==================== design 1
[config.mk]
export PLATFORM = sky130hd
export DESIGN_NAME = flag_join16
export DESIGN_NICKNAME = d
export VERILOG_FILES = /design/src/rtl/flag_join16.sv
export SDC_FILE = /design/constraint.sdc
export NUM_CORES = 1
export LEC_CHECK = 0
export CAP_MARGIN = 20
export CORE_MARGIN = 10
export CORE_UTILIZATION = 60
export CTS_BUF_LIST = sky130_fd_sc_hd__clkbuf_4 sky130_fd_sc_hd__clkbuf_8
export DETAILED_ROUTE_END_ITERATION = 8
export DONT_BUFFER_PORTS = 1
export PLACE_DENSITY = 0.76
export SLEW_MARGIN = 30
export SYNTH_ARGS = -nofsm -noshare
export SYNTH_HDL_FRONTEND = slang
export SYNTH_SLANG_ARGS = --single-unit
[constraint.sdc]
create_clock -name clk -period 1.5 [get_ports clk]
set_clock_uncertainty 0.1 [all_clocks]
set_input_delay 0.15 -clock clk [delete_from_list [all_inputs] [get_ports clk]]
set_output_delay 0.15 -clock clk [all_outputs]
set_load 0.02 [all_outputs]
[src/rtl/flag_join16.sv]
// Sticky per-lane completion flags with masking, one handshake per round, early-pulse buffering and a round counter.
// Optional per-round abort timer is enabled by defining FLAG_JOIN_TIMEOUT_EN.
module flag_join16 #(
  parameter int WIDTH   = 16,
  parameter int RND_W   = 8,
  parameter int TIMEOUT = 64
) (
  input  logic             clk,
  input  logic             rst,
  input  logic [WIDTH-1:0] set_i,
  input  logic [WIDTH-1:0] mask_i,
  output logic [WIDTH-1:0] flags_o,
  output logic             done_valid_o,
  input  logic             done_ready_i,
  output logic [RND_W-1:0] round_o,
  output logic [WIDTH-1:0] pend_o,
  output logic             timeout_o
);

  typedef enum logic {
    S_COLLECT = 1'b0,
    S_DONE    = 1'b1
  } state_e;

  if (TIMEOUT < 2 || TIMEOUT > 65535) begin : g_bad_timeout
    $error("flag_join16: TIMEOUT must be in 2..65535");
  end

  state_e           state_q, state_d;
  logic [WIDTH-1:0] flags_q, flags_d;
  logic [WIDTH-1:0] pend_q, pend_d;
  logic [RND_W-1:0] round_q, round_d;
  logic [WIDTH-1:0] nxt;
  logic             full;

  // Masked lanes count as done, but masking never clears a stored flag.
  assign nxt  = flags_q | set_i;
  assign full = &(nxt | mask_i);

`ifdef FLAG_JOIN_TIMEOUT_EN
  logic [15:0] cnt_q, cnt_d;
  logic        timeout_q, timeout_d;
`endif

  // State register and datapath registers.
  // NOTE: sequential state uses non-blocking assignments so every register samples pre-edge values.
  always_ff @(posedge clk) begin
    if (rst) begin
      state_q   <= S_COLLECT;
      flags_q   <= '0;
      pend_q    <= '0;
      round_q   <= '0;
`ifdef FLAG_JOIN_TIMEOUT_EN
      cnt_q     <= '0;
      timeout_q <= 1'b0;
`endif
    end else begin
      state_q   <= state_d;
      flags_q   <= flags_d;
      pend_q    <= pend_d;
      round_q   <= round_d;
`ifdef FLAG_JOIN_TIMEOUT_EN
      cnt_q     <= cnt_d;
      timeout_q <= timeout_d;
`endif
    end
  end

  // Next-state logic.
  always_comb begin
    state_d = state_q;
    unique case (state_q)
      S_COLLECT: if (full) state_d = S_DONE;
      S_DONE:    if (done_ready_i) state_d = S_COLLECT;
      default:   state_d = S_COLLECT;
    endcase
  end

  // Datapath next values.
  // NOTE: every variable gets a default first so no path through this block infers a latch.
  always_comb begin
    flags_d   = flags_q;
    pend_d    = pend_q;
    round_d   = round_q;
`ifdef FLAG_JOIN_TIMEOUT_EN
    cnt_d     = cnt_q;
    timeout_d = 1'b0;
`endif
    unique case (state_q)
      S_COLLECT: begin
        flags_d = nxt;
`ifdef FLAG_JOIN_TIMEOUT_EN
        // Completion on the same edge as expiry wins over the abort.
        if (full) begin
          cnt_d = '0;
        end else if (cnt_q == 16'(TIMEOUT - 1)) begin
          timeout_d = 1'b1;
          flags_d   = '0;
          pend_d    = '0;
          cnt_d     = '0;
        end else if (flags_q != '0) begin
          cnt_d = cnt_q + 16'd1;
        end else begin
          cnt_d = '0;
        end
`endif
      end
      S_DONE: begin
        pend_d = pend_q | set_i;
        if (done_ready_i) begin
          // Same-edge pulses seed the next round instead of being dropped.
          flags_d = pend_q | set_i;
          pend_d  = '0;
          round_d = round_q + 1'b1;
`ifdef FLAG_JOIN_TIMEOUT_EN
          cnt_d   = '0;
`endif
        end
      end
      default: ;
    endcase
  end

  // Output logic.
  always_comb begin
    flags_o      = flags_q;
    pend_o       = pend_q;
    round_o      = round_q;
    done_valid_o = (state_q == S_DONE);
`ifdef FLAG_JOIN_TIMEOUT_EN
    timeout_o    = timeout_q;
`else
    timeout_o    = 1'b0;
`endif
  end

endmodule

==> flow_metrics.tcl <==
# implementation run metrics
set metrics [dict create \
    critPathSlowestCell "dlygate4sd3_1" \
    post-route-worst-setup-slack_ns 0.0579 \
    worst_reg2reg_path_startpoint "pend_o[10]$_SDFFE_PP0P_" \
    holdCritStartpoint "done_ready_i" \
    worstHoldPathCells 3 \
    cts_sinks 41 \
    critical_path.top_delay_family "buffers and inverters" \
    cell_internal_pwr_uw 1540 \
    finalPower_uw 2130 \
    report.final.setup_viol 0 \
    synth_seq_share_pct 46.5 \
    drc 0 \
    outcome "complete, but fails checks" \
    yosys.area_share.adder_pct 0.709 \
    yosys.stat.chipArea_sq_mm 0.00176 \
    reg2reg_setup_slack_ns 0.06 \
    asyncSetResetFlopFracSynth_pct 0 \
    post_drt_via_cell_ratio 6.14 \
    cts_hold_repair.buffers 23 \
    clkSlewWorstSetupHoldPaths_ns 0.11 \
    setup.worst_path.start "pend_o[10]$_SDFFE_PP0P_" \
    failing_checks "negative hold slack" \
    finalSetupTns_ns 0 \
    combinational_power_share_pct 16.8 \
    num_tap_cells 31 \
    top_cell_area_share_pct 46.5 \
    path_max_fanout 2 \
    drt-pass1-iter-count 4 \
    hold_viol 16 \
    ys_seq_elements 41 \
    dpl-instance-area_sq_mm 0.00189 \
    synth_xor_xnor_area_share_pct 3.48 \
    start_kind "flip-flop" \
    finalHoldWorstSlack_ns -0.0929 \
    post-place-ws_ns 0.316 \
    netlist_top_cells_area "dfxtp_1, nor3_1, nor2_1" \
    tightest_slew_ns 0.927 \
    layout-drive-gt1-share_pct 13.8 \
    top_area_cell "dfxtp_1" \
    critical_path_buf_inv_count 1 \
    nFillCells 202 \
    number_of_design_rule_violations_left_by_the_first_detailed_router_iteration 176 \
    power.density_cell_area_mw_per_mm2 973 \
    final-clk-cell-share_pct 2.74 \
    die_width_um 74.2 \
]
kinds of logic after synthesis:
group / count (synthesis)
XOR/XNOR: 7
adder cells (fa/ha/maj): 1
AND-OR/OR-AND: 51
other: 1
buffers and inverters: 17
AND/OR/NAND/NOR: 106
flip-flops: 41
routing by layer:
layer / global-route usage [%] / wire length, um
met1: 20.4 / 1860
met3: 9.04 / 673
met4: 6.30 / 87
met2: 32.3 / 2700
met5: 0 / 0
state kept, by name, indices dropped and copies added, names as in the netlist:
signal and flops:
round_o 8, flags_o 16, pend_o 16, done_valid_o 1
placed cells by master, fill, tap and decap left out:
cell type,count
o21ai_0,15
nor2_1,39
nor4_1,3
and3_1,2
buf_4,21
ha_1,1
a211oi_1,15
nand2b_1,2
dfxtp_4,1
nand3_1,1
a21oi_2,1
dfxtp_2,2
dlygate4sd3_1,22
o21ai_1,2
xor2_1,6
conb_1,1
dfxtp_1,38
nand4_1,4
and2_4,1
buf_12,1
o311ai_1,1
nor3_1,32
nor2_2,1
clkbuf_4,8
dlymetal6s4s_1,1
xnor2_1,1
a311oi_1,1
nand2_1,21
a21oi_1,16
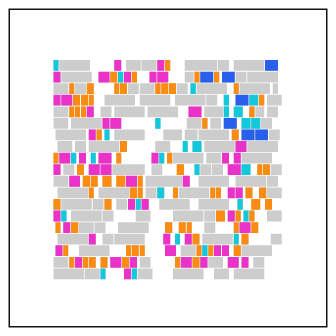
Figure 1: design 1, logic cells by family.
| family | color | cells |
|---|---|---|
| nand cells | cyan | 28 |
| aoi and oai cells | magenta | 51 |
| nor cells | orange | 75 |
| xor and xnor cells | blue | 7 |
combinational share of cell area: 39.0%
most used logic cell in the final layout: nor2_1
number of cells in the finished layout apart from fillers: 291

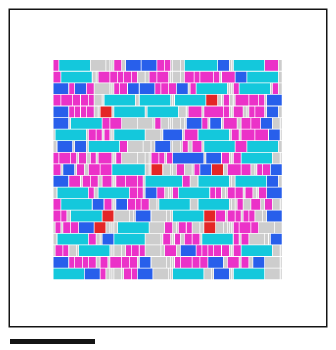
Figure 2: design 1, cell classes on the final placement.
Bar = 20 um. Fill, decap, tap and diode cells in gray.
| class | color | cells |
|---|---|---|
| sequential cells | cyan | 41 |
| combinational and other logic | magenta | 166 |
| clock drivers and dummy loads | red | 8 |
| remaining buffers and delay cells | blue | 45 |
Layout Cell Area excl Fill: 0.00219 sq mm
Core Util, Final: 78.8%
core footprint: 0.00278 sq mm
fraction of area in registers: 37.7%


==================== design 2
Figure 3. Sizing map (design 2).
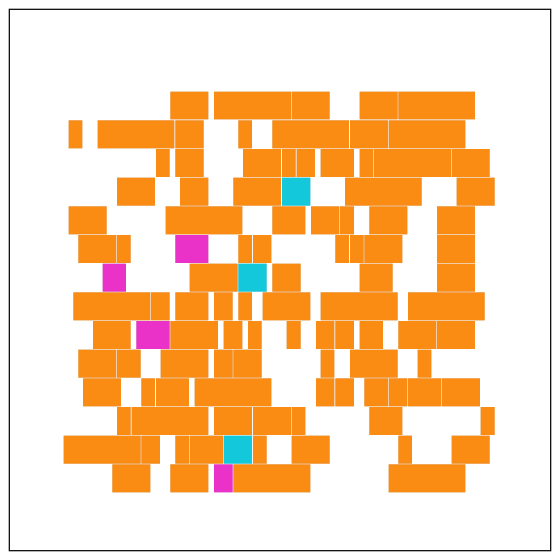
**src/rtl/ramd16_fifo_ctrl.sv**
```systemverilog
// Pointer/flag controller turning a bank of 16x1 dual-port distributed RAM cells into a 16-deep show-ahead FIFO.
// Optional registered ALMOST_FULL/ALMOST_EMPTY flags are built only when RAMD16_FIFO_THRESH_EN is defined.
module ramd16_fifo_ctrl #(
  parameter int AFULL_THRESH  = 14,
  parameter int AEMPTY_THRESH = 2
) (
  input  logic       CLK,
  input  logic       RST,
  input  logic       FLUSH,
  input  logic       WR_REQ,
  input  logic       RD_REQ,
  output logic       WE,
  output logic [3:0] WADR,
  output logic [3:0] RADR,
  output logic       FULL,
  output logic       EMPTY,
  output logic [4:0] COUNT,
  output logic       OVERFLOW,
  output logic       UNDERFLOW,
  output logic       ALMOST_FULL,
  output logic       ALMOST_EMPTY
);

  if (AFULL_THRESH < 1 || AFULL_THRESH > 16 ||
      AEMPTY_THRESH < 0 || AEMPTY_THRESH > 15) begin : g_bad_thresh
    $error("ramd16_fifo_ctrl: threshold parameter out of range");
  end

  logic       clear;
  logic       push_ok;
  logic       pop_ok;
  logic [4:0] count_nxt;

  assign clear   = RST | FLUSH;
  assign FULL    = (COUNT == 5'd16);
  assign EMPTY   = (COUNT == 5'd0);

  // On a full FIFO a simultaneous pop frees the slot being written this edge.
  assign push_ok = WR_REQ & (~FULL | RD_REQ);
  assign pop_ok  = RD_REQ & ~EMPTY;
  assign WE      = push_ok & ~clear;

  always_comb begin
    count_nxt = COUNT;
    if (clear) begin
      count_nxt = 5'd0;
    end else if (push_ok && !pop_ok) begin
      count_nxt = COUNT + 5'd1;
    end else if (pop_ok && !push_ok) begin
      count_nxt = COUNT - 5'd1;
    end
  end

  always_ff @(posedge CLK) begin
    if (clear) begin
      WADR      <= 4'd0;
      RADR      <= 4'd0;
      OVERFLOW  <= 1'b0;
      UNDERFLOW <= 1'b0;
    end else begin
      if (push_ok) WADR <= WADR + 4'd1;
      if (pop_ok)  RADR <= RADR + 4'd1;
      OVERFLOW  <= WR_REQ & ~push_ok;
      UNDERFLOW <= RD_REQ & ~pop_ok;
    end
    COUNT <= count_nxt;
  end

`ifdef RAMD16_FIFO_THRESH_EN
  localparam logic [4:0] AF_LVL = 5'(AFULL_THRESH);
  localparam logic [4:0] AE_LVL = 5'(AEMPTY_THRESH);

  // Compared against next-state count so the flags change on the same edge as COUNT.
  always_ff @(posedge CLK) begin
    ALMOST_FULL  <= (count_nxt >= AF_LVL);
    ALMOST_EMPTY <= (count_nxt <= AE_LVL);
  end
`else
  assign ALMOST_FULL  = 1'b0;
  assign ALMOST_EMPTY = 1'b0;
`endif

endmodule

```
**config.mk**
```make
export PLATFORM = sky130hd
export DESIGN_NAME = ramd16_fifo_ctrl
export DESIGN_NICKNAME = d
export VERILOG_FILES = /design/src/rtl/ramd16_fifo_ctrl.sv
export SDC_FILE = /design/constraint.sdc
export NUM_CORES = 1
export LEC_CHECK = 0
export CORE_MARGIN = 5
export CORE_UTILIZATION = 48
export DETAILED_ROUTE_END_ITERATION = 8
export PLACE_DENSITY_LB_ADDON = 0.12
export RECOVER_POWER = 100
export SLEW_MARGIN = 10
export SYNTH_ARGS = -nofsm -noshare
export SYNTH_HDL_FRONTEND = slang
export SYNTH_SLANG_ARGS = --single-unit
export TNS_END_PERCENT = 5
```
**constraint.sdc**
```tcl
create_clock -name CLK -period 4.2 [get_ports CLK]
set_input_delay 0.63 -clock CLK [delete_from_list [all_inputs] [get_ports CLK]]
set_output_delay 0.63 -clock CLK [all_outputs]
set_load 0.05 [all_outputs]
```
==> flow_metrics.tcl <==
# implementation run metrics
set metrics [dict create \
    outcome "completed" \
    setup.worst_path.start "COUNT[0]$_SDFFE_PP0P_" \
    asyncSetResetFlopFracSynth_pct 0 \
    power.density_cell_area_mw_per_mm2 463 \
    ys_sh_mux_pct 2.45 \
    layout-drive-gt1-share_pct 6.54 \
    nFlopsAndLatches 15 \
    m1WireLength_um 775 \
    aoi_share_pct 17.5 \
    area.share.sequential_pct 29.6 \
    cell_type_taking_the_most_area "logic gates" \
    maximum_number_of_pins_on_one_net_before_global_route_repair 15 \
    yosysWarnings 0 \
    synth_seq_share_pct 36.8 \
    synth_cells 86 \
    met1_routing_resource_usage_after_global_routing_pct 17.3 \
    clkSlewWorstSetupHoldPaths_ns 0.10 \
    drt.antenna.violating_nets 0 \
    synth.logic.top_family "simple AND/OR/NAND/NOR gates" \
    power_sequential_uw 167 \
    worst_ir_drop_vdd_v 0.000339 \
    row_count 14 \
    yosys.stat.chipArea_sq_um 816 \
    synth_xor_xnor_area_share_pct 6.44 \
    synth-cells-yosys 86 \
    detailroute.wirelength.met2_um 745 \
    critical_path.top_delay_family "simple AND/OR/NAND/NOR gates" \
    worstHoldPathCells 2 \
    finalSetupTns_ns 0 \
    nFillCells 134 \
    critical_path_arrival_ns 2.78 \
    grt_util_all_layers_pct 13.6 \
    synth-edff-count 0 \
]
## Picture notes: Figure 3
| size | color | cells | share |
|---|---|---|---|
| _3 and _4 cells | cyan | 3 | 2.8% |
| _2 cells | magenta | 4 | 3.7% |
| _0 and _1 cells | orange | 100 | 93% |
Buffers, non-clock: 22
Layout Cell Area excl Fill: 0.00101 sq mm
smallest setup slack after layout: 0.791 ns
area added between synthesis and finish: 24.2%

## metrics by stage
step | worst slack (ns) | total power (uW) | instances | hold slack [ns] | util (%)
floorplan | 1.20 | 362 | 87 | 0.707 | -
global placement | 1.08 | 409 | 119 | 0.468 | 65.6
detailed placement | 1.02 | 414 | 119 | 0.478 | 65.6
finish | 0.791 | 470 | 123 | 0.489 | 65.0
CTS | 1.15 | 500 | 123 | 0.494 | 67.3
global route | 0.561 | 503 | 123 | 0.515 | 65.0
## cells in the final DEF, fill, tap and decap left out, drive strengths merged
cell / instances
dlygate4sd3: 18
dfxtp: 15
nor2: 15
ha: 6
nand3: 5
xor2: 5
a21oi: 4
clkdlybuf4s50: 4
inv: 3
clkbuf: 3
o21ai: 3
or4: 2
nand2: 2
o211ai: 2
mux2i: 2
and4b: 2
conb: 2
o31ai: 1
or2: 1
a21o: 1
nor4: 1
a311o: 1
xnor2: 1
or3: 1
a211o: 1
a211oi: 1
a31o: 1
and3: 1
o311ai: 1
fa: 1
clkinv: 1
## flip-flops by register name, summed over array words and instances, names as in the netlist
register	count
UNDERFLOW	1
RADR	4
OVERFLOW	1
COUNT	5
WADR	4

==================== design 3
Figure 4. Cell classes on the final placement (design 3).
Bar = 20 um. Fill, decap, tap and diode cells in gray.
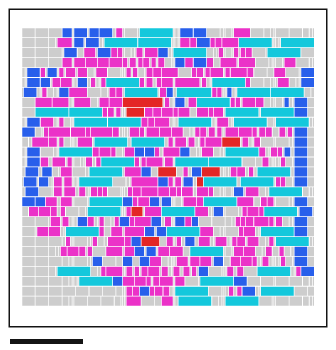
## src/rtl/signed_seq_divider.sv

```systemverilog
// Sequential signed divider: restoring radix-2 division on operand magnitudes,
// one quotient bit per cycle, with sign fix-up and exception overrides.
module signed_seq_divider #(
    parameter int WIDTH = 8
) (
    input  logic             clk,
    input  logic             rst,
    input  logic             in_valid,
    output logic             in_ready,
    input  logic [WIDTH-1:0] dividend,
    input  logic [WIDTH-1:0] divisor,
    output logic             out_valid,
    input  logic             out_ready,
    output logic [WIDTH-1:0] quotient,
    output logic [WIDTH-1:0] remainder,
    output logic             div_by_zero,
    output logic             overflow
);

    localparam int CW = $clog2(WIDTH) + 1;
    localparam logic [WIDTH-1:0] MIN_VAL = {1'b1, {(WIDTH-1){1'b0}}};

    typedef enum logic [1:0] {IDLE, ITER, FIX, DONE} state_t;

    state_t           r_state;
    logic [CW-1:0]    r_count;
    logic [WIDTH-1:0] r_acc;
    logic [WIDTH-1:0] r_rem;
    logic [WIDTH-1:0] r_dvs;
    logic             r_sign_dvd;
    logic             r_sign_dvs;
    logic             r_dbz;
    logic             r_ovf;
    logic             r_in_ready;
    logic             r_out_valid;
    logic [WIDTH-1:0] r_quotient;
    logic [WIDTH-1:0] r_remainder;
    logic             r_div_by_zero;
    logic             r_overflow;

    logic [WIDTH-1:0] w_dvd_mag;
    logic [WIDTH-1:0] w_dvs_mag;
    logic [WIDTH-1:0] w_shift;
    logic [WIDTH:0]   w_diff;
    logic             w_neg;

    // An unsigned WIDTH-bit magnitude covers -2^(WIDTH-1) without an extra bit.
    assign w_dvd_mag = dividend[WIDTH-1] ? -dividend : dividend;
    assign w_dvs_mag = divisor[WIDTH-1]  ? -divisor  : divisor;

    // Partial remainder stays below 2^(WIDTH-1), so its top bit is never shifted out.
    assign w_shift = {r_rem[WIDTH-2:0], r_acc[WIDTH-1]};
    assign w_diff  = {1'b0, w_shift} - {1'b0, r_dvs};
    assign w_neg   = w_diff[WIDTH];

    always_ff @(posedge clk or posedge rst) begin
        if (rst) begin
            r_state       <= IDLE;
            r_count       <= '0;
            r_acc         <= '0;
            r_rem         <= '0;
            r_dvs         <= '0;
            r_sign_dvd    <= 1'b0;
            r_sign_dvs    <= 1'b0;
            r_dbz         <= 1'b0;
            r_ovf         <= 1'b0;
            r_in_ready    <= 1'b1;
            r_out_valid   <= 1'b0;
            r_quotient    <= '0;
            r_remainder   <= '0;
            r_div_by_zero <= 1'b0;
            r_overflow    <= 1'b0;
        end else begin
            case (r_state)
                IDLE: begin
                    if (in_valid && r_in_ready) begin
                        r_acc         <= w_dvd_mag;
                        r_dvs         <= w_dvs_mag;
                        r_rem         <= '0;
                        r_sign_dvd    <= dividend[WIDTH-1];
                        r_sign_dvs    <= divisor[WIDTH-1];
                        r_dbz         <= (divisor == '0);
                        r_ovf         <= (dividend == MIN_VAL) && (divisor == '1);
                        r_div_by_zero <= 1'b0;
                        r_overflow    <= 1'b0;
                        r_count       <= '0;
                        r_in_ready    <= 1'b0;
                        r_state       <= ITER;
                    end
                end
                ITER: begin
                    r_acc   <= {r_acc[WIDTH-2:0], ~w_neg};
                    r_rem   <= w_neg ? w_shift : w_diff[WIDTH-1:0];
                    r_count <= r_count + CW'(1);
                    if (r_count == CW'(WIDTH - 1)) begin
                        r_state <= FIX;
                    end
                end
                FIX: begin
                    // Remainder with a zero divisor is the untouched dividend, so no override needed.
                    if (r_dbz) begin
                        r_quotient <= '1;
                    end else if (r_ovf) begin
                        r_quotient <= MIN_VAL;
                    end else begin
                        r_quotient <= (r_sign_dvd ^ r_sign_dvs) ? -r_acc : r_acc;
                    end
                    r_remainder   <= r_sign_dvd ? -r_rem : r_rem;
                    r_div_by_zero <= r_dbz;
                    r_overflow    <= r_ovf;
                    r_state       <= DONE;
                end
                DONE: begin
                    if (!r_out_valid) begin
                        r_out_valid <= 1'b1;
                    end else if (out_ready) begin
                        r_out_valid <= 1'b0;
                        r_in_ready  <= 1'b1;
                        r_state     <= IDLE;
                    end
                end
                default: begin
                    r_state <= IDLE;
                end
            endcase
        end
    end

    assign in_ready    = r_in_ready;
    assign out_valid   = r_out_valid;
    assign quotient    = r_quotient;
    assign remainder   = r_remainder;
    assign div_by_zero = r_div_by_zero;
    assign overflow    = r_overflow;

endmodule

```

## config.mk

```make
export PLATFORM = sky130hd
export DESIGN_NAME = signed_seq_divider
export DESIGN_NICKNAME = d
export VERILOG_FILES = /design/src/rtl/signed_seq_divider.sv
export SDC_FILE = /design/constraint.sdc
export NUM_CORES = 1
export LEC_CHECK = 0
export ABC_AREA = 0
export CAP_MARGIN = 40
export CORE_MARGIN = 3
export CORE_UTILIZATION = 51
export DETAILED_ROUTE_END_ITERATION = 8
export PLACE_DENSITY = 0.76
export RECOVER_POWER = 50
export SYNTH_ARGS = -nofsm -noshare
export SYNTH_HDL_FRONTEND = slang
export SYNTH_SLANG_ARGS = --single-unit
```

## constraint.sdc

```tcl
create_clock -name clk -period 2.1 [get_ports clk]
set_input_delay 0.42 -clock clk [delete_from_list [all_inputs] [get_ports clk]]
set_output_delay 0.42 -clock clk [all_outputs]
set_load 0.02 [all_outputs]
```

==> flow_metrics.tcl <==
# implementation run metrics
set metrics [dict create \
    cell_type_taking_the_most_area "logic gates" \
    die_width_um 86.5 \
    worst_ir_drop_vdd_v 0.000293 \
    post_drt_via_cell_ratio 5.57 \
    min_delay_worst_endpoint "r_dvs[5]$_DFFE_PP0P_" \
    yosysWarnings 0 \
    grt_overflow 0 \
    combinational_power_share_pct 7.5 \
    synth_seq_share_pct 41.0 \
    outcome "completed" \
    critical_path_class "flip-flop to flip-flop" \
    sequential_cell_area_sq_mm 0.00135 \
    io_pins 40 \
    asyncSetResetFlopFracSynth_pct 100 \
    cts_inserted_buffers 5 \
    critical_path_buf_inv_count 1 \
    holdCritStartpoint "r_dvs[5]$_DFFE_PP0P_" \
    finalCritPeriodShare_pct 94.1 \
    pg_comb_uw 141 \
    place_congestion 0.845 \
    area.share.sequential_pct 32.4 \
    synth_cells 353 \
    fp_util_pct 54.2 \
    num-nets-final 472 \
    r2r_cells 8 \
    synth_xor_xnor_area_share_pct 7.12 \
    area_growth_syn_to_layout_pct 26.5 \
    comb_area_sq_mm 0.00180 \
    critical_path.top_delay_family "adder cells" \
    nFlopsAndLatches 54 \
    top_cell_area_share_pct 40.2 \
    fin_area_sq_mm 0.00418 \
    grt_pass1_wl_um 12600 \
    power_sequential_uw 1040 \
    num_tap_cells 75 \
    tightest_slew_ns 0.763 \
    final-clk-cell-share_pct 2.70 \
    unrepaired_setup_endpoints_after_global_routing "yes" \
    synth.logic.top_family "AND-OR/OR-AND gates" \
    cts_setup_buffers 0 \
    die_height_um 86.5 \
    n_all_buffers 86 \
    lay_top_count "dfrtp_1" \
    netlist_top_cells_area "dfrtp_1, ha_1, a21oi_1" \
    number_of_warning_messages_in_the_logs 33 \
]
## Picture notes: Figure 4
| class | color | cells |
|---|---|---|
| sequential cells | cyan | 54 |
| remaining buffers and delay cells | blue | 86 |
| clock drivers and dummy loads | red | 8 |
| combinational and other logic | magenta | 284 |
core footprint: 0.00610 sq mm
cell row count: 28

[stage by stage]
| stage | hold slack (ns) | std cells | utilization [%] | setup slack, ns | total power, uW |
|---|---|---|---|---|---|
| finish | 0.491 | 507 | 68.5 | 0.124 | 1890 |
| global route | 0.531 | 507 | 68.5 | -0.0146 | 1960 |
| CTS | 0.446 | 506 | 68.8 | 0.0373 | 1910 |
| detailed placement | 0.476 | 498 | 67.0 | -0.0745 | 1210 |
| global placement | 0.467 | 497 | 66.8 | -0.236 | 1200 |
| floorplan | 0.456 | 353 | - | 0.0159 | 1120 |
[registers in the layout, indices dropped and copies added, names as in the netlist]
register	cells
quotient	8
r_dbz	1
r_state	2
in_ready	1
div_by_zero	1
remainder	8
r_sign_dvs	1
overflow	1
r_dvs	8
r_acc	8
r_count	4
r_sign_dvd	1
r_rem	8
out_valid	1
r_ovf	1
[per-layer routing]
| layer | share of wire, % | GRT usage (%) |
|---|---|---|
| met1 | 46 | 28.0 |
| met2 | 49 | 35.0 |
| met3 | 4.1 | 2.76 |
| met4 | 1.2 | 5.81 |
| met5 | 0 | 0 |
[worst min-delay path, cell delays in order (launching register included)]
cell     delay, ns
dfrtp_1       0.35
nand2_1       0.05
o21ai_1       0.06

==================== design 4
`config.mk`:
```
export PLATFORM = sky130hd
export DESIGN_NAME = ball_motion_flat
export DESIGN_NICKNAME = d
export VERILOG_FILES = /design/src/rtl/ball_motion_if.sv /design/src/rtl/ball_motion.sv /design/src/flat_wrapper.sv
export SDC_FILE = /design/constraint.sdc
export NUM_CORES = 1
export LEC_CHECK = 0
export ABC_CLOCK_PERIOD_IN_PS = 6400
export CORE_UTILIZATION = 55
export CTS_CLUSTER_DIAMETER = 80
export DETAILED_ROUTE_END_ITERATION = 7
export PLACE_DENSITY_LB_ADDON = 0.1
export SLEW_MARGIN = 10
export SYNTH_ARGS = -nofsm -noshare
export SYNTH_HDL_FRONTEND = slang
export SYNTH_SLANG_ARGS = --single-unit
```
`constraint.sdc`:
```
create_clock -name clk -period 6.4 [get_ports clk]
set_input_delay 1.28 -clock clk [delete_from_list [all_inputs] [get_ports clk]]
set_output_delay 1.28 -clock clk [all_outputs]
set_load 0.02 [all_outputs]
```
`src/rtl/ball_motion_if.sv`:
```
// ball_motion_if: strobe, serve and paddle inputs plus ball position and event outputs
interface ball_motion_if;
    logic       clk_ball;
    logic       serve;
    logic [8:0] paddle_l_y;
    logic [8:0] paddle_r_y;
    logic [9:0] ball_x;
    logic [8:0] ball_y;
    logic       hit;
    logic       miss_l;
    logic       miss_r;
    modport master (output clk_ball, serve, paddle_l_y, paddle_r_y,
                    input  ball_x, ball_y, hit, miss_l, miss_r);
    modport slave  (input  clk_ball, serve, paddle_l_y, paddle_r_y,
                    output ball_x, ball_y, hit, miss_l, miss_r);
endinterface

```
`src/rtl/ball_motion.sv`:
```
// ball_motion: steps the PONG ball once per synchronised clk_ball rise with wall/paddle bounces and misses
module ball_motion #(
    parameter int H_ACTIVE   = 640,
    parameter int V_ACTIVE   = 480,
    parameter int BALL_SIZE  = 8,
    parameter int PADDLE_H   = 64,
    parameter int PADDLE_W   = 8,
    parameter int PADDLE_L_X = 16,
    parameter int PADDLE_R_X = 616,
    parameter int MISS_HOLD  = 32
) (
    input logic          clk,
    input logic          reset,
    ball_motion_if.slave bus
);
    localparam int CW = $clog2(MISS_HOLD) + 1;
    localparam logic [9:0] X_C    = 10'((H_ACTIVE - BALL_SIZE) / 2);
    localparam logic [8:0] Y_C    = 9'((V_ACTIVE - BALL_SIZE) / 2);
    localparam logic [9:0] X_MAX  = 10'(H_ACTIVE - BALL_SIZE);
    localparam logic [8:0] Y_MAX  = 9'(V_ACTIVE - BALL_SIZE);
    localparam logic [9:0] X_HL   = 10'(PADDLE_L_X + PADDLE_W);
    localparam logic [9:0] X_HR   = 10'(PADDLE_R_X - BALL_SIZE);
    localparam logic [CW-1:0] CNT_LAST = CW'(MISS_HOLD - 1);

    typedef enum logic [1:0] {IDLE, MOVE, MISS} state_t;

    state_t        state, state_n;
    logic          s1, s2, s3, step;
    logic [9:0]    x, x_n;
    logic [8:0]    y, y_n;
    logic          dx, dx_n, dy, dy_n;
    logic [CW-1:0] cnt, cnt_n;
    logic          hit_q, ml_q, mr_q, hit_n, ml_n, mr_n;
    logic [10:0]   y11, pl11, pr11;
    logic          ov_l, ov_r;

    assign step = s2 & ~s3;
    assign y11  = {2'b0, y};
    assign pl11 = {2'b0, bus.paddle_l_y};
    assign pr11 = {2'b0, bus.paddle_r_y};
    assign ov_l = (y11 + 11'(BALL_SIZE) > pl11) && (y11 < pl11 + 11'(PADDLE_H));
    assign ov_r = (y11 + 11'(BALL_SIZE) > pr11) && (y11 < pr11 + 11'(PADDLE_H));

    assign bus.ball_x = x;
    assign bus.ball_y = y;
    assign bus.hit    = hit_q;
    assign bus.miss_l = ml_q;
    assign bus.miss_r = mr_q;

    // synchronise clk_ball and keep the previous level for rising-edge detection
    always_ff @(posedge clk) begin
        if (reset) begin
            s1 <= 1'b0;
            s2 <= 1'b0;
            s3 <= 1'b0;
        end else begin
            s1 <= bus.clk_ball;
            s2 <= s1;
            s3 <= s2;
        end
    end

    // state, position, direction, miss counter and event pulse registers
    always_ff @(posedge clk) begin
        if (reset) begin
            state <= IDLE;
            x     <= X_C;
            y     <= Y_C;
            dx    <= 1'b1;
            dy    <= 1'b1;
            cnt   <= '0;
            hit_q <= 1'b0;
            ml_q  <= 1'b0;
            mr_q  <= 1'b0;
        end else begin
            state <= state_n;
            x     <= x_n;
            y     <= y_n;
            dx    <= dx_n;
            dy    <= dy_n;
            cnt   <= cnt_n;
            hit_q <= hit_n;
            ml_q  <= ml_n;
            mr_q  <= mr_n;
        end
    end

    // next state: reflect first, then move by the new direction; a miss freezes x and y
    always_comb begin
        state_n = state;
        x_n     = x;
        y_n     = y;
        dx_n    = dx;
        dy_n    = dy;
        cnt_n   = cnt;
        hit_n   = 1'b0;
        ml_n    = 1'b0;
        mr_n    = 1'b0;
        case (state)
            IDLE: state_n = bus.serve ? MOVE : IDLE;
            MOVE: if (step) begin
                dy_n = (dy && y == Y_MAX) ? 1'b0 : (!dy && y == 9'd0) ? 1'b1 : dy;
                if (!dx && x == 10'd0) begin
                    ml_n    = 1'b1;
                    dx_n    = 1'b1;
                    state_n = MISS;
                end else if (dx && x == X_MAX) begin
                    mr_n    = 1'b1;
                    dx_n    = 1'b0;
                    state_n = MISS;
                end else begin
                    hit_n = (!dx && x == X_HL && ov_l) || (dx && x == X_HR && ov_r);
                    dx_n  = hit_n ? ~dx : dx;
                    x_n   = dx_n ? x + 10'd1 : x - 10'd1;
                    y_n   = dy_n ? y + 9'd1 : y - 9'd1;
                end
            end
            MISS: if (step) begin
                cnt_n   = (cnt == CNT_LAST) ? '0 : cnt + CW'(1);
                state_n = (cnt == CNT_LAST) ? IDLE : MISS;
                x_n     = (cnt == CNT_LAST) ? X_C : x;
                y_n     = (cnt == CNT_LAST) ? Y_C : y;
            end
            default: state_n = IDLE;
        endcase
    end
endmodule
```
`src/flat_wrapper.sv`:
```
// flat-port wrapper written by rule: the top's interface ports become plain ports
module ball_motion_flat 
#(
    parameter int H_ACTIVE   = 640,
    parameter int V_ACTIVE   = 480,
    parameter int BALL_SIZE  = 8,
    parameter int PADDLE_H   = 64,
    parameter int PADDLE_W   = 8,
    parameter int PADDLE_L_X = 16,
    parameter int PADDLE_R_X = 616,
    parameter int MISS_HOLD  = 32
)
  (clk, reset, bus_clk_ball, bus_serve, bus_paddle_l_y, bus_paddle_r_y, bus_ball_x, bus_ball_y, bus_hit, bus_miss_l, bus_miss_r);
  ball_motion_if bus_i ();
  input logic clk;
  input logic reset;
  input wire logic [$bits(bus_i.clk_ball)-1:0] bus_clk_ball;
  input wire logic [$bits(bus_i.serve)-1:0] bus_serve;
  input wire logic [$bits(bus_i.paddle_l_y)-1:0] bus_paddle_l_y;
  input wire logic [$bits(bus_i.paddle_r_y)-1:0] bus_paddle_r_y;
  output wire logic [$bits(bus_i.ball_x)-1:0] bus_ball_x;
  output wire logic [$bits(bus_i.ball_y)-1:0] bus_ball_y;
  output wire logic [$bits(bus_i.hit)-1:0] bus_hit;
  output wire logic [$bits(bus_i.miss_l)-1:0] bus_miss_l;
  output wire logic [$bits(bus_i.miss_r)-1:0] bus_miss_r;
  assign bus_i.clk_ball = bus_clk_ball;
  assign bus_i.serve = bus_serve;
  assign bus_i.paddle_l_y = bus_paddle_l_y;
  assign bus_i.paddle_r_y = bus_paddle_r_y;
  assign bus_ball_x = bus_i.ball_x;
  assign bus_ball_y = bus_i.ball_y;
  assign bus_hit = bus_i.hit;
  assign bus_miss_l = bus_i.miss_l;
  assign bus_miss_r = bus_i.miss_r;
  ball_motion #(.H_ACTIVE(H_ACTIVE), .V_ACTIVE(V_ACTIVE), .BALL_SIZE(BALL_SIZE), .PADDLE_H(PADDLE_H), .PADDLE_W(PADDLE_W), .PADDLE_L_X(PADDLE_L_X), .PADDLE_R_X(PADDLE_R_X), .MISS_HOLD(MISS_HOLD)) u_core (.clk(clk), .reset(reset), .bus(bus_i));
endmodule
```
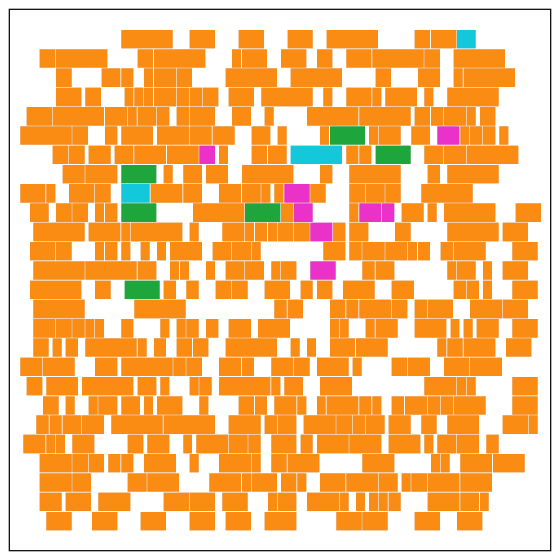
Figure 5: design 4, sizing map.
| size | color | cells | share |
|---|---|---|---|
| _2 cells | magenta | 8 | 1.9% |
| _3 and _4 cells | cyan | 3 | 0.72% |
| _6 and larger | green | 6 | 1.4% |
| _0 and _1 cells | orange | 399 | 96% |
smallest setup slack after layout: 0.561 ns
Buffers, non-clock: 44
Layout Cell Area excl Fill: 0.00361 sq mm
area added between synthesis and finish: 19.3%

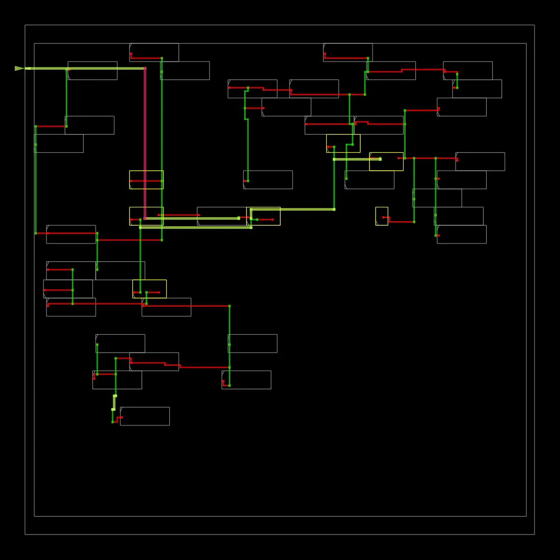
Figure 6: design 4, the clock network.
Insertion Delay late pin: 0.28 ns
clock skew: 0.00930 ns

==> flow_metrics.tcl <==
# implementation run metrics
set metrics [dict create \
    outcome "completed" \
    fp_util_pct 58.2 \
    hold_viol 0 \
    worstSetupEndpoint "u_core.bus.ball_x[9]$_SDFFE_PP0P_" \
    r2r-end "u_core.bus.ball_x[9]$_SDFFE_PP0P_" \
    number_of_design_rule_violations_left_by_the_first_detailed_router_iteration 200 \
    nFlopsAndLatches 35 \
    drc 0 \
    total_standard_cell_area_after_synthesis_sq_mm 0.00303 \
    most_common_cell "ha_1" \
    clkSlewWorstSetupHoldPaths_ns 0.07 \
    critical_path.top_delay_family "AND-OR/OR-AND gates" \
    comb_area_sq_mm 0.00219 \
    grt_util_all_layers_pct 26.3 \
    ys_seq_elements 35 \
    drt-pass1-iter-count 4 \
    number_of_warning_messages_in_the_logs 28 \
    path_cells "clkdlybuf4s50_1 -> ha_1 -> xnor2_1 -> ha_1 -> a21oi_1 -> o21ai_0 -> a311oi_1 -> o41ai_1 -> a211oi_1 -> nor2_1 -> inv_1 -> ha_1 -> a21oi_1 -> nor2b_1 -> o31a_1 -> or4_1 -> a41o_1 -> or4_1 -> o31ai_1 -> a211o_1" \
    synth_cells 371 \
    place.detailed.instances 479 \
    top_area_cell "dfxtp_1" \
    report.final.setup_viol 0 \
    place_congestion 0.924 \
    cts_sinks 35 \
    area.share.sequential_pct 19.4 \
    cts_hold_repair.buffers 0 \
    mappedNetlistNets 444 \
    maxcap_viol_count 0 \
    drt.antenna.violating_nets 0 \
    n_clock_buffer 6 \
    timing.critical_path.mode_cell "ha_1" \
    setup.worst_path.start "bus_paddle_r_y[6]" \
    yosys_most_used_dff "dfxtp_1" \
    grt_overflow 0 \
    max_stage_delay_ns 0.47 \
    placeableCoreArea_sq_mm 0.00520 \
    num_tap_cells 70 \
    postSynthAreaPerCell_sq_um 8.16 \
    io_pins 44 \
    antenna_violations_before_repair 0 \
]
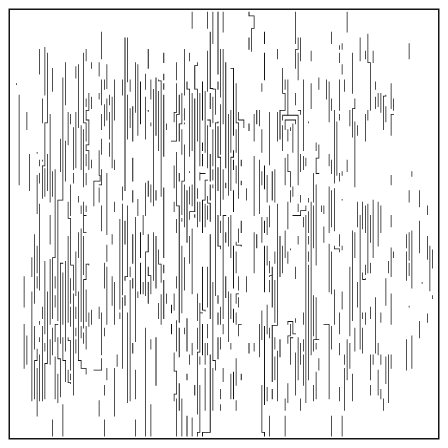
Figure 7: design 4, signal wires on met2.
nets with wire on the layer: 420
main direction: vertical
met2 usage: 45.9%
detailed-route via count: 2852
overall routed net length: 7210 um

-- power breakdown --
group	leakage [uW]	switching [uW]	internal, uW
clock	0.0000470	77.9	84.5
sequential	0.000283	2.66	220
combinational	0.00119	37.2	37.6
total	0.00152	118	342
-- layer usage --
metal	up-vias	global-route usage (%)	part of all wire, %
li1	1444	-	-
met1	1339	34.3	48
met2	64	45.9	47
met3	5	3.83	4.1
met4	0	5.96	0.69
met5	-	0	0
-- logic make-up after synthesis --
group	synth area share, %
compound gates	20.0
flops	23.1
simple gates	24.1
xor+xnor	6.36
fa+ha+maj	21.6
buf+inv	4.50
mux	0.331
-- per-stage QoR --
step | area [sq um] | worst slack (ns) | power (uW) | hold slack (ns) | util [%]
floorplan | 3030 | 1.31 | 274 | 0.414 | -
finish | 3610 | 0.561 | 460 | 0.444 | 69.4
global placement | 3530 | 0.510 | 301 | 0.417 | 67.7
global route | 3610 | 0.133 | 481 | 0.460 | 69.4
CTS | 3610 | 0.625 | 461 | 0.448 | 69.4
detailed placement | 3530 | 0.366 | 302 | 0.432 | 67.7
-- flip-flops by register name (all words and copies together) (netlist names), 2 cells and up --
name	flops
u_core.cnt	6
u_core.state	2
u_core.bus.ball_y	9
u_core.bus.ball_x	10

==================== design 5
File: src/rtl/signed_seq_alu.sv
// Multi-cycle signed ALU: single-cycle add/sub, iterative shift-add multiply and
// restoring divide. Results and flags are registered and held until the next done.
module signed_seq_alu #(
    parameter int WIDTH = 32
) (
    input  logic             clk,
    input  logic             reset,
    input  logic             start,
    input  logic [1:0]       OpCode,
    input  logic [WIDTH-1:0] A,
    input  logic [WIDTH-1:0] B,
    output logic             busy,
    output logic             done,
    output logic [WIDTH-1:0] Answer,
    output logic [WIDTH-1:0] AnswerHi,
    output logic             Overflow,
    output logic             DivByZero
);

    localparam int CW = $clog2(WIDTH + 1);

    localparam logic [1:0] OP_ADD = 2'b00;
    localparam logic [1:0] OP_SUB = 2'b01;
    localparam logic [1:0] OP_MUL = 2'b10;
    localparam logic [1:0] OP_DIV = 2'b11;

    typedef enum logic [1:0] {
        IDLE = 2'd0,
        ITER = 2'd1,
        FIX  = 2'd2
    } state_t;

    state_t state;
    state_t next_state;

    logic [CW-1:0]    count;
    logic             is_div;
    logic             neg_res;
    logic             neg_rem;
    logic [WIDTH-1:0] mag_b;
    logic [WIDTH-1:0] work_hi;
    logic [WIDTH-1:0] work_lo;

    logic             accept;
    logic             iterative_op;
    logic             b_zero;
    logic             a_neg;
    logic             b_neg;
    logic [WIDTH-1:0] a_mag;
    logic [WIDTH-1:0] b_mag;
    logic [WIDTH-1:0] add_sum;
    logic [WIDTH-1:0] sub_diff;
    logic             add_ovf;
    logic             sub_ovf;

    logic [WIDTH:0]   mul_sum;
    logic [WIDTH-1:0] mul_hi_next;
    logic [WIDTH-1:0] mul_lo_next;
    logic [WIDTH:0]   div_shift;
    logic [WIDTH-1:0] div_diff;
    logic             div_ok;
    logic [WIDTH-1:0] div_hi_next;
    logic [WIDTH-1:0] div_lo_next;

    logic [2*WIDTH-1:0] prod_fix;
    logic [WIDTH-1:0]   quot_fix;
    logic [WIDTH-1:0]   rem_fix;
    logic               mul_ovf;
    logic               div_ovf;

    // Operand preparation and the single-cycle add/sub path.
    always_comb begin
        accept       = (state == IDLE) && start;
        b_zero       = (B == '0);
        iterative_op = OpCode[1] && !((OpCode == OP_DIV) && b_zero);
        a_neg        = A[WIDTH-1];
        b_neg        = B[WIDTH-1];
        a_mag        = a_neg ? (-A) : A;
        b_mag        = b_neg ? (-B) : B;
        add_sum      = A + B;
        sub_diff     = A - B;
        add_ovf      = (A[WIDTH-1] == B[WIDTH-1]) && (add_sum[WIDTH-1] != A[WIDTH-1]);
        sub_ovf      = (A[WIDTH-1] != B[WIDTH-1]) && (sub_diff[WIDTH-1] != A[WIDTH-1]);
    end

    // One iteration step. For div the partial remainder stays below the divisor,
    // so the W-bit difference is exact whenever the trial subtraction succeeds.
    always_comb begin
        mul_sum     = {1'b0, work_hi} + (work_lo[0] ? {1'b0, mag_b} : '0);
        mul_hi_next = mul_sum[WIDTH:1];
        mul_lo_next = {mul_sum[0], work_lo[WIDTH-1:1]};
        div_shift   = {work_hi, work_lo[WIDTH-1]};
        div_ok      = (div_shift >= {1'b0, mag_b});
        div_diff    = div_shift[WIDTH-1:0] - mag_b;
        div_hi_next = div_ok ? div_diff : div_shift[WIDTH-1:0];
        div_lo_next = {work_lo[WIDTH-2:0], div_ok};
    end

    // Sign correction; a non-negative quotient with its top bit set only arises from MIN / -1.
    always_comb begin
        prod_fix = neg_res ? (-{work_hi, work_lo}) : {work_hi, work_lo};
        quot_fix = neg_res ? (-work_lo) : work_lo;
        rem_fix  = neg_rem ? (-work_hi) : work_hi;
        mul_ovf  = (prod_fix[2*WIDTH-1:WIDTH] != {WIDTH{prod_fix[WIDTH-1]}});
        div_ovf  = !neg_res && work_lo[WIDTH-1];
    end

    always_ff @(posedge clk) begin
        if (reset) begin
            state <= IDLE;
        end else begin
            state <= next_state;
        end
    end

    always_comb begin
        next_state = state;
        case (state)
            IDLE:    if (accept && iterative_op) next_state = ITER;
            ITER:    if (count == CW'(1)) next_state = FIX;
            FIX:     next_state = IDLE;
            default: next_state = IDLE;
        endcase
    end

    always_comb begin
        busy = (state != IDLE);
    end

    always_ff @(posedge clk) begin
        if (reset) begin
            done      <= 1'b0;
            Answer    <= '0;
            AnswerHi  <= '0;
            Overflow  <= 1'b0;
            DivByZero <= 1'b0;
            count     <= '0;
            is_div    <= 1'b0;
            neg_res   <= 1'b0;
            neg_rem   <= 1'b0;
            mag_b     <= '0;
            work_hi   <= '0;
            work_lo   <= '0;
        end else begin
            done <= 1'b0;
            case (state)
                IDLE: begin
                    if (accept) begin
                        case (OpCode)
                            OP_ADD: begin
                                Answer    <= add_sum;
                                AnswerHi  <= '0;
                                Overflow  <= add_ovf;
                                DivByZero <= 1'b0;
                                done      <= 1'b1;
                            end
                            OP_SUB: begin
                                Answer    <= sub_diff;
                                AnswerHi  <= '0;
                                Overflow  <= sub_ovf;
                                DivByZero <= 1'b0;
                                done      <= 1'b1;
                            end
                            default: begin
                                if ((OpCode == OP_DIV) && b_zero) begin
                                    Answer    <= '1;
                                    AnswerHi  <= A;
                                    Overflow  <= 1'b0;
                                    DivByZero <= 1'b1;
                                    done      <= 1'b1;
                                end else begin
                                    is_div  <= (OpCode == OP_DIV);
                                    neg_res <= a_neg ^ b_neg;
                                    neg_rem <= a_neg;
                                    mag_b   <= b_mag;
                                    work_hi <= '0;
                                    work_lo <= a_mag;
                                    count   <= CW'(WIDTH);
                                end
                            end
                        endcase
                    end
                end
                ITER: begin
                    work_hi <= is_div ? div_hi_next : mul_hi_next;
                    work_lo <= is_div ? div_lo_next : mul_lo_next;
                    count   <= count - CW'(1);
                end
                FIX: begin
                    if (is_div) begin
                        Answer   <= quot_fix;
                        AnswerHi <= rem_fix;
                        Overflow <= div_ovf;
                    end else begin
                        Answer   <= prod_fix[WIDTH-1:0];
                        AnswerHi <= prod_fix[2*WIDTH-1:WIDTH];
                        Overflow <= mul_ovf;
                    end
                    DivByZero <= 1'b0;
                    done      <= 1'b1;
                end
                default: ;
            endcase
        end
    end

endmodule

File: config.mk
export PLATFORM = sky130hd
export DESIGN_NAME = signed_seq_alu
export DESIGN_NICKNAME = d
export VERILOG_FILES = /design/src/rtl/signed_seq_alu.sv
export SDC_FILE = /design/constraint.sdc
export NUM_CORES = 1
export LEC_CHECK = 0
export CAP_MARGIN = 25
export CELL_PAD_IN_SITES_DETAIL_PLACEMENT = 0
export CELL_PAD_IN_SITES_GLOBAL_PLACEMENT = 2
export CORE_ASPECT_RATIO = 0.8
export CORE_UTILIZATION = 38
export DETAILED_ROUTE_END_ITERATION = 10
export PLACE_DENSITY_LB_ADDON = 0.05
export SETUP_SLACK_MARGIN = 0.1
export SLEW_MARGIN = 20
export SYNTH_ARGS = -nofsm -noshare
export SYNTH_HDL_FRONTEND = slang
export SYNTH_SLANG_ARGS = --single-unit
File: constraint.sdc
create_clock -name clk -period 5.13 [get_ports clk]
set_input_delay 0.513 -clock clk [delete_from_list [all_inputs] [get_ports clk]]
set_output_delay 0.513 -clock clk [all_outputs]
set_load 0.02 [all_outputs]
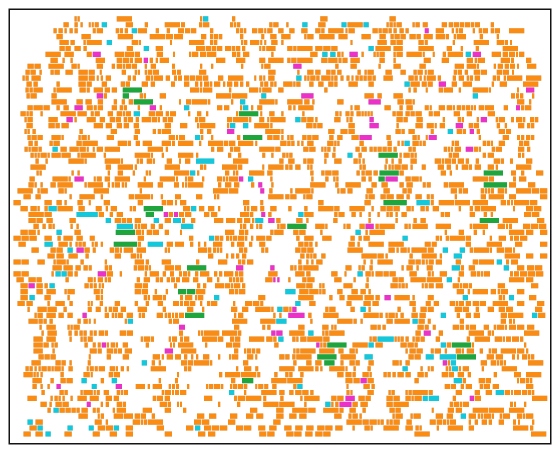
Figure 8: design 5, sizing map.
| size | color | cells | share |
|---|---|---|---|
| _6 and larger | green | 27 | 1.1% |
| _2 cells | magenta | 60 | 2.3% |
| _3 and _4 cells | cyan | 104 | 4.0% |
| _0 and _1 cells | orange | 2379 | 93% |
Buffers, non-clock: 215
Layout Cell Area excl Fill: 0.0210 sq mm
smallest setup slack after layout: 0.307 ns

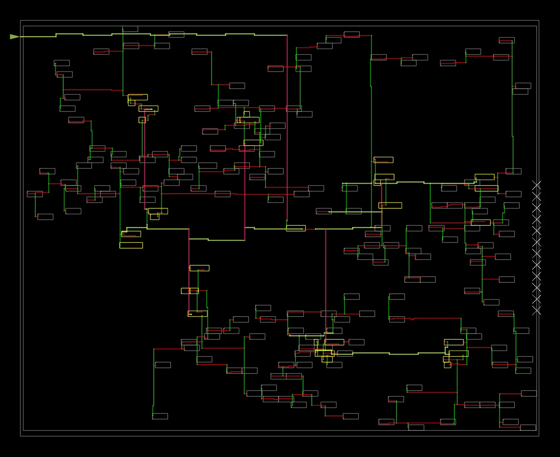
Figure 9: design 5, the clock network.
number of clock sinks seen by CTS: 174
power in the clock group: 1490 uW

==> flow_metrics.tcl <==
# implementation run metrics
set metrics [dict create \
    timing.fmax_mhz 207 \
    total_standard_cell_area_after_synthesis_sq_mm 0.0183 \
    comb_area_sq_mm 0.0137 \
    top_area_cell "dfxtp_1" \
    sequential_cell_area_sq_mm 0.00349 \
    path_cells "inv_1 -> buf_4 -> nor2_1 -> ha_1 -> a21o_1 -> a21o_1 -> a21oi_1 -> o21ai_0 -> a2111oi_0 -> buf_4 -> o31ai_1 -> a41oi_1 -> o221ai_1 -> a21oi_1 -> o221ai_1" \
    drc 24 \
    setup.worst_path.start "work_lo[0]$_SDFFE_PP0P_" \
    common_cells "nand2_1, nor2_1, a21oi_1" \
    failing_checks "design-rule violations" \
    maxcap_viol_count 0 \
    io_pins 137 \
    die_height_um 199 \
    num-nets-final 2762 \
    pg_comb_uw 1850 \
    outcome "complete, but fails checks" \
    synth_seq_share_pct 19.0 \
    finalHoldWorstSlack_ns 0.459 \
]
[metal layers]
metal	up-vias	routed length (um)	global-route usage [%]
met5	-	9	0
met4	2	1610	7.82
met3	77	7140	6.44
met2	831	31800	44.4
met1	9608	41200	51.4
li1	9205	-	-
[placed cells by master, fill, tap and decap left out, types with 19 or more instances in the layout]
cell type	count
nand2b_1	30
or3_1	29
xnor2_1	159
o21ai_0	151
or4_1	21
o41ai_1	22
nand4_1	20
o31ai_1	49
and3_1	19
o21a_1	19
a211oi_1	60
nand2_1	232
a21o_1	59
a22oi_1	30
clkdlybuf4s50_1	135
xor2_1	64
nor3_1	48
dfxtp_1	172
ha_1	132
o211ai_1	58
nor2_1	213
nand3_1	52
mux2i_1	64
inv_1	122
buf_4	79
nor4_1	22
a21oi_1	215
[cells by family after synthesis]
logic type	synth area share [%]
AND-OR/OR-AND	29.5
AND/OR/NAND/NOR	20.9
buffers and inverters	6.53
XOR/XNOR	10.6
flip-flops	19.0
adder cells (fa/ha/maj)	9.44
multiplexers	4.04
[flip-flops by register name, indices dropped and copies added, names as in the netlist, 2 cells and up]
name and flops:
AnswerHi 32, Answer 32, mag_b 32, work_hi 32
work_lo 32, count 6, state 2

==================== design 6
Figure 10. Cell classes on the final placement (design 6).
Bar = 50 um. Fill, decap, tap and diode cells in gray.
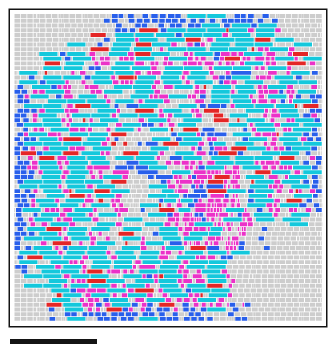
Figure 11. The clock network (design 6).
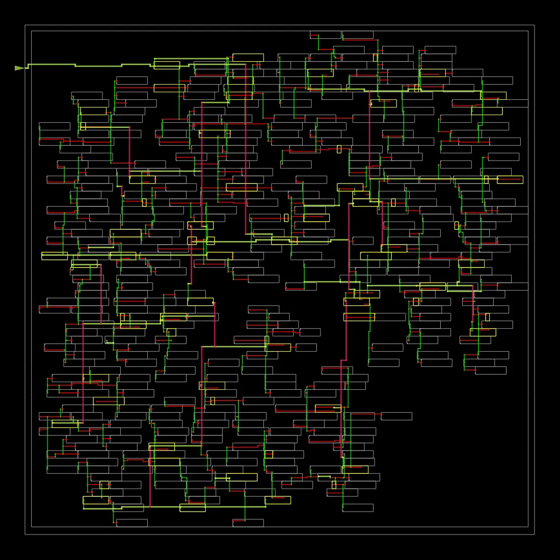
==> src/rtl/completion_arbiter.sv <==
// completion_arbiter: per-source in-order completion FIFOs drained round-robin onto the single ROB wakeup port.
// Optional per-source stall counters (port stall_cnt) are enabled by defining COMPLETION_ARB_STATS_EN.

module completion_arbiter #(
  parameter int NUM_SRC    = 4,
  parameter int ROB_W      = 6,
  parameter int TAG_W      = 6,
  parameter int DATA_W     = 32,
  parameter int FIFO_DEPTH = 2
) (
  input  logic                      clk,
  input  logic                      reset,
  input  logic                      flush,
  input  logic [NUM_SRC-1:0]        src_valid,
  input  logic [NUM_SRC*ROB_W-1:0]  src_rob_index,
  input  logic [NUM_SRC*TAG_W-1:0]  src_tag,
  input  logic [NUM_SRC*DATA_W-1:0] src_value,
  output logic [NUM_SRC-1:0]        src_ready,
  input  logic                      rob_ready,
  output logic                      rob_wb_valid,
  output logic [1:0]                rob_wb_src,
  output logic [ROB_W-1:0]          rob_wb_rob_index,
  output logic [TAG_W-1:0]          rob_wb_tag,
  output logic [DATA_W-1:0]         rob_wb_value
`ifdef COMPLETION_ARB_STATS_EN
  ,
  output logic [NUM_SRC*16-1:0]     stall_cnt
`endif
);

  localparam int PTR_W = (FIFO_DEPTH > 1) ? $clog2(FIFO_DEPTH) : 1;
  localparam int CNT_W = $clog2(FIFO_DEPTH + 1);
  localparam int SRC_W = (NUM_SRC > 1) ? $clog2(NUM_SRC) : 1;
  localparam int ENT_W = ROB_W + TAG_W + DATA_W;

  logic [ENT_W-1:0] mem_r    [NUM_SRC][FIFO_DEPTH];
  logic [PTR_W-1:0] wr_ptr_r [NUM_SRC];
  logic [PTR_W-1:0] rd_ptr_r [NUM_SRC];
  logic [CNT_W-1:0] count_r  [NUM_SRC];
  logic [SRC_W-1:0] rr_ptr_r;

  logic [NUM_SRC-1:0] enq_s;
  logic [NUM_SRC-1:0] deq_s;
  logic [SRC_W-1:0]   win_s;
  logic               any_s;
  logic               xfer_s;
  logic [ENT_W-1:0]   head_s;

  // Per-source ready from the registered occupancy and enqueue qualification.
  always_comb begin
    for (int i = 0; i < NUM_SRC; i++) begin
      src_ready[i] = (count_r[i] < CNT_W'(FIFO_DEPTH));
      enq_s[i]     = src_valid[i] && src_ready[i] && !flush;
    end
  end

  // Round-robin scan over non-empty FIFOs starting at rr_ptr_r.
  always_comb begin
    any_s = 1'b0;
    win_s = '0;
    for (int k = 0; k < NUM_SRC; k++) begin
      int idx;
      idx = (int'(rr_ptr_r) + k) % NUM_SRC;
      if (!any_s && (count_r[idx] != '0)) begin
        any_s = 1'b1;
        win_s = SRC_W'(idx);
      end else begin
        any_s = any_s;
      end
    end
  end

  // Present the winner's head entry; everything reads zero when nothing is offered.
  always_comb begin
    head_s       = mem_r[win_s][rd_ptr_r[win_s]];
    rob_wb_valid = any_s && !flush;
    xfer_s       = rob_wb_valid && rob_ready;
    if (rob_wb_valid) begin
      rob_wb_src                                     = 2'(win_s);
      {rob_wb_rob_index, rob_wb_tag, rob_wb_value}   = head_s;
    end else begin
      rob_wb_src       = 2'b00;
      rob_wb_rob_index = '0;
      rob_wb_tag       = '0;
      rob_wb_value     = '0;
    end
    for (int i = 0; i < NUM_SRC; i++) begin
      deq_s[i] = xfer_s && (win_s == SRC_W'(i));
    end
  end

  // FIFO storage; contents need no reset because occupancy gates every read.
  always_ff @(posedge clk) begin
    for (int i = 0; i < NUM_SRC; i++) begin
      if (enq_s[i]) begin
        mem_r[i][wr_ptr_r[i]] <= {src_rob_index[i*ROB_W +: ROB_W],
                                  src_tag[i*TAG_W +: TAG_W],
                                  src_value[i*DATA_W +: DATA_W]};
      end
    end
  end

  // Occupancy, pointers and round-robin state; flush empties FIFOs but keeps rr_ptr_r.
  always_ff @(posedge clk) begin
    if (!reset) begin
      rr_ptr_r <= '0;
      for (int i = 0; i < NUM_SRC; i++) begin
        count_r[i]  <= '0;
        wr_ptr_r[i] <= '0;
        rd_ptr_r[i] <= '0;
      end
    end else if (flush) begin
      for (int i = 0; i < NUM_SRC; i++) begin
        count_r[i]  <= '0;
        wr_ptr_r[i] <= '0;
        rd_ptr_r[i] <= '0;
      end
    end else begin
      for (int i = 0; i < NUM_SRC; i++) begin
        if (enq_s[i]) wr_ptr_r[i] <= wr_ptr_r[i] + PTR_W'(1);
        if (deq_s[i]) rd_ptr_r[i] <= rd_ptr_r[i] + PTR_W'(1);
        count_r[i] <= count_r[i] + CNT_W'(enq_s[i]) - CNT_W'(deq_s[i]);
      end
      if (xfer_s) begin
        rr_ptr_r <= (win_s == SRC_W'(NUM_SRC - 1)) ? '0 : win_s + SRC_W'(1);
      end
    end
  end

`ifdef COMPLETION_ARB_STATS_EN
  logic [15:0] stall_r [NUM_SRC];

  // Saturating count of cycles each source was held off while full; survives flush.
  always_ff @(posedge clk) begin
    if (!reset) begin
      for (int i = 0; i < NUM_SRC; i++) stall_r[i] <= 16'h0000;
    end else begin
      for (int i = 0; i < NUM_SRC; i++) begin
        if (src_valid[i] && !src_ready[i] && (stall_r[i] != 16'hFFFF)) begin
          stall_r[i] <= stall_r[i] + 16'd1;
        end
      end
    end
  end

  // Pack the counters onto the output bus.
  always_comb begin
    for (int i = 0; i < NUM_SRC; i++) begin
      stall_cnt[i*16 +: 16] = stall_r[i];
    end
  end
`endif

endmodule

==> config.mk <==
export PLATFORM = sky130hd
export DESIGN_NAME = completion_arbiter
export DESIGN_NICKNAME = d
export VERILOG_FILES = /design/src/rtl/completion_arbiter.sv
export SDC_FILE = /design/constraint.sdc
export NUM_CORES = 1
export LEC_CHECK = 0
export CAP_MARGIN = 20
export CORE_MARGIN = 2
export CORE_UTILIZATION = 50
export CTS_BUF_LIST = sky130_fd_sc_hd__clkbuf_16
export DETAILED_ROUTE_END_ITERATION = 8
export PLACE_DENSITY = 0.8
export SLEW_MARGIN = 20
export SYNTH_ARGS = -nofsm -noshare
export SYNTH_HDL_FRONTEND = slang
export SYNTH_SLANG_ARGS = --single-unit
==> constraint.sdc <==
create_clock -name clk -period 4.3 [get_ports clk]
set_clock_uncertainty 0.05 [all_clocks]
set_input_delay 0.43 -clock clk [delete_from_list [all_inputs] [get_ports clk]]
set_output_delay 0.43 -clock clk [all_outputs]
set_load 0.02 [all_outputs]
==> flow_metrics.tcl <==
# implementation run metrics
set metrics [dict create \
    cts_hold_repair.buffers 0 \
    synth_cells 978 \
    m1WireLength_um 17100 \
    total_standard_cell_area_after_synthesis_sq_mm 0.0158 \
    row_count 65 \
    period_needed_ns 4.22 \
    die_width_um 182 \
    first_global_vias 10500 \
    logic_gate_count 508 \
    cell_type_taking_the_most_area "flip-flops and latches" \
    outcome "completed" \
    ys_sh_mux_pct 6.01 \
    post_cts_resize_count 89 \
    cts_inserted_buffers 39 \
    layout-drive-gt1-share_pct 14.5 \
    relSlewSlack_pct 32.8 \
    grt_util_all_layers_pct 26.3 \
    post_drt_via_cell_ratio 6.27 \
    maximum_number_of_pins_on_one_net_before_global_route_repair 61 \
    clock_power_share_pct 35.9 \
    seq_power_share_pct 41.1 \
    crit_required_ns 3.82 \
    start_kind "flip-flop" \
    number_of_design_rule_violations_left_by_the_first_detailed_router_iteration 1246 \
    global_route.peak_usage_layer "met2" \
    num-nets-final 1417 \
    ys_seq_elements 372 \
]
Notes on Figure 10 above:
| class | color | cells |
|---|---|---|
| clock drivers and dummy loads | red | 71 |
| sequential cells | cyan | 372 |
| combinational and other logic | magenta | 528 |
| remaining buffers and delay cells | blue | 280 |
core footprint: 0.0313 sq mm
fraction of area in registers: 54.3%

Notes on Figure 11 above:
number of clock sinks seen by CTS: 372
Insertion Delay late pin: 0.54 ns
clock buffers: 39
power in the clock group: 3610 uW
number of sequential cells in the layout: 372

-- state kept, by name, indices dropped and copies added, names as in the netlist, named ones only --
name,cells
rr_ptr_r,2
count_r,8
rd_ptr_r,4
mem_r,352
wr_ptr_r,4
-- critical path: cells and delay by family, from the launching register on --
kind	cells	cell delay (ns)
compound gates	4	1.14
buf+inv	3	0.75
flops	1	0.40
mux	1	0.54
simple gates	2	0.35
-- worst paths after layout --
kind	to	startpoint	slack (ns)	cells after the start
worst min register to register	rd_ptr_r[2]$_SDFFE_PP0P_	rd_ptr_r[2]$_SDFFE_PP0P_	0.50	2
worst min-delay path	mem_r[2][37]$_DFFE_PP_	src_tag[17]	0.41	1
worst max register to register	count_r[3][1]$_SDFFCE_PN0P_	count_r[3][0]$_SDFFCE_PN0P_	0.69	13
worst max-delay path	rob_wb_value[15]	count_r[3][0]$_SDFFCE_PN0P_	0.08	10
-- stage by stage --
step / std cells / hold slack, ns
after detailed placement: 1572 / 0.470
final: 1658 / 0.413
after CTS: 1651 / 0.396
after floorplan: 983 / 0.426
after global routing: 1656 / 0.404
after global placement: 1571 / 0.459

==================== design 7
Figure 12. Cell classes on the final placement (design 7).
Bar = 20 um. Fill, decap, tap and diode cells in gray.
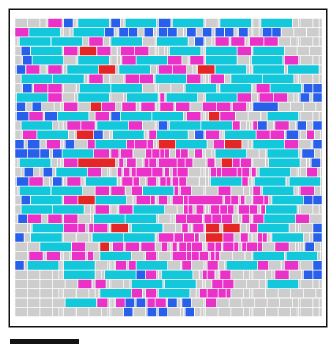
Figure 13. The clock network (design 7).
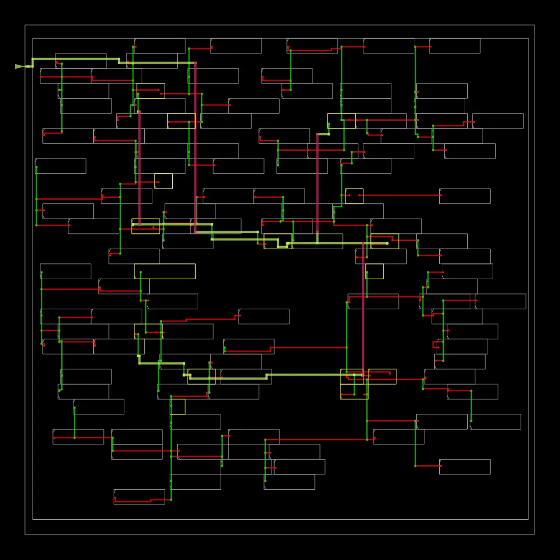
## config.mk

```make
export PLATFORM = sky130hd
export DESIGN_NAME = program_loader
export DESIGN_NICKNAME = d
export VERILOG_FILES = /design/src/rtl/program_loader.sv
export SDC_FILE = /design/constraint.sdc
export NUM_CORES = 1
export LEC_CHECK = 0
export CORE_UTILIZATION = 56
export DETAILED_ROUTE_END_ITERATION = 6
export PLACE_DENSITY = 0.81
export SYNTH_ARGS = -nofsm -noshare
export SYNTH_HDL_FRONTEND = slang
export SYNTH_SLANG_ARGS = --single-unit
```

## constraint.sdc

```tcl
create_clock -name clk -period 3.3 [get_ports clk]
set_input_delay 0.66 -clock clk [delete_from_list [all_inputs] [get_ports clk]]
set_output_delay 0.66 -clock clk [all_outputs]
set_load 0.1 [all_outputs]
```

## src/rtl/program_loader.sv

```systemverilog
// program_loader: byte-stream boot loader that fills instruction memory and gates the mips core reset.
// Protocol: 0x01 <cnt_hi> <cnt_lo> <4*cnt big-endian bytes> loads, 0x02 runs, 0x03 stops, 0xFF clears error.
module program_loader #(
    parameter int DATA_WIDTH = 32,
    parameter int ADDR_WIDTH = 8,
    parameter int MAX_WORDS  = 256
) (
    input  logic                  clk,
    input  logic                  reset,
    input  logic [7:0]            rx_data,
    input  logic                  rx_valid,
    output logic                  rx_ready,
    output logic                  imem_we,
    output logic [ADDR_WIDTH-1:0] imem_addr,
    output logic [DATA_WIDTH-1:0] imem_wdata,
    output logic                  cpu_reset,
    output logic                  busy,
    output logic                  error,
    output logic [ADDR_WIDTH:0]   words_loaded
);
    localparam int CW = ADDR_WIDTH + 1;
    localparam logic [2:0] IDLE   = 3'd0;
    localparam logic [2:0] CNT_HI = 3'd1;
    localparam logic [2:0] CNT_LO = 3'd2;
    localparam logic [2:0] DATA   = 3'd3;
    localparam logic [2:0] RUN    = 3'd4;
    localparam logic [2:0] ERR    = 3'd5;

    logic [2:0]            state;
    logic [15:0]           count;
    logic [1:0]            byte_idx;
    logic [CW-1:0]         word_idx;
    logic [DATA_WIDTH-9:0] shreg;
    logic [DATA_WIDTH-1:0] word_next;
    logic [15:0]           cnt_full;
    logic                  xfer;
    logic                  cnt_bad;
    logic                  last_word;

    // no byte is taken in the write cycle, so the write path never competes with a transfer
    assign rx_ready  = reset && !imem_we;
    assign xfer      = rx_valid && rx_ready;
    assign word_next = {shreg, rx_data};
    assign cnt_full  = {count[15:8], rx_data};
    assign cnt_bad   = (cnt_full == 16'd0) || (cnt_full > 16'(MAX_WORDS));
    assign last_word = word_idx == CW'(count - 16'd1);
    assign cpu_reset = state != RUN;
    assign busy      = (state == CNT_HI) || (state == CNT_LO) || (state == DATA);
    assign error     = state == ERR;

    always_ff @(posedge clk or negedge reset) begin
        if (!reset) begin
            state        <= IDLE;
            count        <= '0;
            byte_idx     <= '0;
            word_idx     <= '0;
            shreg        <= '0;
            imem_we      <= 1'b0;
            imem_addr    <= '0;
            imem_wdata   <= '0;
            words_loaded <= '0;
        end else if (imem_we) begin
            imem_we  <= 1'b0;
            byte_idx <= 2'd0;
            word_idx <= word_idx + 1'b1;
            if (last_word) begin
                state        <= IDLE;
                words_loaded <= CW'(count);
            end
        end else if (xfer) begin
            case (state)
                IDLE: begin
                    if (rx_data == 8'h01) begin
                        state <= CNT_HI;
                    end else if (rx_data == 8'h02 && words_loaded != '0) begin
                        state <= RUN;
                    end else begin
                        state        <= ERR;
                        words_loaded <= '0;
                    end
                end
                CNT_HI: begin
                    count[15:8] <= rx_data;
                    state       <= CNT_LO;
                end
                CNT_LO: begin
                    if (cnt_bad) begin
                        state        <= ERR;
                        words_loaded <= '0;
                    end else begin
                        count[7:0] <= rx_data;
                        state      <= DATA;
                        word_idx   <= '0;
                        byte_idx   <= 2'd0;
                    end
                end
                DATA: begin
                    shreg    <= word_next[DATA_WIDTH-9:0];
                    byte_idx <= byte_idx + 2'd1;
                    if (byte_idx == 2'd3) begin
                        imem_we    <= 1'b1;
                        imem_addr  <= word_idx[ADDR_WIDTH-1:0];
                        imem_wdata <= word_next;
                    end
                end
                RUN:     if (rx_data == 8'h03) state <= IDLE;
                ERR:     if (rx_data == 8'hFF) state <= IDLE;
                default: state <= IDLE;
            endcase
        end
    end
endmodule

```

==> flow_metrics.tcl <==
# implementation run metrics
set metrics [dict create \
    combinational_power_share_pct 27.6 \
    finalWirelength_um 9190 \
    seq_power_share_pct 49.8 \
    cts_buffer_depth 2 \
    layout-drive-gt1-share_pct 40.9 \
    leakage_power_uw 0.00266 \
    post-route-worst-setup-slack_ns 0.727 \
    finalSetupTns_ns 0 \
    top_area_cell "dfrtp_1" \
    first_global_vias 3010 \
    place_congestion 0.922 \
    antenna_violations_before_repair 0 \
    drt-pass1-iter-count 4 \
    power.group.top "sequential cells" \
    cts_tree "done" \
    slew_viol_final 0 \
    finalHoldWorstSlack_ns 0.370 \
    crit_required_ns 3.56 \
    outcome "completed" \
    r2r-end "words_loaded[3]$_DFFE_PN0P_" \
    synth.lib_cells_used.distinct 51 \
    critical_path_arrival_ns 2.83 \
    finalPower_uw 3670 \
    power.density_cell_area_mw_per_mm2 679 \
    unrepaired_setup_endpoints_after_global_routing "no" \
    drc 0 \
    setup.worst_path.start "rx_data[7]" \
    mappedNetlistNets 357 \
    number_of_warning_messages_in_the_logs 26 \
    post-place-ws_ns 0.354 \
    number_of_design_rule_violations_left_by_the_first_detailed_router_iteration 148 \
    tightest_slew_ns 0.711 \
    n_antenna_cell 0 \
    worst_reg2reg_path_startpoint "words_loaded[2]$_DFFE_PN0P_" \
    most-common-layout-cells "dfrtp_1, mux2_2, buf_4" \
    maximum_number_of_pins_on_one_net_before_global_route_repair 62 \
    worst_ir_drop_vdd_v 0.000555 \
    nFillCells 549 \
    chip_area_sq_mm 0.00850 \
    critical_path_class "primary input to flip-flop" \
    final-clk-cell-share_pct 3.94 \
    die_height_um 92.2 \
]
About Figure 12:
| class | color | cells |
|---|---|---|
| combinational and other logic | magenta | 223 |
| remaining buffers and delay cells | blue | 73 |
| clock drivers and dummy loads | red | 16 |
| sequential cells | cyan | 104 |
Core Util, Final: 69.2%
core footprint: 0.00781 sq mm
Layout Cell Area excl Fill: 0.00540 sq mm

About Figure 13:
number of clock sinks seen by CTS: 104
number of buffers inserted during clock tree synthesis: 9
power in the clock group: 829 uW
clock skew: 0.00614 ns

## cells by family (layout without fill, tap and decap cells)
group / count (synthesis) / count (layout) / synth area share [%]
buf+inv: 20 / 93 / 2.03
xor+xnor: 15 / 15 / 2.89
flops: 104 / 104 / 57.2
mux: 81 / 81 / 20.0
compound gates: 33 / 33 / 6.46
fa+ha+maj: 3 / 3 / 0.824
simple gates: 87 / 87 / 10.6
## worst max-delay path: cells and delay by family
| family | cells | cell delay (ns) |
|---|---|---|
| multiplexers | 1 | 0.38 |
| buffers and inverters | 1 | 0.53 |
| AND/OR/NAND/NOR | 3 | 0.99 |
| AND-OR/OR-AND | 1 | 0.27 |
## registers in the layout, indices dropped and copies added, names as in the netlist
name          count
imem_addr         8
words_loaded      9
byte_idx          2
state             3
imem_wdata       32
count            16
word_idx          9
imem_we           1
shreg            24
## metal layers
metal	share of wire [%]	track usage, %	vias up
met2	50	37.3	79
li1	-	-	1380
met1	44	31.5	1534
met5	0	0	-
met3	4.8	4.64	10
met4	1.2	8.07	0

==================== design 8
File: src/rtl/ads_sample_sched_if.sv
// ADC conversion handshake and FIFO read stream of the sample scheduler.
// The master modport is the scheduler side; the slave modport is the ADC/consumer side.
interface ads_sample_sched_if;
  logic        adc_start;
  logic        adc_done;
  logic [15:0] adc_data;
  logic [15:0] m_data;
  logic        m_valid;
  logic        m_ready;

  modport master (
    output adc_start, m_data, m_valid,
    input  adc_done, adc_data, m_ready
  );

  modport slave (
    input  adc_start, m_data, m_valid,
    output adc_done, adc_data, m_ready
  );
endinterface

File: src/rtl/ads_sample_sched.sv
// ADC sample scheduler: periodic or burst conversion requests with timeout,
// results buffered in a first-word-fall-through FIFO with sticky error flags.
module ads_sample_sched #(
  parameter int PERIOD_W = 16,
  parameter int FIFO_AW  = 3,
  parameter int TMO_CYC  = 1023
) (
  input  logic                clk,
  input  logic                rst_n,
  input  logic                enable,
  input  logic                cont,
  input  logic                trig,
  input  logic [PERIOD_W-1:0] period,
  input  logic [7:0]          burst_len,
  ads_sample_sched_if.master  bus,
  output logic [FIFO_AW:0]    level,
  output logic                busy,
  output logic                overflow,
  output logic                timeout,
  input  logic                clr_err
);

  localparam int DEPTH = 1 << FIFO_AW;
  localparam int TMO_W = $clog2(TMO_CYC + 1);

  typedef enum logic [1:0] {IDLE, START, WAIT, GAP} state_t;

  state_t              r_state;
  logic                r_adc_start;
  logic                r_busy;
  logic                r_cont;
  logic                r_stop;
  logic [PERIOD_W-1:0] r_per_thr;
  logic [PERIOD_W-1:0] r_per_cnt;
  logic [TMO_W-1:0]    r_tmo_cnt;
  logic [8:0]          r_burst_tgt;
  logic [8:0]          r_samp_cnt;

  logic [15:0]         r_mem [DEPTH];
  logic [FIFO_AW-1:0]  r_wr_ptr;
  logic [FIFO_AW-1:0]  r_rd_ptr;
  logic [FIFO_AW:0]    r_level;
  logic                r_ovf;
  logic                r_tmo;

  logic w_push;
  logic w_pop;
  logic w_full;
  logic w_wr;
  logic w_ovf_set;
  logic w_tmo_hit;

  assign w_push    = (r_state == WAIT) && bus.adc_done;
  assign w_tmo_hit = (r_state == WAIT) && !bus.adc_done && (r_tmo_cnt >= TMO_W'(TMO_CYC));
  assign w_full    = (r_level == (FIFO_AW + 1)'(DEPTH));
  assign w_pop     = bus.m_valid && bus.m_ready;
  assign w_wr      = w_push && (!w_full || w_pop);
  assign w_ovf_set = w_push && w_full && !w_pop;

  // Scheduler FSM. Counters and adc_start get a default update at the top;
  // the transition branches below override them where needed.
  always_ff @(posedge clk) begin
    if (!rst_n) begin
      r_state     <= IDLE;
      r_adc_start <= 1'b0;
      r_busy      <= 1'b0;
      r_cont      <= 1'b0;
      r_stop      <= 1'b0;
      r_per_thr   <= '0;
      r_per_cnt   <= '0;
      r_tmo_cnt   <= '0;
      r_burst_tgt <= '0;
      r_samp_cnt  <= '0;
    end else begin
      // NOTE: non-blocking assignments; a later assignment to the same register in this block takes precedence.
      r_adc_start <= 1'b0;
      if (r_state != IDLE && r_per_cnt != '1) r_per_cnt <= r_per_cnt + 1'b1;
      if (r_tmo_cnt != '1) r_tmo_cnt <= r_tmo_cnt + 1'b1;

      case (r_state)
        IDLE: begin
          r_samp_cnt <= '0;
          r_stop     <= 1'b0;
          if (enable && (cont || trig)) begin
            r_cont      <= cont;
            r_per_thr   <= (period <= PERIOD_W'(1)) ? '0 : period - 1'b1;
            r_burst_tgt <= (burst_len == 8'd0) ? 9'd256 : {1'b0, burst_len};
            r_state     <= START;
            r_busy      <= 1'b1;
            r_adc_start <= 1'b1;
            r_per_cnt   <= '0;
            r_tmo_cnt   <= '0;
          end
        end

        START: begin
          if (!enable) r_stop <= 1'b1;
          r_state <= WAIT;
        end

        WAIT: begin
          if (!enable) r_stop <= 1'b1;
          if (bus.adc_done) begin
            r_samp_cnt <= r_samp_cnt + 1'b1;
            if (r_stop || !enable) begin
              r_state <= IDLE;
              r_busy  <= 1'b0;
            end else begin
              r_state <= GAP;
            end
          end else if (w_tmo_hit) begin
            r_state <= IDLE;
            r_busy  <= 1'b0;
          end
        end

        GAP: begin
          if (!enable || (!r_cont && r_samp_cnt >= r_burst_tgt)) begin
            r_state <= IDLE;
            r_busy  <= 1'b0;
          end else if (r_per_cnt >= r_per_thr) begin
            r_state     <= START;
            r_adc_start <= 1'b1;
            r_per_cnt   <= '0;
            r_tmo_cnt   <= '0;
          end
        end

        default: begin
          r_state <= IDLE;
          r_busy  <= 1'b0;
        end
      endcase
    end
  end

  // NOTE: the sample storage is deliberately not reset; m_data is forced to zero while the FIFO is empty.
  always_ff @(posedge clk) begin
    if (w_wr) r_mem[r_wr_ptr] <= bus.adc_data;
  end

  always_ff @(posedge clk) begin
    if (!rst_n) begin
      r_wr_ptr <= '0;
      r_rd_ptr <= '0;
      r_level  <= '0;
    end else begin
      if (w_wr)  r_wr_ptr <= r_wr_ptr + 1'b1;
      if (w_pop) r_rd_ptr <= r_rd_ptr + 1'b1;
      case ({w_wr, w_pop})
        2'b10:   r_level <= r_level + 1'b1;
        2'b01:   r_level <= r_level - 1'b1;
        default: r_level <= r_level;
      endcase
    end
  end

  // Sticky error flags: a set event in the same cycle as clr_err wins.
  always_ff @(posedge clk) begin
    if (!rst_n) begin
      r_ovf <= 1'b0;
      r_tmo <= 1'b0;
    end else begin
      if (w_ovf_set)    r_ovf <= 1'b1;
      else if (clr_err) r_ovf <= 1'b0;
      if (w_tmo_hit)    r_tmo <= 1'b1;
      else if (clr_err) r_tmo <= 1'b0;
    end
  end

  assign bus.adc_start = r_adc_start;
  assign bus.m_valid   = (r_level != '0);
  assign bus.m_data    = bus.m_valid ? r_mem[r_rd_ptr] : 16'h0000;
  assign level         = r_level;
  assign busy          = r_busy;
  assign overflow      = r_ovf;
  assign timeout       = r_tmo;

endmodule

File: src/flat_wrapper.sv
// flat-port wrapper written by rule: the top's interface ports become plain ports
module ads_sample_sched_flat 
#(
  parameter int PERIOD_W = 16,
  parameter int FIFO_AW  = 3,
  parameter int TMO_CYC  = 1023
)
  (clk, rst_n, enable, cont, trig, period, burst_len, level, busy, overflow, timeout, clr_err, bus_adc_start, bus_m_data, bus_m_valid, bus_adc_done, bus_adc_data, bus_m_ready);
  ads_sample_sched_if bus_i ();
  input  logic clk;
  input  logic rst_n;
  input  logic enable;
  input  logic cont;
  input  logic trig;
  input  logic [PERIOD_W-1:0] period;
  input  logic [7:0] burst_len;
  output logic [FIFO_AW:0] level;
  output logic busy;
  output logic overflow;
  output logic timeout;
  input  logic clr_err;
  output wire logic [$bits(bus_i.adc_start)-1:0] bus_adc_start;
  output wire logic [$bits(bus_i.m_data)-1:0] bus_m_data;
  output wire logic [$bits(bus_i.m_valid)-1:0] bus_m_valid;
  input wire logic [$bits(bus_i.adc_done)-1:0] bus_adc_done;
  input wire logic [$bits(bus_i.adc_data)-1:0] bus_adc_data;
  input wire logic [$bits(bus_i.m_ready)-1:0] bus_m_ready;
  assign bus_adc_start = bus_i.adc_start;
  assign bus_m_data = bus_i.m_data;
  assign bus_m_valid = bus_i.m_valid;
  assign bus_i.adc_done = bus_adc_done;
  assign bus_i.adc_data = bus_adc_data;
  assign bus_i.m_ready = bus_m_ready;
  ads_sample_sched #(.PERIOD_W(PERIOD_W), .FIFO_AW(FIFO_AW), .TMO_CYC(TMO_CYC)) u_core (.clk(clk), .rst_n(rst_n), .enable(enable), .cont(cont), .trig(trig), .period(period), .burst_len(burst_len), .bus(bus_i), .level(level), .busy(busy), .overflow(overflow), .timeout(timeout), .clr_err(clr_err));
endmodule
File: config.mk
export PLATFORM = sky130hd
export DESIGN_NAME = ads_sample_sched_flat
export DESIGN_NICKNAME = d
export VERILOG_FILES = /design/src/rtl/ads_sample_sched_if.sv /design/src/rtl/ads_sample_sched.sv /design/src/flat_wrapper.sv
export SDC_FILE = /design/constraint.sdc
export NUM_CORES = 1
export LEC_CHECK = 0
export CAP_MARGIN = 20
export CORE_AREA = 10 10 205 207
export CTS_CLUSTER_DIAMETER = 80
export DETAILED_ROUTE_END_ITERATION = 6
export DIE_AREA = 0 0 215 217
export PLACE_DENSITY = 0.43
export RECOVER_POWER = 25
export SLEW_MARGIN = 20
export SYNTH_ARGS = -nofsm -noshare
export SYNTH_HDL_FRONTEND = slang
export SYNTH_SLANG_ARGS = --single-unit
File: constraint.sdc
create_clock -name clk -period 2.8 [get_ports clk]
set_clock_uncertainty 0.15 [all_clocks]
set_input_delay 0.28 -clock clk [delete_from_list [all_inputs] [get_ports clk]]
set_output_delay 0.28 -clock clk [all_outputs]
set_load 0.005 [all_outputs]
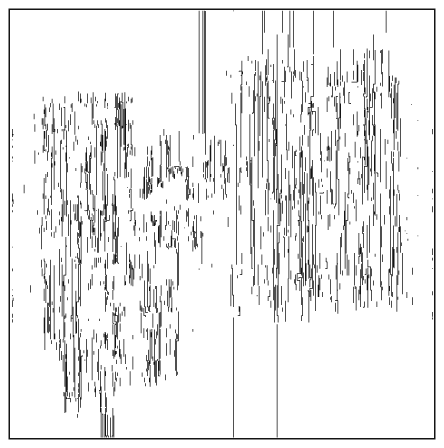
Figure 14: design 8, signal wires on met2.
wire length on this layer: 9930 um
main direction: vertical
nets with wire on the layer: 767
met2 usage: 15.2%
detailed-route via count: 6005
overall routed net length: 21600 um

==> flow_metrics.tcl <==
# implementation run metrics
set metrics [dict create \
    worstSetupEndpointType "output pin" \
    hold_viol 0 \
    synth_cells 752 \
    path_max_fanout 7 \
    global_route.peak_usage_layer "met2" \
    worst_reg2reg_path_startpoint "u_core.level[0]$_SDFFE_PN0P_" \
    synth-cells-yosys 752 \
    outcome "completed" \
    grt_util_all_layers_pct 9.12 \
    drc 0 \
    maxcap_viol_count 0 \
    finalHoldWorstSlack_ns 0.187 \
    cell_type_taking_the_most_area "flip-flops and latches" \
    post_drt_via_cell_ratio 4.31 \
    dpl.hpwl_um 14300 \
    chip_area_sq_mm 0.0467 \
]
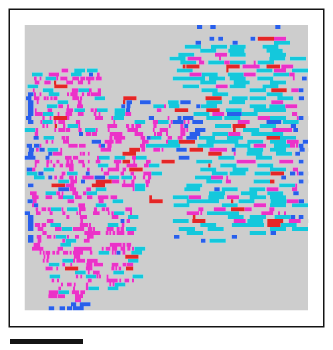
Figure 15: design 8, cell classes on the final placement.
Bar = 50 um. Fill, decap, tap and diode cells in gray.
| class | color | cells |
|---|---|---|
| sequential cells | cyan | 209 |
| clock drivers and dummy loads | red | 45 |
| combinational and other logic | magenta | 517 |
| remaining buffers and delay cells | blue | 105 |
core footprint: 0.0381 sq mm
cell row count: 72
fraction of area in registers: 46.0%
Layout Cell Area excl Fill: 0.0119 sq mm
Core Util, Final: 31.2%

[where the power goes]
group | switching (uW) | total (uW) | internal [uW]
sequential | 89.2 | 3490 | 3400
combinational | 1080 | 2110 | 1040
clock | 1290 | 3460 | 2160
[worst register-to-register path, delay by kind of cell, from the launching register on]
family,cells,cell delay (ns)
DFF,1,0.31
AOI/OAI and AO/OA,4,0.69
adders and majority gates,1,0.28
and+or+nand+nor,5,0.87
buffers and inverters,2,0.19
[state kept, by name, indices dropped and copies added (netlist names), named ones only]
name	cells
u_core.r_burst_tgt	9
u_core.r_rd_ptr	3
u_core.bus.adc_start	1
u_core.r_stop	1
u_core.level	4
u_core.r_per_thr	16
u_core.timeout	1
u_core.r_cont	1
u_core.r_wr_ptr	3
u_core.r_tmo_cnt	10
u_core.r_per_cnt	16
u_core.r_state	2
u_core.busy	1
u_core.r_samp_cnt	9
u_core.r_mem	128
u_core.overflow	1
[per-stage QoR]
stage / instances / cell area (sq um) / total power (uW)
global route: 1394 / 11900 / 9550
floorplan: 752 / 9330 / 4770
global placement: 1345 / 10900 / 5670
CTS: 1393 / 11900 / 9220
finish: 1394 / 11900 / 9060
detailed placement: 1345 / 10900 / 5680

==================== design 9
Figure 16. Signal wires on met2 (design 9).
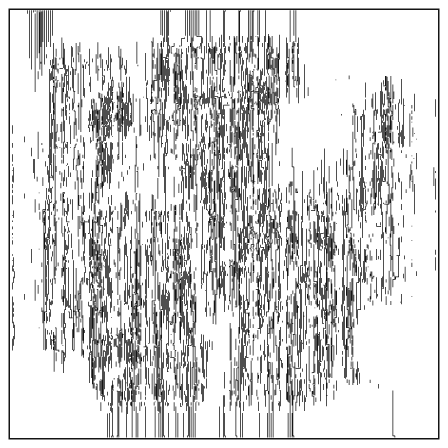
Figure 17. Cell classes on the final placement (design 9).
Bar = 50 um. Fill, decap, tap and diode cells in gray.
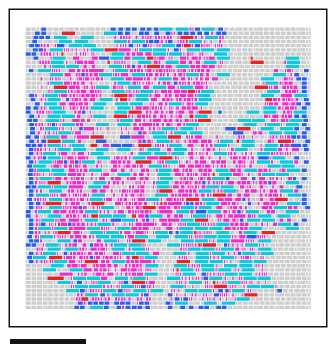
Figure 18. Logic cells by family (design 9).
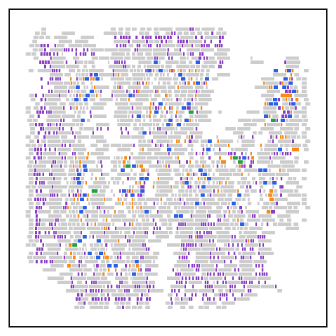
File: config.mk
export PLATFORM = sky130hd
export DESIGN_NAME = spike_sum_pipe_flat
export DESIGN_NICKNAME = d
export VERILOG_FILES = /design/src/rtl/spike_sum_if.sv /design/src/rtl/spike_sum_pipe.sv /design/src/flat_wrapper.sv
export SDC_FILE = /design/constraint.sdc
export NUM_CORES = 1
export LEC_CHECK = 0
export ABC_CLOCK_PERIOD_IN_PS = 2400
export CORE_MARGIN = 10
export CORE_UTILIZATION = 51
export CTS_CLUSTER_DIAMETER = 80
export DETAILED_ROUTE_END_ITERATION = 10
export HOLD_SLACK_MARGIN = 0.05
export PLACE_DENSITY = 0.84
export SETUP_SLACK_MARGIN = 0.1
export SYNTH_ARGS = -nofsm -noshare
export SYNTH_HDL_FRONTEND = slang
export SYNTH_SLANG_ARGS = --single-unit
File: constraint.sdc
create_clock -name clk -period 2.4 [get_ports clk]
set_input_delay 0.48 -clock clk [delete_from_list [all_inputs] [get_ports clk]]
set_output_delay 0.48 -clock clk [all_outputs]
set_load 0.02 [all_outputs]
File: src/rtl/spike_sum_if.sv
// Handshake and data bundle for the pipelined weighted-spike summer.
// The slave side is the summer. The master side is whoever feeds operands
// in and consumes the saturated voltage increment.
interface spike_sum_if #(
  parameter int N_CH  = 8,
  parameter int W     = 14,
  parameter int CNT_W = 16
);
  logic                 i_clear;
  logic                 i_valid;
  logic                 o_ready;
  logic [N_CH*W-1:0]    i_weighted_spikes;
  logic [N_CH-1:0]      i_ch_mask;
  logic [W-1:0]         i_cond_decay;
  logic                 o_valid;
  logic                 i_ready;
  logic [W-1:0]         o_sum_voltage;
  logic                 o_sat;
  logic [CNT_W-1:0]     o_sat_count;

  modport master (
    output i_clear, i_valid, i_weighted_spikes, i_ch_mask, i_cond_decay, i_ready,
    input  o_ready, o_valid, o_sum_voltage, o_sat, o_sat_count
  );

  modport slave (
    input  i_clear, i_valid, i_weighted_spikes, i_ch_mask, i_cond_decay, i_ready,
    output o_ready, o_valid, o_sum_voltage, o_sat, o_sat_count
  );
endinterface

File: src/rtl/spike_sum_pipe.sv
// Pipelined weighted-spike summer: masked channel operands plus the
// conductance-decay term go through a registered binary adder tree, the
// final sum is clipped to W bits, and clipped handoffs are counted.
// A single advance enable stalls every stage together under backpressure.
module spike_sum_pipe #(
  parameter int N_CH  = 8,
  parameter int W     = 14,
  parameter int CNT_W = 16
) (
  input  logic            clk,
  input  logic            reset,
  spike_sum_if.slave      bus
);
  localparam int OPS = N_CH + 1;
  localparam int LVL = ($clog2(OPS) < 1) ? 1 : $clog2(OPS);
  localparam int IW  = W + $clog2(OPS);
  localparam logic [W-1:0]     SUM_MAX = {W{1'b1}};
  localparam logic [CNT_W-1:0] CNT_MAX = {CNT_W{1'b1}};
  localparam logic [CNT_W-1:0] CNT_ONE = {{(CNT_W-1){1'b0}}, 1'b1};

  // Number of live operands at tree level s (level 0 = raw operands).
  function automatic int ops_at(input int s);
    ops_at = (OPS + (1 << s) - 1) >> s;
  endfunction

  logic              adv;
  logic [LVL:0]      vld_r;
  logic [IW-1:0]     total;
  logic              sat_s;
  logic              o_valid_r;
  logic [W-1:0]      o_sum_r;
  logic              o_sat_r;
  logic [CNT_W-1:0]  cnt_r;

  // The whole pipe moves only when the output slot is free or being taken.
  assign adv         = ~o_valid_r | bus.i_ready;
  assign bus.o_ready = adv;

  // Valid bits ride alongside the data; clear and reset drop everything in flight.
  always_ff @(posedge clk or negedge reset) begin
    if (!reset) begin
      vld_r <= '0;
    end else if (bus.i_clear) begin
      vld_r <= '0;
    end else if (adv) begin
      vld_r <= {vld_r[LVL-1:0], bus.i_valid};
    end
  end

  for (genvar s = 0; s <= LVL; s++) begin : g_lvl
    localparam int N = ops_at(s);
    logic [IW-1:0] nxt   [N];
    logic [IW-1:0] sum_r [N];

    if (s == 0) begin : g_in
      for (genvar j = 0; j < N; j++) begin : g_op
        if (j < N_CH) begin : g_ch
          assign nxt[j] = bus.i_ch_mask[j]
                        ? {{(IW-W){1'b0}}, bus.i_weighted_spikes[j*W +: W]}
                        : {IW{1'b0}};
        end else begin : g_dec
          assign nxt[j] = {{(IW-W){1'b0}}, bus.i_cond_decay};
        end
      end
    end else begin : g_add
      localparam int NP = ops_at(s - 1);
      for (genvar j = 0; j < N; j++) begin : g_op
        if (2*j + 1 < NP) begin : g_pair
          assign nxt[j] = g_lvl[s-1].sum_r[2*j] + g_lvl[s-1].sum_r[2*j+1];
        end else begin : g_odd
          assign nxt[j] = g_lvl[s-1].sum_r[2*j];
        end
      end
    end

    // Register this tree level; data is not flushed by clear, only its valid bit.
    always_ff @(posedge clk or negedge reset) begin
      if (!reset) begin
        for (int j = 0; j < N; j++) sum_r[j] <= '0;
      end else if (adv) begin
        for (int j = 0; j < N; j++) sum_r[j] <= nxt[j];
      end
    end
  end

  assign total = g_lvl[LVL].sum_r[0];
  assign sat_s = |total[IW-1:W];

  // Output slot: clip the tree result and hold it steady while downstream stalls.
  always_ff @(posedge clk or negedge reset) begin
    if (!reset) begin
      o_valid_r <= 1'b0;
      o_sum_r   <= '0;
      o_sat_r   <= 1'b0;
    end else begin
      if (bus.i_clear) begin
        o_valid_r <= 1'b0;
      end else if (adv) begin
        o_valid_r <= vld_r[LVL];
      end
      if (adv) begin
        o_sum_r <= sat_s ? SUM_MAX : total[W-1:0];
        o_sat_r <= sat_s;
      end
    end
  end

  // Count clipped handoffs, sticking at all-ones; clear wins over an increment.
  always_ff @(posedge clk or negedge reset) begin
    if (!reset) begin
      cnt_r <= '0;
    end else if (bus.i_clear) begin
      cnt_r <= '0;
    end else if (o_valid_r && bus.i_ready && o_sat_r && (cnt_r != CNT_MAX)) begin
      cnt_r <= cnt_r + CNT_ONE;
    end
  end

  assign bus.o_valid       = o_valid_r;
  assign bus.o_sum_voltage = o_sum_r;
  assign bus.o_sat         = o_sat_r;
  assign bus.o_sat_count   = cnt_r;
endmodule

File: src/flat_wrapper.sv
// flat-port wrapper written by rule: the top's interface ports become plain ports
module spike_sum_pipe_flat 
#(
  parameter int N_CH  = 8,
  parameter int W     = 14,
  parameter int CNT_W = 16
)
  (clk, reset, bus_i_clear, bus_i_valid, bus_i_weighted_spikes, bus_i_ch_mask, bus_i_cond_decay, bus_i_ready, bus_o_ready, bus_o_valid, bus_o_sum_voltage, bus_o_sat, bus_o_sat_count);
  spike_sum_if #(.N_CH(N_CH), .W(W), .CNT_W(CNT_W)) bus_i ();
  input  logic clk;
  input  logic reset;
  input wire logic [$bits(bus_i.i_clear)-1:0] bus_i_clear;
  input wire logic [$bits(bus_i.i_valid)-1:0] bus_i_valid;
  input wire logic [$bits(bus_i.i_weighted_spikes)-1:0] bus_i_weighted_spikes;
  input wire logic [$bits(bus_i.i_ch_mask)-1:0] bus_i_ch_mask;
  input wire logic [$bits(bus_i.i_cond_decay)-1:0] bus_i_cond_decay;
  input wire logic [$bits(bus_i.i_ready)-1:0] bus_i_ready;
  output wire logic [$bits(bus_i.o_ready)-1:0] bus_o_ready;
  output wire logic [$bits(bus_i.o_valid)-1:0] bus_o_valid;
  output wire logic [$bits(bus_i.o_sum_voltage)-1:0] bus_o_sum_voltage;
  output wire logic [$bits(bus_i.o_sat)-1:0] bus_o_sat;
  output wire logic [$bits(bus_i.o_sat_count)-1:0] bus_o_sat_count;
  assign bus_i.i_clear = bus_i_clear;
  assign bus_i.i_valid = bus_i_valid;
  assign bus_i.i_weighted_spikes = bus_i_weighted_spikes;
  assign bus_i.i_ch_mask = bus_i_ch_mask;
  assign bus_i.i_cond_decay = bus_i_cond_decay;
  assign bus_i.i_ready = bus_i_ready;
  assign bus_o_ready = bus_i.o_ready;
  assign bus_o_valid = bus_i.o_valid;
  assign bus_o_sum_voltage = bus_i.o_sum_voltage;
  assign bus_o_sat = bus_i.o_sat;
  assign bus_o_sat_count = bus_i.o_sat_count;
  spike_sum_pipe #(.N_CH(N_CH), .W(W), .CNT_W(CNT_W)) u_core (.clk(clk), .reset(reset), .bus(bus_i));
endmodule
==> flow_metrics.tcl <==
# implementation run metrics
set metrics [dict create \
    common_cells "nand2_1, dfrtp_1, nand3_1" \
    post_drt_via_cell_ratio 5.63 \
    die_height_um 207 \
    synth-cells-yosys 1981 \
    n_antenna_cell 0 \
    worstSetupEndpoint "u_core.g_lvl[1].sum_r[68]$_DFFE_PN0P_" \
    relSlewSlack_pct 55.8 \
    critical_path_arrival_ns 2.75 \
    number_of_warning_messages_in_the_logs 31 \
    m1WireLength_um 18400 \
    place_congestion 0.893 \
    report.final.setup_viol 0 \
    top_signal_layer_used "met4" \
    finalHoldWorstSlack_ns 0.465 \
    grt_util_all_layers_pct 19.3 \
    timing.hold.worst.class "flip-flop to flip-flop" \
    min_delay_worst_endpoint "u_core.g_lvl[0].sum_r[12]$_DFFE_PN0P_" \
    finalSetupTns_ns 0 \
    met3_usage_pct 2.84 \
    grt_pass1_wl_um 70100 \
    outcome "completed" \
    slew_viol_final 0 \
    global_route.peak_usage_layer "met2" \
    postSynthAreaPerCell_sq_um 9.00 \
    cts_sinks 332 \
    synth-edff-count 0 \
    crit_required_ns 2.80 \
    asyncSetResetFlopFracSynth_pct 100 \
    yosys.area_share.adder_pct 9.11 \
    clkSlewWorstSetupHoldPaths_ns 0.06 \
    r2r_cells 8 \
    yosysWarnings 0 \
    hold_viol 0 \
]
## Picture notes: Figure 16
longest straight run: 61.7 um
wire length on this layer: 21.4 mm
main direction: vertical
share of all routed wire: 50%
detailed-route via count: 14900
met2 usage: 33.7%
overall routed net length: 42600 um

## Picture notes: Figure 17
| class | color | cells |
|---|---|---|
| clock drivers and dummy loads | red | 62 |
| remaining buffers and delay cells | blue | 223 |
| combinational and other logic | magenta | 1565 |
| sequential cells | cyan | 332 |
Layout Cell Area excl Fill: 0.0218 sq mm
cell row count: 68
fraction of area in registers: 38.1%
core footprint: 0.0345 sq mm

## Picture notes: Figure 18
| family | color | cells |
|---|---|---|
| nor cells | orange | 155 |
| xor and xnor cells | blue | 90 |
| mux cells | green | 7 |
| nand cells | purple | 712 |
combinational share of cell area: 43.1%
most used logic cell in the final layout: nand2_1
number of cells in the finished layout apart from fillers: 2637

==> report_power, final <==
group          internal (uW)  switching (uW)  leakage (uW)
sequential              6590             724       0.00408
clock                   3430            2190      0.000593
combinational           3190            3580       0.00547
total                  13200            6490        0.0101
==> repair_timing <==
action                                  4_1_cts  5_1_grt
endpoints found under the hold margin        61        0
setup buffers                                 2       13
gates resized                                17       45
pin swaps                                    10       43
endpoints found under the setup margin       18       26
hold buffers                                  1        0
==> cell type report <==
| type | count | area [sq um] | area share [%] |
|---|---|---|---|
| tap | 455 | 569 | 2.61 |
| clock inverter | 8 | 123 | 0.562 |
| timing repair buffer | 223 | 2260 | 10.4 |
| multi-input combinational | 1547 | 9410 | 43.1 |
| inverter | 18 | 75.1 | 0.344 |
| clock buffer | 54 | 1080 | 4.95 |
| sequential | 332 | 8310 | 38.1 |
==> registers in the layout, indices dropped and copies added (netlist names) <==
name                      count
u_core.vld_r                  5
u_core.bus.o_sat_count       16
u_core.g_lvl.sum_r          295
u_core.bus.o_valid            1
u_core.bus.o_sum_voltage     14
u_core.bus.o_sat              1

==================== design 10
[src/rtl/regblock_ctrl.sv]
// Register-transfer controller: accepts one opcode at a time and sequences its source selects, memory fetch and write-back.
// Latency: write-back 2 cycles after accept (memory ops add one MEM cycle per wait); instr_ready is high only in IDLE.
module regblock_ctrl #(
  parameter int MEM_TIMEOUT = 8
) (
  input  logic       clock,
  input  logic       reset,
  input  logic       instr_valid,
  input  logic [3:0] opcode,
  output logic       instr_ready,
  input  logic       abort,
  output logic       mem_req,
  input  logic       mem_ack,
  output logic       mary_write,
  output logic       shelley_write,
  output logic       comp_write,
  output logic       ra_write,
  output logic [1:0] mary_src,
  output logic [1:0] shelley_src,
  output logic       ra_src,
  output logic       done,
  output logic       err
);
  localparam int CW = (MEM_TIMEOUT > 1) ? $clog2(MEM_TIMEOUT) : 1;

  typedef enum logic [1:0] {IDLE, DECODE, MEM, WB} state_t;

  state_t        state_q, state_d;
  logic [3:0]    opcode_q, opcode_d;
  logic [CW-1:0] cnt_q, cnt_d;
  logic [3:0]    wr_q, wr_d;
  logic          mem_req_q, mem_req_d;
  logic          done_q, done_d;
  logic          err_q, err_d;
  logic [1:0]    mary_src_q, mary_src_d;
  logic [1:0]    shelley_src_q, shelley_src_d;
  logic          ra_src_q, ra_src_d;

  // Write enable vector for an opcode, ordered {mary, shelley, comp, ra}.
  function automatic logic [3:0] wr_sel(input logic [3:0] op);
    case (op)
      4'd0, 4'd2, 4'd4, 4'd6: wr_sel = 4'b1000;
      4'd1, 4'd3, 4'd7:       wr_sel = 4'b0100;
      4'd5:                   wr_sel = 4'b0010;
      4'd8, 4'd9:             wr_sel = 4'b0001;
      default:                wr_sel = 4'b0000;
    endcase
  endfunction

  always_comb begin
    state_d       = state_q;
    opcode_d      = opcode_q;
    cnt_d         = cnt_q;
    wr_d          = 4'b0000;
    mem_req_d     = 1'b0;
    done_d        = 1'b0;
    err_d         = 1'b0;
    mary_src_d    = mary_src_q;
    shelley_src_d = shelley_src_q;
    ra_src_d      = ra_src_q;
    case (state_q)
      IDLE: begin
        if (instr_valid) begin
          opcode_d = opcode;
          state_d  = DECODE;
          // Selects are loaded at accept so they are already valid during DECODE.
          case (opcode)
            4'd0:    mary_src_d    = 2'b00;
            4'd2:    mary_src_d    = 2'b11;
            4'd4:    mary_src_d    = 2'b01;
            4'd6:    mary_src_d    = 2'b10;
            4'd1:    shelley_src_d = 2'b00;
            4'd3:    shelley_src_d = 2'b01;
            4'd7:    shelley_src_d = 2'b10;
            4'd8:    ra_src_d      = 1'b1;
            4'd9:    ra_src_d      = 1'b0;
            default: ;
          endcase
        end
      end
      DECODE: begin
        if (abort) begin
          state_d = IDLE;
        end else if (opcode_q == 4'd0 || opcode_q == 4'd1 || opcode_q == 4'd9) begin
          state_d   = MEM;
          cnt_d     = '0;
          mem_req_d = 1'b1;
        end else if (opcode_q <= 4'd8) begin
          state_d = WB;
          wr_d    = wr_sel(opcode_q);
          done_d  = 1'b1;
        end else begin
          state_d = IDLE;
          err_d   = 1'b1;
        end
      end
      MEM: begin
        if (abort) begin
          state_d = IDLE;
        end else if (mem_ack) begin
          state_d = WB;
          wr_d    = wr_sel(opcode_q);
          done_d  = 1'b1;
        end else if (cnt_q == CW'(MEM_TIMEOUT - 1)) begin
          state_d = IDLE;
          err_d   = 1'b1;
        end else begin
          cnt_d     = cnt_q + 1'b1;
          mem_req_d = 1'b1;
        end
      end
      WB: state_d = IDLE;
      default: state_d = IDLE;
    endcase
  end

  always_ff @(posedge clock or posedge reset) begin
    if (reset) begin
      state_q       <= IDLE;
      opcode_q      <= 4'd0;
      cnt_q         <= '0;
      wr_q          <= 4'b0000;
      mem_req_q     <= 1'b0;
      done_q        <= 1'b0;
      err_q         <= 1'b0;
      mary_src_q    <= 2'b00;
      shelley_src_q <= 2'b00;
      ra_src_q      <= 1'b0;
    end else begin
      state_q       <= state_d;
      opcode_q      <= opcode_d;
      cnt_q         <= cnt_d;
      wr_q          <= wr_d;
      mem_req_q     <= mem_req_d;
      done_q        <= done_d;
      err_q         <= err_d;
      mary_src_q    <= mary_src_d;
      shelley_src_q <= shelley_src_d;
      ra_src_q      <= ra_src_d;
    end
  end

  assign instr_ready   = (state_q == IDLE);
  assign mem_req       = mem_req_q;
  assign mary_write    = wr_q[3];
  assign shelley_write = wr_q[2];
  assign comp_write    = wr_q[1];
  assign ra_write      = wr_q[0];
  assign done          = done_q;
  assign err           = err_q;
  assign mary_src      = mary_src_q;
  assign shelley_src   = shelley_src_q;
  assign ra_src        = ra_src_q;
endmodule

[config.mk]
export PLATFORM = sky130hd
export DESIGN_NAME = regblock_ctrl
export DESIGN_NICKNAME = d
export VERILOG_FILES = /design/src/rtl/regblock_ctrl.sv
export SDC_FILE = /design/constraint.sdc
export NUM_CORES = 1
export LEC_CHECK = 0
export CORE_MARGIN = 2
export CORE_UTILIZATION = 46
export CTS_BUF_LIST = sky130_fd_sc_hd__clkbuf_8
export CTS_CLUSTER_DIAMETER = 30
export CTS_CLUSTER_SIZE = 20
export DETAILED_ROUTE_END_ITERATION = 16
export HOLD_SLACK_MARGIN = 0.12
export PLACE_DENSITY = 0.76
export SYNTH_ARGS = -nofsm -noshare
export SYNTH_HDL_FRONTEND = slang
export SYNTH_SLANG_ARGS = --single-unit
[constraint.sdc]
create_clock -name clock -period 1.8 [get_ports clock]
set_input_delay 0.36 -clock clock [delete_from_list [all_inputs] [get_ports clock]]
set_output_delay 0.36 -clock clock [all_outputs]
set_load 0.01 [all_outputs]
==> flow_metrics.tcl <==
# implementation run metrics
set metrics [dict create \
    outcome "completed" \
    synth_seq_share_pct 51.1 \
    clock_insertion_delay_worst_skew_ns 0.26 \
    combinational_share_of_cell_area_pct 36.0 \
    worst_reg2reg_path_startpoint "cnt_q[0]$_DFFE_PP0P_" \
    maxcap_viol_count 0 \
    reg2reg_setup_slack_ns 0.04 \
    netlist_top_cells_area "dfrtp_1, ha_1, mux2_2" \
    layout-drive-gt1-share_pct 18.6 \
    worstSetupEndpointType "flip-flop" \
    pg_clk_uw 302 \
    io_buffer_count 21 \
    dpl.hpwl_um 1700 \
    asyncSetResetFlopFracSynth_pct 100 \
    tightest_slew_ns 0.330 \
    yosys.stat.chipArea_sq_mm 0.00103 \
]
layer usage:
layer / GRT usage, % / routed length (um) / vias up
li1: - / - / 414
met2: 37.7 / 1210 / 32
met3: 3.22 / 103 / 6
met5: 0 / 0 / -
met1: 22.8 / 922 / 417
met4: 9.21 / 44 / 0
how the worst max path moves through the flow:
stage,from,end,slack [ns],depth (start not counted)
6_report,cnt_q[0]$_DFFE_PP0P_,cnt_q[2]$_DFFE_PP0P_,0.04,5
5_1_grt,cnt_q[0]$_DFFE_PP0P_,cnt_q[1]$_DFFE_PP0P_,-0.01,5
4_1_cts,cnt_q[0]$_DFFE_PP0P_,cnt_q[2]$_DFFE_PP0P_,0.009,5
3_5_place_dp,abort,cnt_q[2]$_DFFE_PP0P_,-0.13,5
3_3_place_gp,abort,cnt_q[1]$_DFFE_PP0P_,-0.06,5
2_1_floorplan,cnt_q[0]$_DFFE_PP0P_,cnt_q[1]$_DFFE_PP0P_,0.13,5
registers in the layout, summed over array words and instances (netlist names):
name and cells:
mem_req 1, shelley_src 2, cnt_q 3, opcode_q 4
wr_q 4, mary_src 2, err 1, ra_src 1
state_q 2, done 1
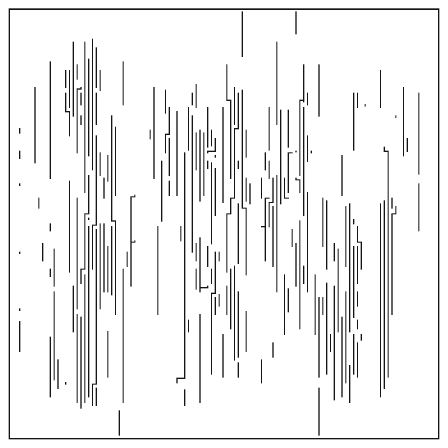
Figure 19: design 10, signal wires on met2.
wire length on this layer: 1210 um
nets with wire on the layer: 127
longest straight run: 27.0 um
share of all routed wire: 53%
met2 usage: 37.7%
detailed-route via count: 869
overall routed net length: 2280 um

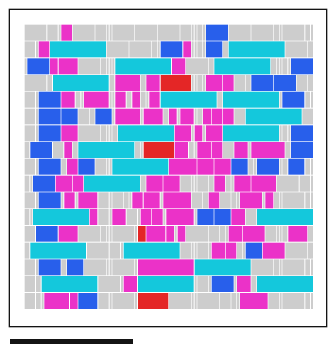
Figure 20: design 10, cell classes on the final placement.
Bar = 20 um. Fill, decap, tap and diode cells in gray.
| class | color | cells |
|---|---|---|
| remaining buffers and delay cells | blue | 31 |
| clock drivers and dummy loads | red | 4 |
| combinational and other logic | magenta | 73 |
| sequential cells | cyan | 21 |
Layout Cell Area excl Fill: 0.00141 sq mm
core footprint: 0.00217 sq mm
cell row count: 17
Core Util, Final: 65.1%
fraction of area in registers: 37.2%

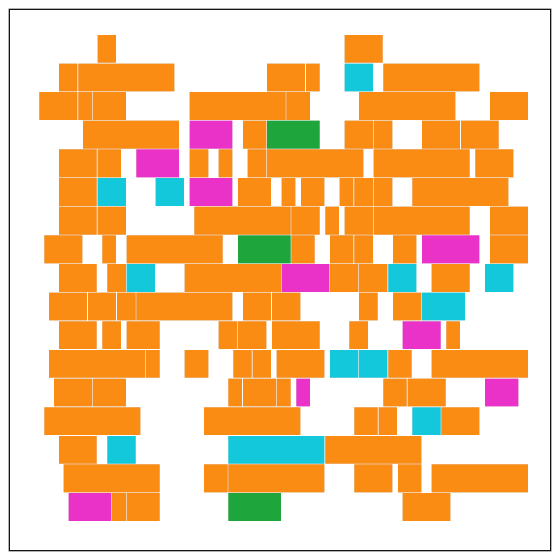
Figure 21: design 10, sizing map.
| size | color | cells | share |
|---|---|---|---|
| _2 cells | magenta | 9 | 7.0% |
| _0 and _1 cells | orange | 105 | 81% |
| _3 and _4 cells | cyan | 12 | 9.3% |
| _6 and larger | green | 3 | 2.3% |
smallest setup slack after layout: 0.0415 ns
area added between synthesis and finish: 37.3%


==================== design 11
## config.mk

```make
export PLATFORM = sky130hd
export DESIGN_NAME = pipeline_hazard_controller
export DESIGN_NICKNAME = d
export VERILOG_FILES = /design/src/rtl/pipeline_hazard_controller.sv
export SDC_FILE = /design/constraint.sdc
export NUM_CORES = 1
export LEC_CHECK = 0
export CAP_MARGIN = 20
export CORE_MARGIN = 8
export CORE_UTILIZATION = 35
export DETAILED_ROUTE_END_ITERATION = 8
export PLACE_DENSITY_LB_ADDON = 0.08
export SYNTH_ARGS = -nofsm -noshare
export SYNTH_HDL_FRONTEND = slang
export SYNTH_SLANG_ARGS = --single-unit
```

## constraint.sdc

```tcl
create_clock -name clk -period 1.75 [get_ports clk]
set_input_delay 0.2625 -clock clk [delete_from_list [all_inputs] [get_ports clk]]
set_output_delay 0.2625 -clock clk [all_outputs]
set_load 0.02 [all_outputs]
```

## src/rtl/pipeline_hazard_controller.sv

```systemverilog
// pipeline_hazard_controller
// Sequencing control for the five-stage pipeline. It resolves load-use
// stalls, CPSR-flag stalls, taken-branch redirects with instruction-memory
// refill, and data-memory wait states.
// Optional statistics counters are built when HAZARD_STATS_EN is defined.
`timescale 1ns/1ps

module pipeline_hazard_controller #(
    parameter int unsigned WAIT_LIMIT = 15
) (
    input  logic       clk,
    input  logic       reset,
    input  logic [3:0] id_rn,
    input  logic [3:0] id_rm,
    input  logic       id_uses_rn,
    input  logic       id_uses_rm,
    input  logic [3:0] id_cond,
    input  logic       ex_is_load,
    input  logic [3:0] ex_rd,
    input  logic       ex_sets_flags,
    input  logic       ex_branch_taken,
    input  logic       mem_busy,
    output logic       pc_en,
    output logic       ifid_en,
    output logic       ifid_flush,
    output logic       idex_bubble,
    output logic       pipe_hold,
    output logic       mem_timeout,
    output logic [1:0] ctrl_state
`ifdef HAZARD_STATS_EN
    ,
    output logic [15:0] stall_cycles,
    output logic [15:0] flush_events
`endif
);

    typedef enum logic [1:0] {
        RUN       = 2'd0,
        BR_REFILL = 2'd1,
        MEM_WAIT  = 2'd2
    } state_t;

    localparam logic [7:0] LIMIT = 8'(WAIT_LIMIT);

    state_t     state_q;
    state_t     state_d;
    logic [7:0] wait_cnt;
    logic [7:0] wait_inc;
    logic       load_use;
    logic       flag_haz;

    assign load_use = ex_is_load &
                      ((id_uses_rn & (id_rn == ex_rd)) |
                       (id_uses_rm & (id_rm == ex_rd)));
    assign flag_haz = ex_sets_flags & (id_cond != 4'hE);
    assign wait_inc = (wait_cnt == 8'hFF) ? 8'hFF : wait_cnt + 8'd1;
    assign ctrl_state = state_q;

    // Control outputs and next state; MEM_WAIT with memory ready resolves
    // exactly like RUN, so both share the RUN priority chain.
    always_comb begin
        pc_en       = 1'b0;
        ifid_en     = 1'b0;
        ifid_flush  = 1'b0;
        idex_bubble = 1'b0;
        pipe_hold   = 1'b0;
        state_d     = state_q;
        if (!reset) begin
            ifid_flush  = 1'b1;
            idex_bubble = 1'b1;
            state_d     = RUN;
        end else if (mem_busy) begin
            pipe_hold = 1'b1;
            state_d   = (state_q == BR_REFILL) ? BR_REFILL : MEM_WAIT;
        end else if (state_q == BR_REFILL) begin
            pc_en      = 1'b1;
            ifid_en    = 1'b1;
            ifid_flush = 1'b1;
            state_d    = RUN;
        end else if (ex_branch_taken) begin
            pc_en       = 1'b1;
            ifid_flush  = 1'b1;
            idex_bubble = 1'b1;
            state_d     = BR_REFILL;
        end else if (load_use | flag_haz) begin
            idex_bubble = 1'b1;
            state_d     = RUN;
        end else begin
            pc_en   = 1'b1;
            ifid_en = 1'b1;
            state_d = RUN;
        end
    end

    // State, consecutive-busy counter and sticky timeout flag.
    always_ff @(posedge clk or negedge reset) begin
        if (!reset) begin
            state_q     <= RUN;
            wait_cnt    <= '0;
            mem_timeout <= 1'b0;
        end else begin
            state_q  <= state_d;
            wait_cnt <= mem_busy ? wait_inc : '0;
            if (mem_busy && (wait_inc >= LIMIT))
                mem_timeout <= 1'b1;
        end
    end

`ifdef HAZARD_STATS_EN
    logic br_accept;
    assign br_accept = !mem_busy && (state_q != BR_REFILL) && ex_branch_taken;

    // Saturating stall-cycle and branch-flush event counters.
    always_ff @(posedge clk or negedge reset) begin
        if (!reset) begin
            stall_cycles <= '0;
            flush_events <= '0;
        end else begin
            if (!pc_en && (stall_cycles != 16'hFFFF))
                stall_cycles <= stall_cycles + 16'd1;
            if (br_accept && (flush_events != 16'hFFFF))
                flush_events <= flush_events + 16'd1;
        end
    end
`endif

endmodule

```

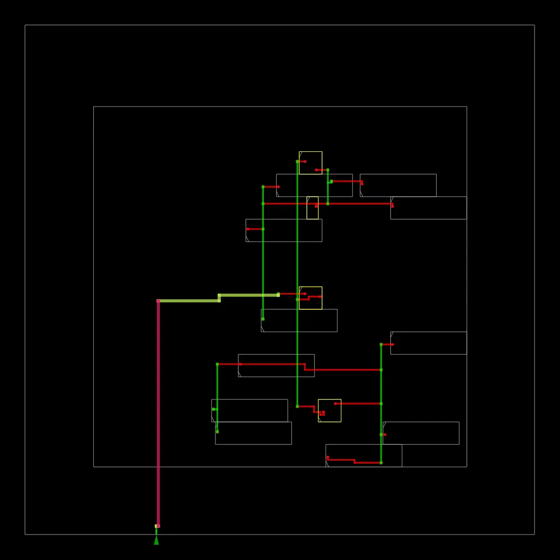
Figure 22: design 11, the clock network.
number of buffers inserted during clock tree synthesis: 3
Insertion Delay late pin: 0.27 ns
power in the clock group: 174 uW
clock skew: 0.00356 ns
clock buffers: 4

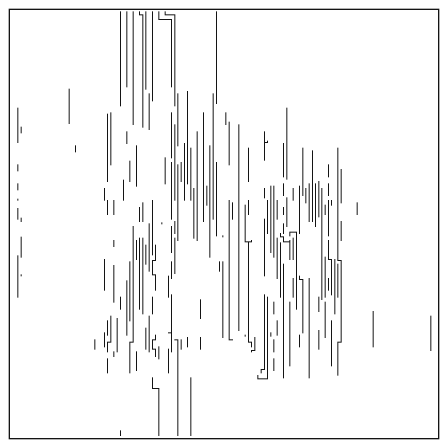
Figure 23: design 11, signal wires on met2.
main direction: vertical
nets with wire on the layer: 129
wire length on this layer: 1020 um
share of all routed wire: 48%
longest straight run: 29.6 um
overall routed net length: 2130 um
met2 usage: 20.2%
detailed-route via count: 766

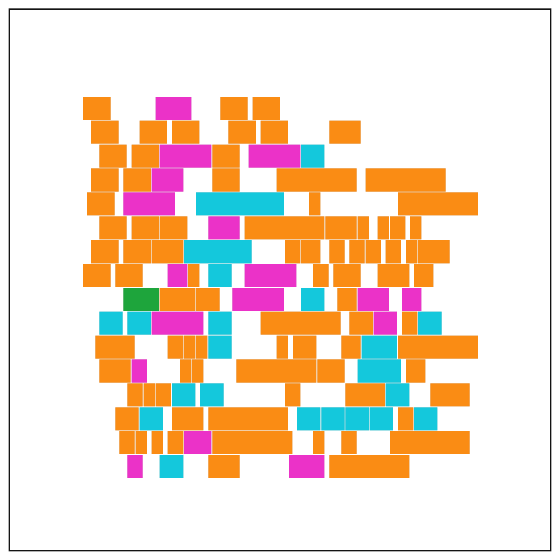
Figure 24: design 11, sizing map.
| size | color | cells | share |
|---|---|---|---|
| _6 and larger | green | 1 | 0.79% |
| _2 cells | magenta | 17 | 13% |
| _0 and _1 cells | orange | 87 | 69% |
| _3 and _4 cells | cyan | 22 | 17% |
Layout Cell Area excl Fill: 0.00125 sq mm
Buffers, non-clock: 44
area added between synthesis and finish: 72.9%

==> flow_metrics.tcl <==
# implementation run metrics
set metrics [dict create \
    outcome "complete, but fails checks" \
    failing_checks "negative setup slack" \
    worstSetupEndpointType "output pin" \
    die_height_um 61.5 \
    worst_ir_drop_vdd_v 0.000284 \
    unrepaired_setup_endpoints_after_global_routing "yes" \
    report.final.setup_viol 1 \
    drc 0 \
    timing.fmax_mhz 571 \
    most-common-layout-cells "dlygate4sd2_1, buf_4, dfrtp_1" \
    yosysWarnings 0 \
    placeableCoreArea_sq_mm 0.00196 \
    power_sequential_uw 274 \
    synth_xor_xnor_area_share_pct 10.9 \
    asyncSetResetFlopFracSynth_pct 100 \
    largest-register "wait_cnt" \
    post_drt_via_cell_ratio 4.97 \
    mappedNetlistNets 106 \
    yosys_most_used_dff "dfrtp_1" \
    grt_pass1_wl_um 3770 \
    grt_util_all_layers_pct 13.5 \
    finalCritPeriodShare_pct 100 \
    ys_seq_elements 11 \
    nFillCells 192 \
    cts_sinks 11 \
    finalPower_uw 665 \
    dpl-instance-area_sq_mm 0.00116 \
    synth.lib_cells_used.distinct 35 \
    num-nets-final 153 \
    cts_max_level 1 \
    sequential_cell_area_sq_um 275 \
    period_needed_ns 1.75 \
    critical_path_class "primary input to output pin" \
    post-route-worst-setup-slack_ns -0.00269 \
    synth.logic.top_family "simple AND/OR/NAND/NOR gates" \
    power.group.top "sequential cells" \
    clock_power_share_pct 26.1 \
    grt_overflow 0 \
    r2r_cells 5 \
    top_cell_area_share_pct 37.9 \
]
## repair_timing
item | CTS | global route
setup endpoints to repair | 6 | 6
resized | 58 | 7
setup buffers | 1 | 1
pin swaps | 17 | 5
## layer usage
| metal | part of all wire, % | vias to the layer above | track usage (%) |
|---|---|---|---|
| met2 | 48 | 23 | 20.2 |
| met5 | 0 | - | 0 |
| met3 | 6.7 | 2 | 5.64 |
| met4 | 1.3 | 0 | 8.77 |
| met1 | 44 | 356 | 15.3 |
| li1 | - | 385 | - |
## worst max path at each step
stage / depth (start not counted) / to / slack [ns] / startpoint
floorplan: 5 / mem_timeout$_DFFE_PN0P_ / 0.02 / wait_cnt[0]$_DFF_PN0_
global placement: 6 / ifid_en / -0.68 / ex_rd[1]
detailed placement: 6 / ifid_en / -0.67 / ex_rd[1]
CTS: 4 / idex_bubble / 0.002 / reset
global route: 5 / idex_bubble / -0.07 / ex_rd[3]
finish: 5 / idex_bubble / -0.003 / ex_rd[3]
## area by class of cell
cell class,count,share of cell area [%]
clock buffer,4,2.09
inverter,3,0.897
multi-input combinational,65,42.3
sequential,11,21.9
tap,27,2.69
timing repair buffer,44,30.1

==================== design 12
Figure 25. Signal wires on met2 (design 12).
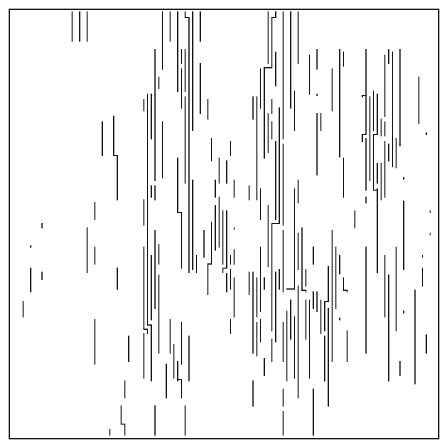
Figure 26. The clock network (design 12).
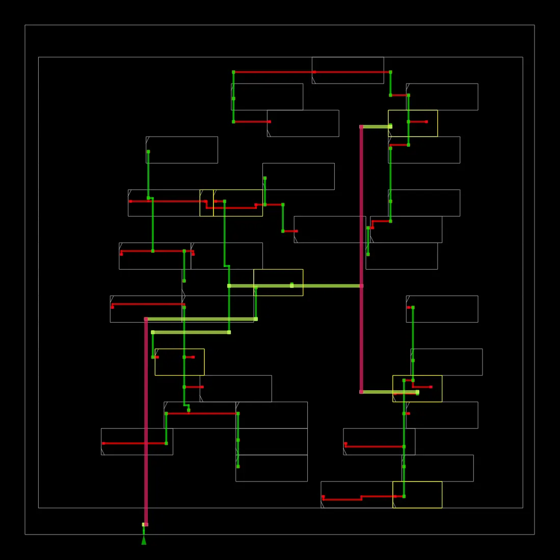
Figure 27. Logic cells by family (design 12).
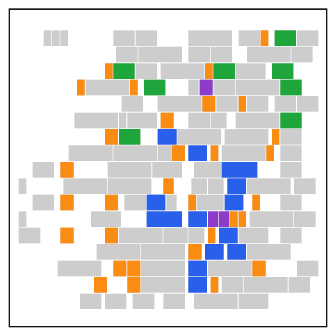
### config.mk
export PLATFORM = sky130hd
export DESIGN_NAME = fifo_read_block
export DESIGN_NICKNAME = d
export VERILOG_FILES = /design/src/rtl/fifo_read_block.sv
export SDC_FILE = /design/constraint.sdc
export NUM_CORES = 1
export LEC_CHECK = 0
export CORE_UTILIZATION = 43
export CTS_BUF_LIST = sky130_fd_sc_hd__clkbuf_8 sky130_fd_sc_hd__clkbuf_16
export DETAILED_ROUTE_END_ITERATION = 12
export PLACE_DENSITY = 0.89
export SLEW_MARGIN = 20
export SYNTH_ARGS = -nofsm -noshare
export SYNTH_HDL_FRONTEND = slang
export SYNTH_SLANG_ARGS = --single-unit
export TNS_END_PERCENT = 1
### constraint.sdc
create_clock -name read_clock_i -period 3.39 [get_ports read_clock_i]
set_input_delay 1.017 -clock read_clock_i [delete_from_list [all_inputs] [get_ports read_clock_i]]
set_output_delay 1.017 -clock read_clock_i [all_outputs]
set_load 0.005 [all_outputs]
### src/rtl/fifo_read_block.sv
// fifo_read_block: read-side FIFO controller with show-ahead output register; FIFO_READ_LEVEL_EN adds level_o
module fifo_read_block #(
  parameter int data_size = 8,
  parameter int addr_size = 4
) (
  input  logic                 read_clock_i,
  input  logic                 read_reset_i,
  input  logic [addr_size:0]   write_ptr_gray_i,
  input  logic [data_size-1:0] mem_data_i,
  input  logic                 ready_i,
  output logic [addr_size-1:0] read_addr_o,
  output logic [addr_size:0]   read_ptr_gray_o,
  output logic                 read_empty_o,
  output logic [data_size-1:0] data_o,
  output logic                 valid_o,
  output logic [addr_size:0]   level_o
);
  logic [addr_size:0] sync1_q, sync2_q, rbin_q, rbin_d, rgray_q, rgray_d, level_q, level_d;
  logic empty_q, empty_d, valid_q, valid_d, pop;
  logic [data_size-1:0] data_q, data_d;
`ifdef FIFO_READ_LEVEL_EN
  logic [addr_size:0] wbin;
`endif
  always_comb begin
    pop = ~empty_q & (~valid_q | ready_i);
    rbin_d = rbin_q + {{addr_size{1'b0}}, pop};
    rgray_d = rbin_d ^ (rbin_d >> 1);
    empty_d = rgray_d == sync2_q;
    valid_d = pop | (valid_q & ~ready_i);
    data_d = pop ? mem_data_i : data_q;
`ifdef FIFO_READ_LEVEL_EN
    wbin[addr_size] = sync2_q[addr_size];
    for (int i = addr_size - 1; i >= 0; i--) wbin[i] = wbin[i+1] ^ sync2_q[i];
    level_d = wbin - rbin_d;
`else
    level_d = '0;
`endif
  end
  always_ff @(posedge read_clock_i) begin
    if (read_reset_i) begin
      sync1_q <= '0;
      sync2_q <= '0;
      rbin_q <= '0;
      rgray_q <= '0;
      empty_q <= 1'b1;
      valid_q <= 1'b0;
      data_q <= '0;
      level_q <= '0;
    end else begin
      sync1_q <= write_ptr_gray_i;
      sync2_q <= sync1_q;
      rbin_q <= rbin_d;
      rgray_q <= rgray_d;
      empty_q <= empty_d;
      valid_q <= valid_d;
      data_q <= data_d;
      level_q <= level_d;
    end
  end
  assign read_addr_o = rbin_q[addr_size-1:0];
  assign read_ptr_gray_o = rgray_q;
  assign read_empty_o = empty_q;
  assign data_o = data_q;
  assign valid_o = valid_q;
  assign level_o = level_q;
endmodule

==> flow_metrics.tcl <==
# implementation run metrics
set metrics [dict create \
    area.share.sequential_pct 38.1 \
    outcome "completed" \
    cts_sinks 29 \
    nFlopsAndLatches 29 \
    maxcap_viol_count 0 \
    common_cells "dfxtp_1, nor2_1, nor2b_1" \
    reg2reg_setup_slack_ns 1.42 \
    die_height_um 52.3 \
    report.final.setup_viol 0 \
    period_needed_ns 2.89 \
    worst_ir_drop_vdd_v 0.000333 \
    cts_buffer_depth 2 \
    switching_share_pct 24.6 \
    combinational_power_share_pct 26.1 \
    sequential_cell_area_sq_um 581 \
    finalPower_uw 911 \
    total_standard_cell_area_after_synthesis_sq_mm 0.00109 \
    r2r-end "read_empty_o$_SDFF_PP1_" \
    worstSetupEndpointType "flip-flop" \
    synth_cells 102 \
    tightest_slew_ns 0.581 \
    pg_clk_uw 266 \
    hold_viol 0 \
    nFillCells 173 \
    place.detailed.instances 161 \
    cts_max_level 2 \
    power.density_cell_area_mw_per_mm2 598 \
    synth-edff-count 0 \
    most-common-layout-cells "clkdlybuf4s50_1, dfxtp_1, nor2b_1, nor2_1, mux2i_1" \
    holdCritStartpoint "sync1_q[0]$_SDFF_PP0_" \
    post_cts_resize_count 0 \
    slew_viol_final 0 \
    path_max_fanout 4 \
    maximum_number_of_pins_on_one_net_before_global_route_repair 19 \
    crit_required_ns 3.55 \
    row_count 17 \
    cts_setup_buffers 0 \
    logic_gate_count 68 \
    finalSetupTns_ns 0 \
    synth-cells-yosys 102 \
    met1_routing_resource_usage_after_global_routing_pct 14.2 \
    power.group.top "sequential cells" \
    inverters_excl_clock 0 \
]
About Figure 25:
longest straight run: 31.1 um
nets with wire on the layer: 138
main direction: vertical
share of all routed wire: 55%
met2 usage: 29.7%
overall routed net length: 1840 um

About Figure 26:
clock skew: 0.00156 ns
number of buffers inserted during clock tree synthesis: 5

About Figure 27:
| family | color | cells |
|---|---|---|
| xor and xnor cells | blue | 13 |
| nor cells | orange | 31 |
| nand cells | purple | 3 |
| mux cells | green | 8 |
combinational share of cell area: 30.6%
number of cells in the finished layout apart from fillers: 168
most used logic cell in the final layout: clkdlybuf4s50_1

-- worst max-delay path by stage --
stage / start / to / slack, ns
2_1_floorplan: ready_i / read_empty_o$_SDFF_PP1_ / 0.64
3_3_place_gp: ready_i / read_empty_o$_SDFF_PP1_ / 0.30
3_5_place_dp: ready_i / read_empty_o$_SDFF_PP1_ / 0.23
4_1_cts: ready_i / read_empty_o$_SDFF_PP1_ / 0.51
5_1_grt: ready_i / read_empty_o$_SDFF_PP1_ / 0.34
6_report: ready_i / read_empty_o$_SDFF_PP1_ / 0.50
-- per-stage QoR --
step           hold slack [ns]  utilization, %
2_1_floorplan            0.414               -
3_5_place_dp             0.427            62.6
4_1_cts                  0.442            66.3
5_1_grt                  0.450            66.3
3_3_place_gp             0.418            62.6
6_report                 0.438            66.3
-- state kept, by name, summed over array words and instances, names as in the netlist --
register and cells:
data_o 8, rbin_q 5, sync1_q 5, sync2_q 5, read_ptr_gray_o 4, read_empty_o 1, valid_o 1
-- critical path: stages --
cell and delay (ns):
clkdlybuf4s50_1 0.45, nand2b_1 0.11, nor2b_1 0.18, ha_1 0.22, ha_1 0.26, nand3_1 0.11, xor2_1 0.31, nor2_1 0.09
a22oi_1 0.21, o21bai_2 0.09


==> gallery <==
Logic cells by family.
Plate I
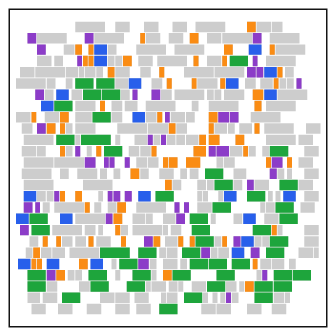
Plate II
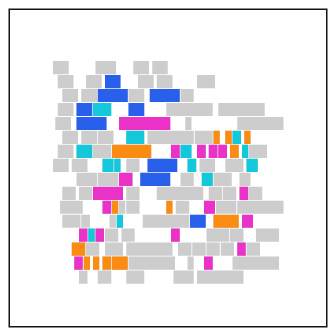
Plate III
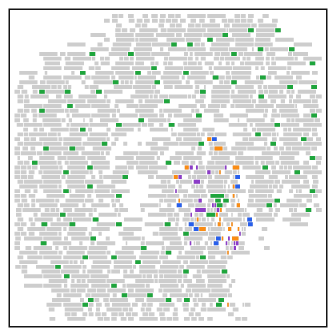
Plate IV
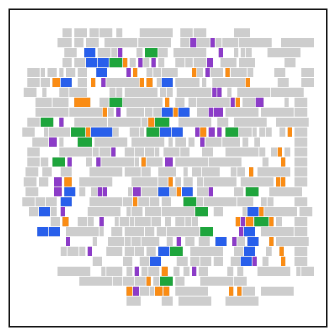
Plate V
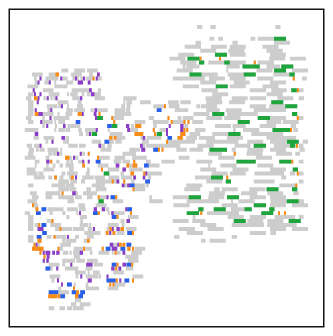
Plate VI
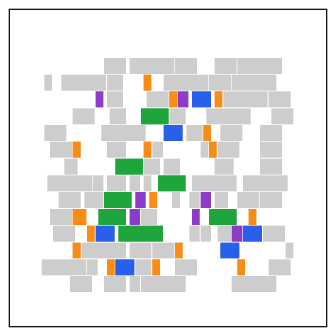
- most cells: Plate III
- fewest cells: Plate VI
Plate III is design 6.
Plate IV is design 3.
Plate II is design 11.
Plate I is design 4.
Plate V is design 8.
Plate VI is design 2.

Key to Plate V:
| family | color | cells |
|---|---|---|
| xor and xnor cells | blue | 36 |
| nor cells | orange | 107 |
| nand cells | purple | 111 |
| mux cells | green | 54 |


## Gallery

The clock network.
panel A
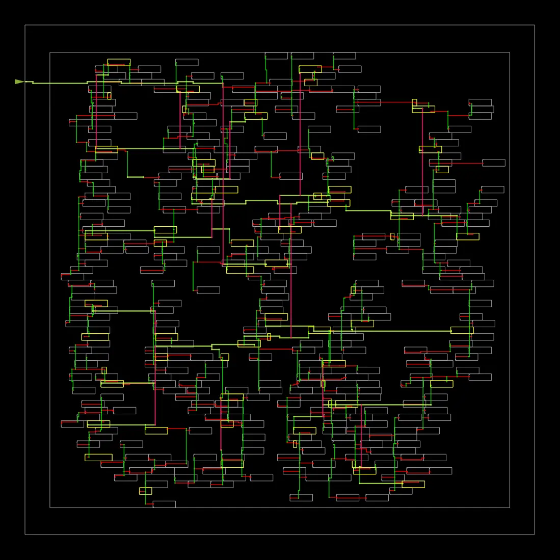
panel B
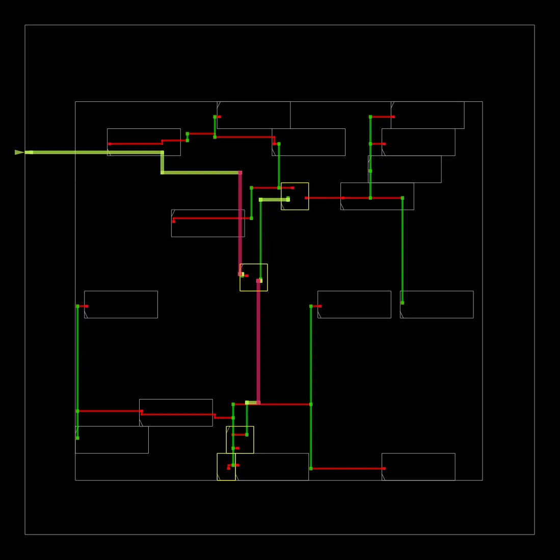
panel C
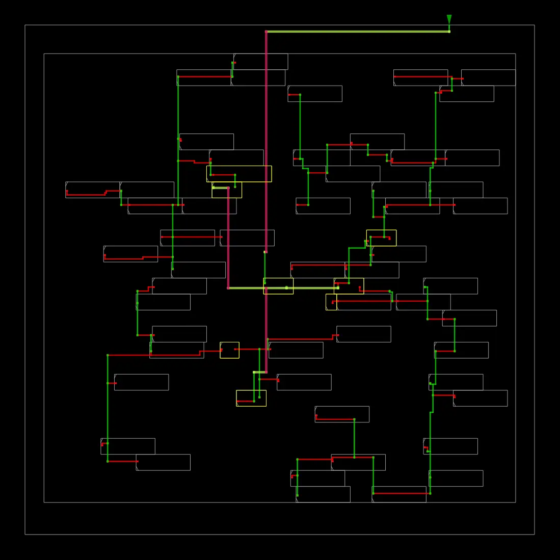
panel D
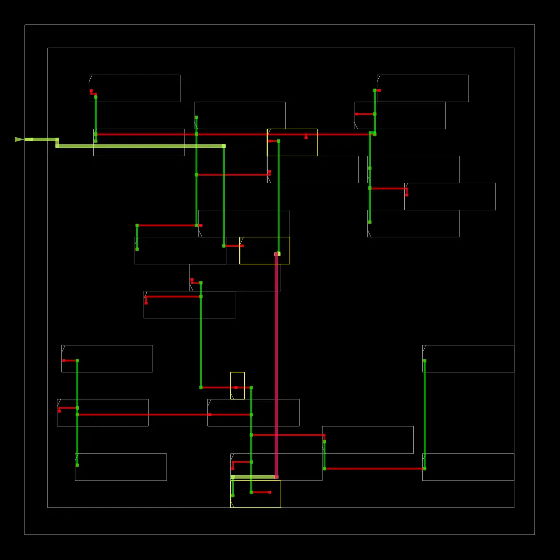
panel E
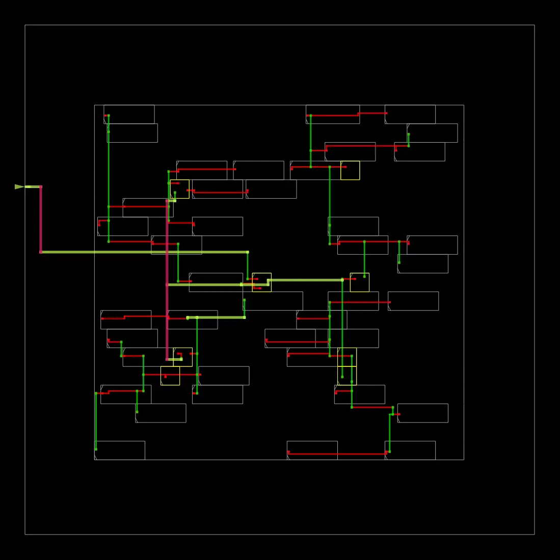
panel F
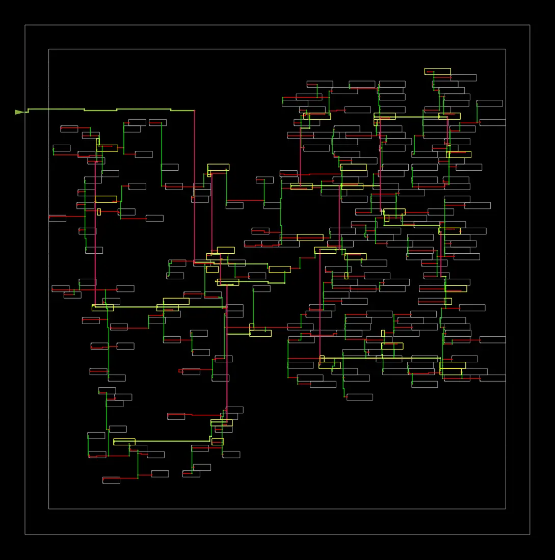
design 9: panel A
design 8: panel F
design 10: panel D
design 2: panel B
design 1: panel E
design 3: panel C
- most clock buffers: panel A

No activity file was given, so power comes from the tool's default toggle rates.
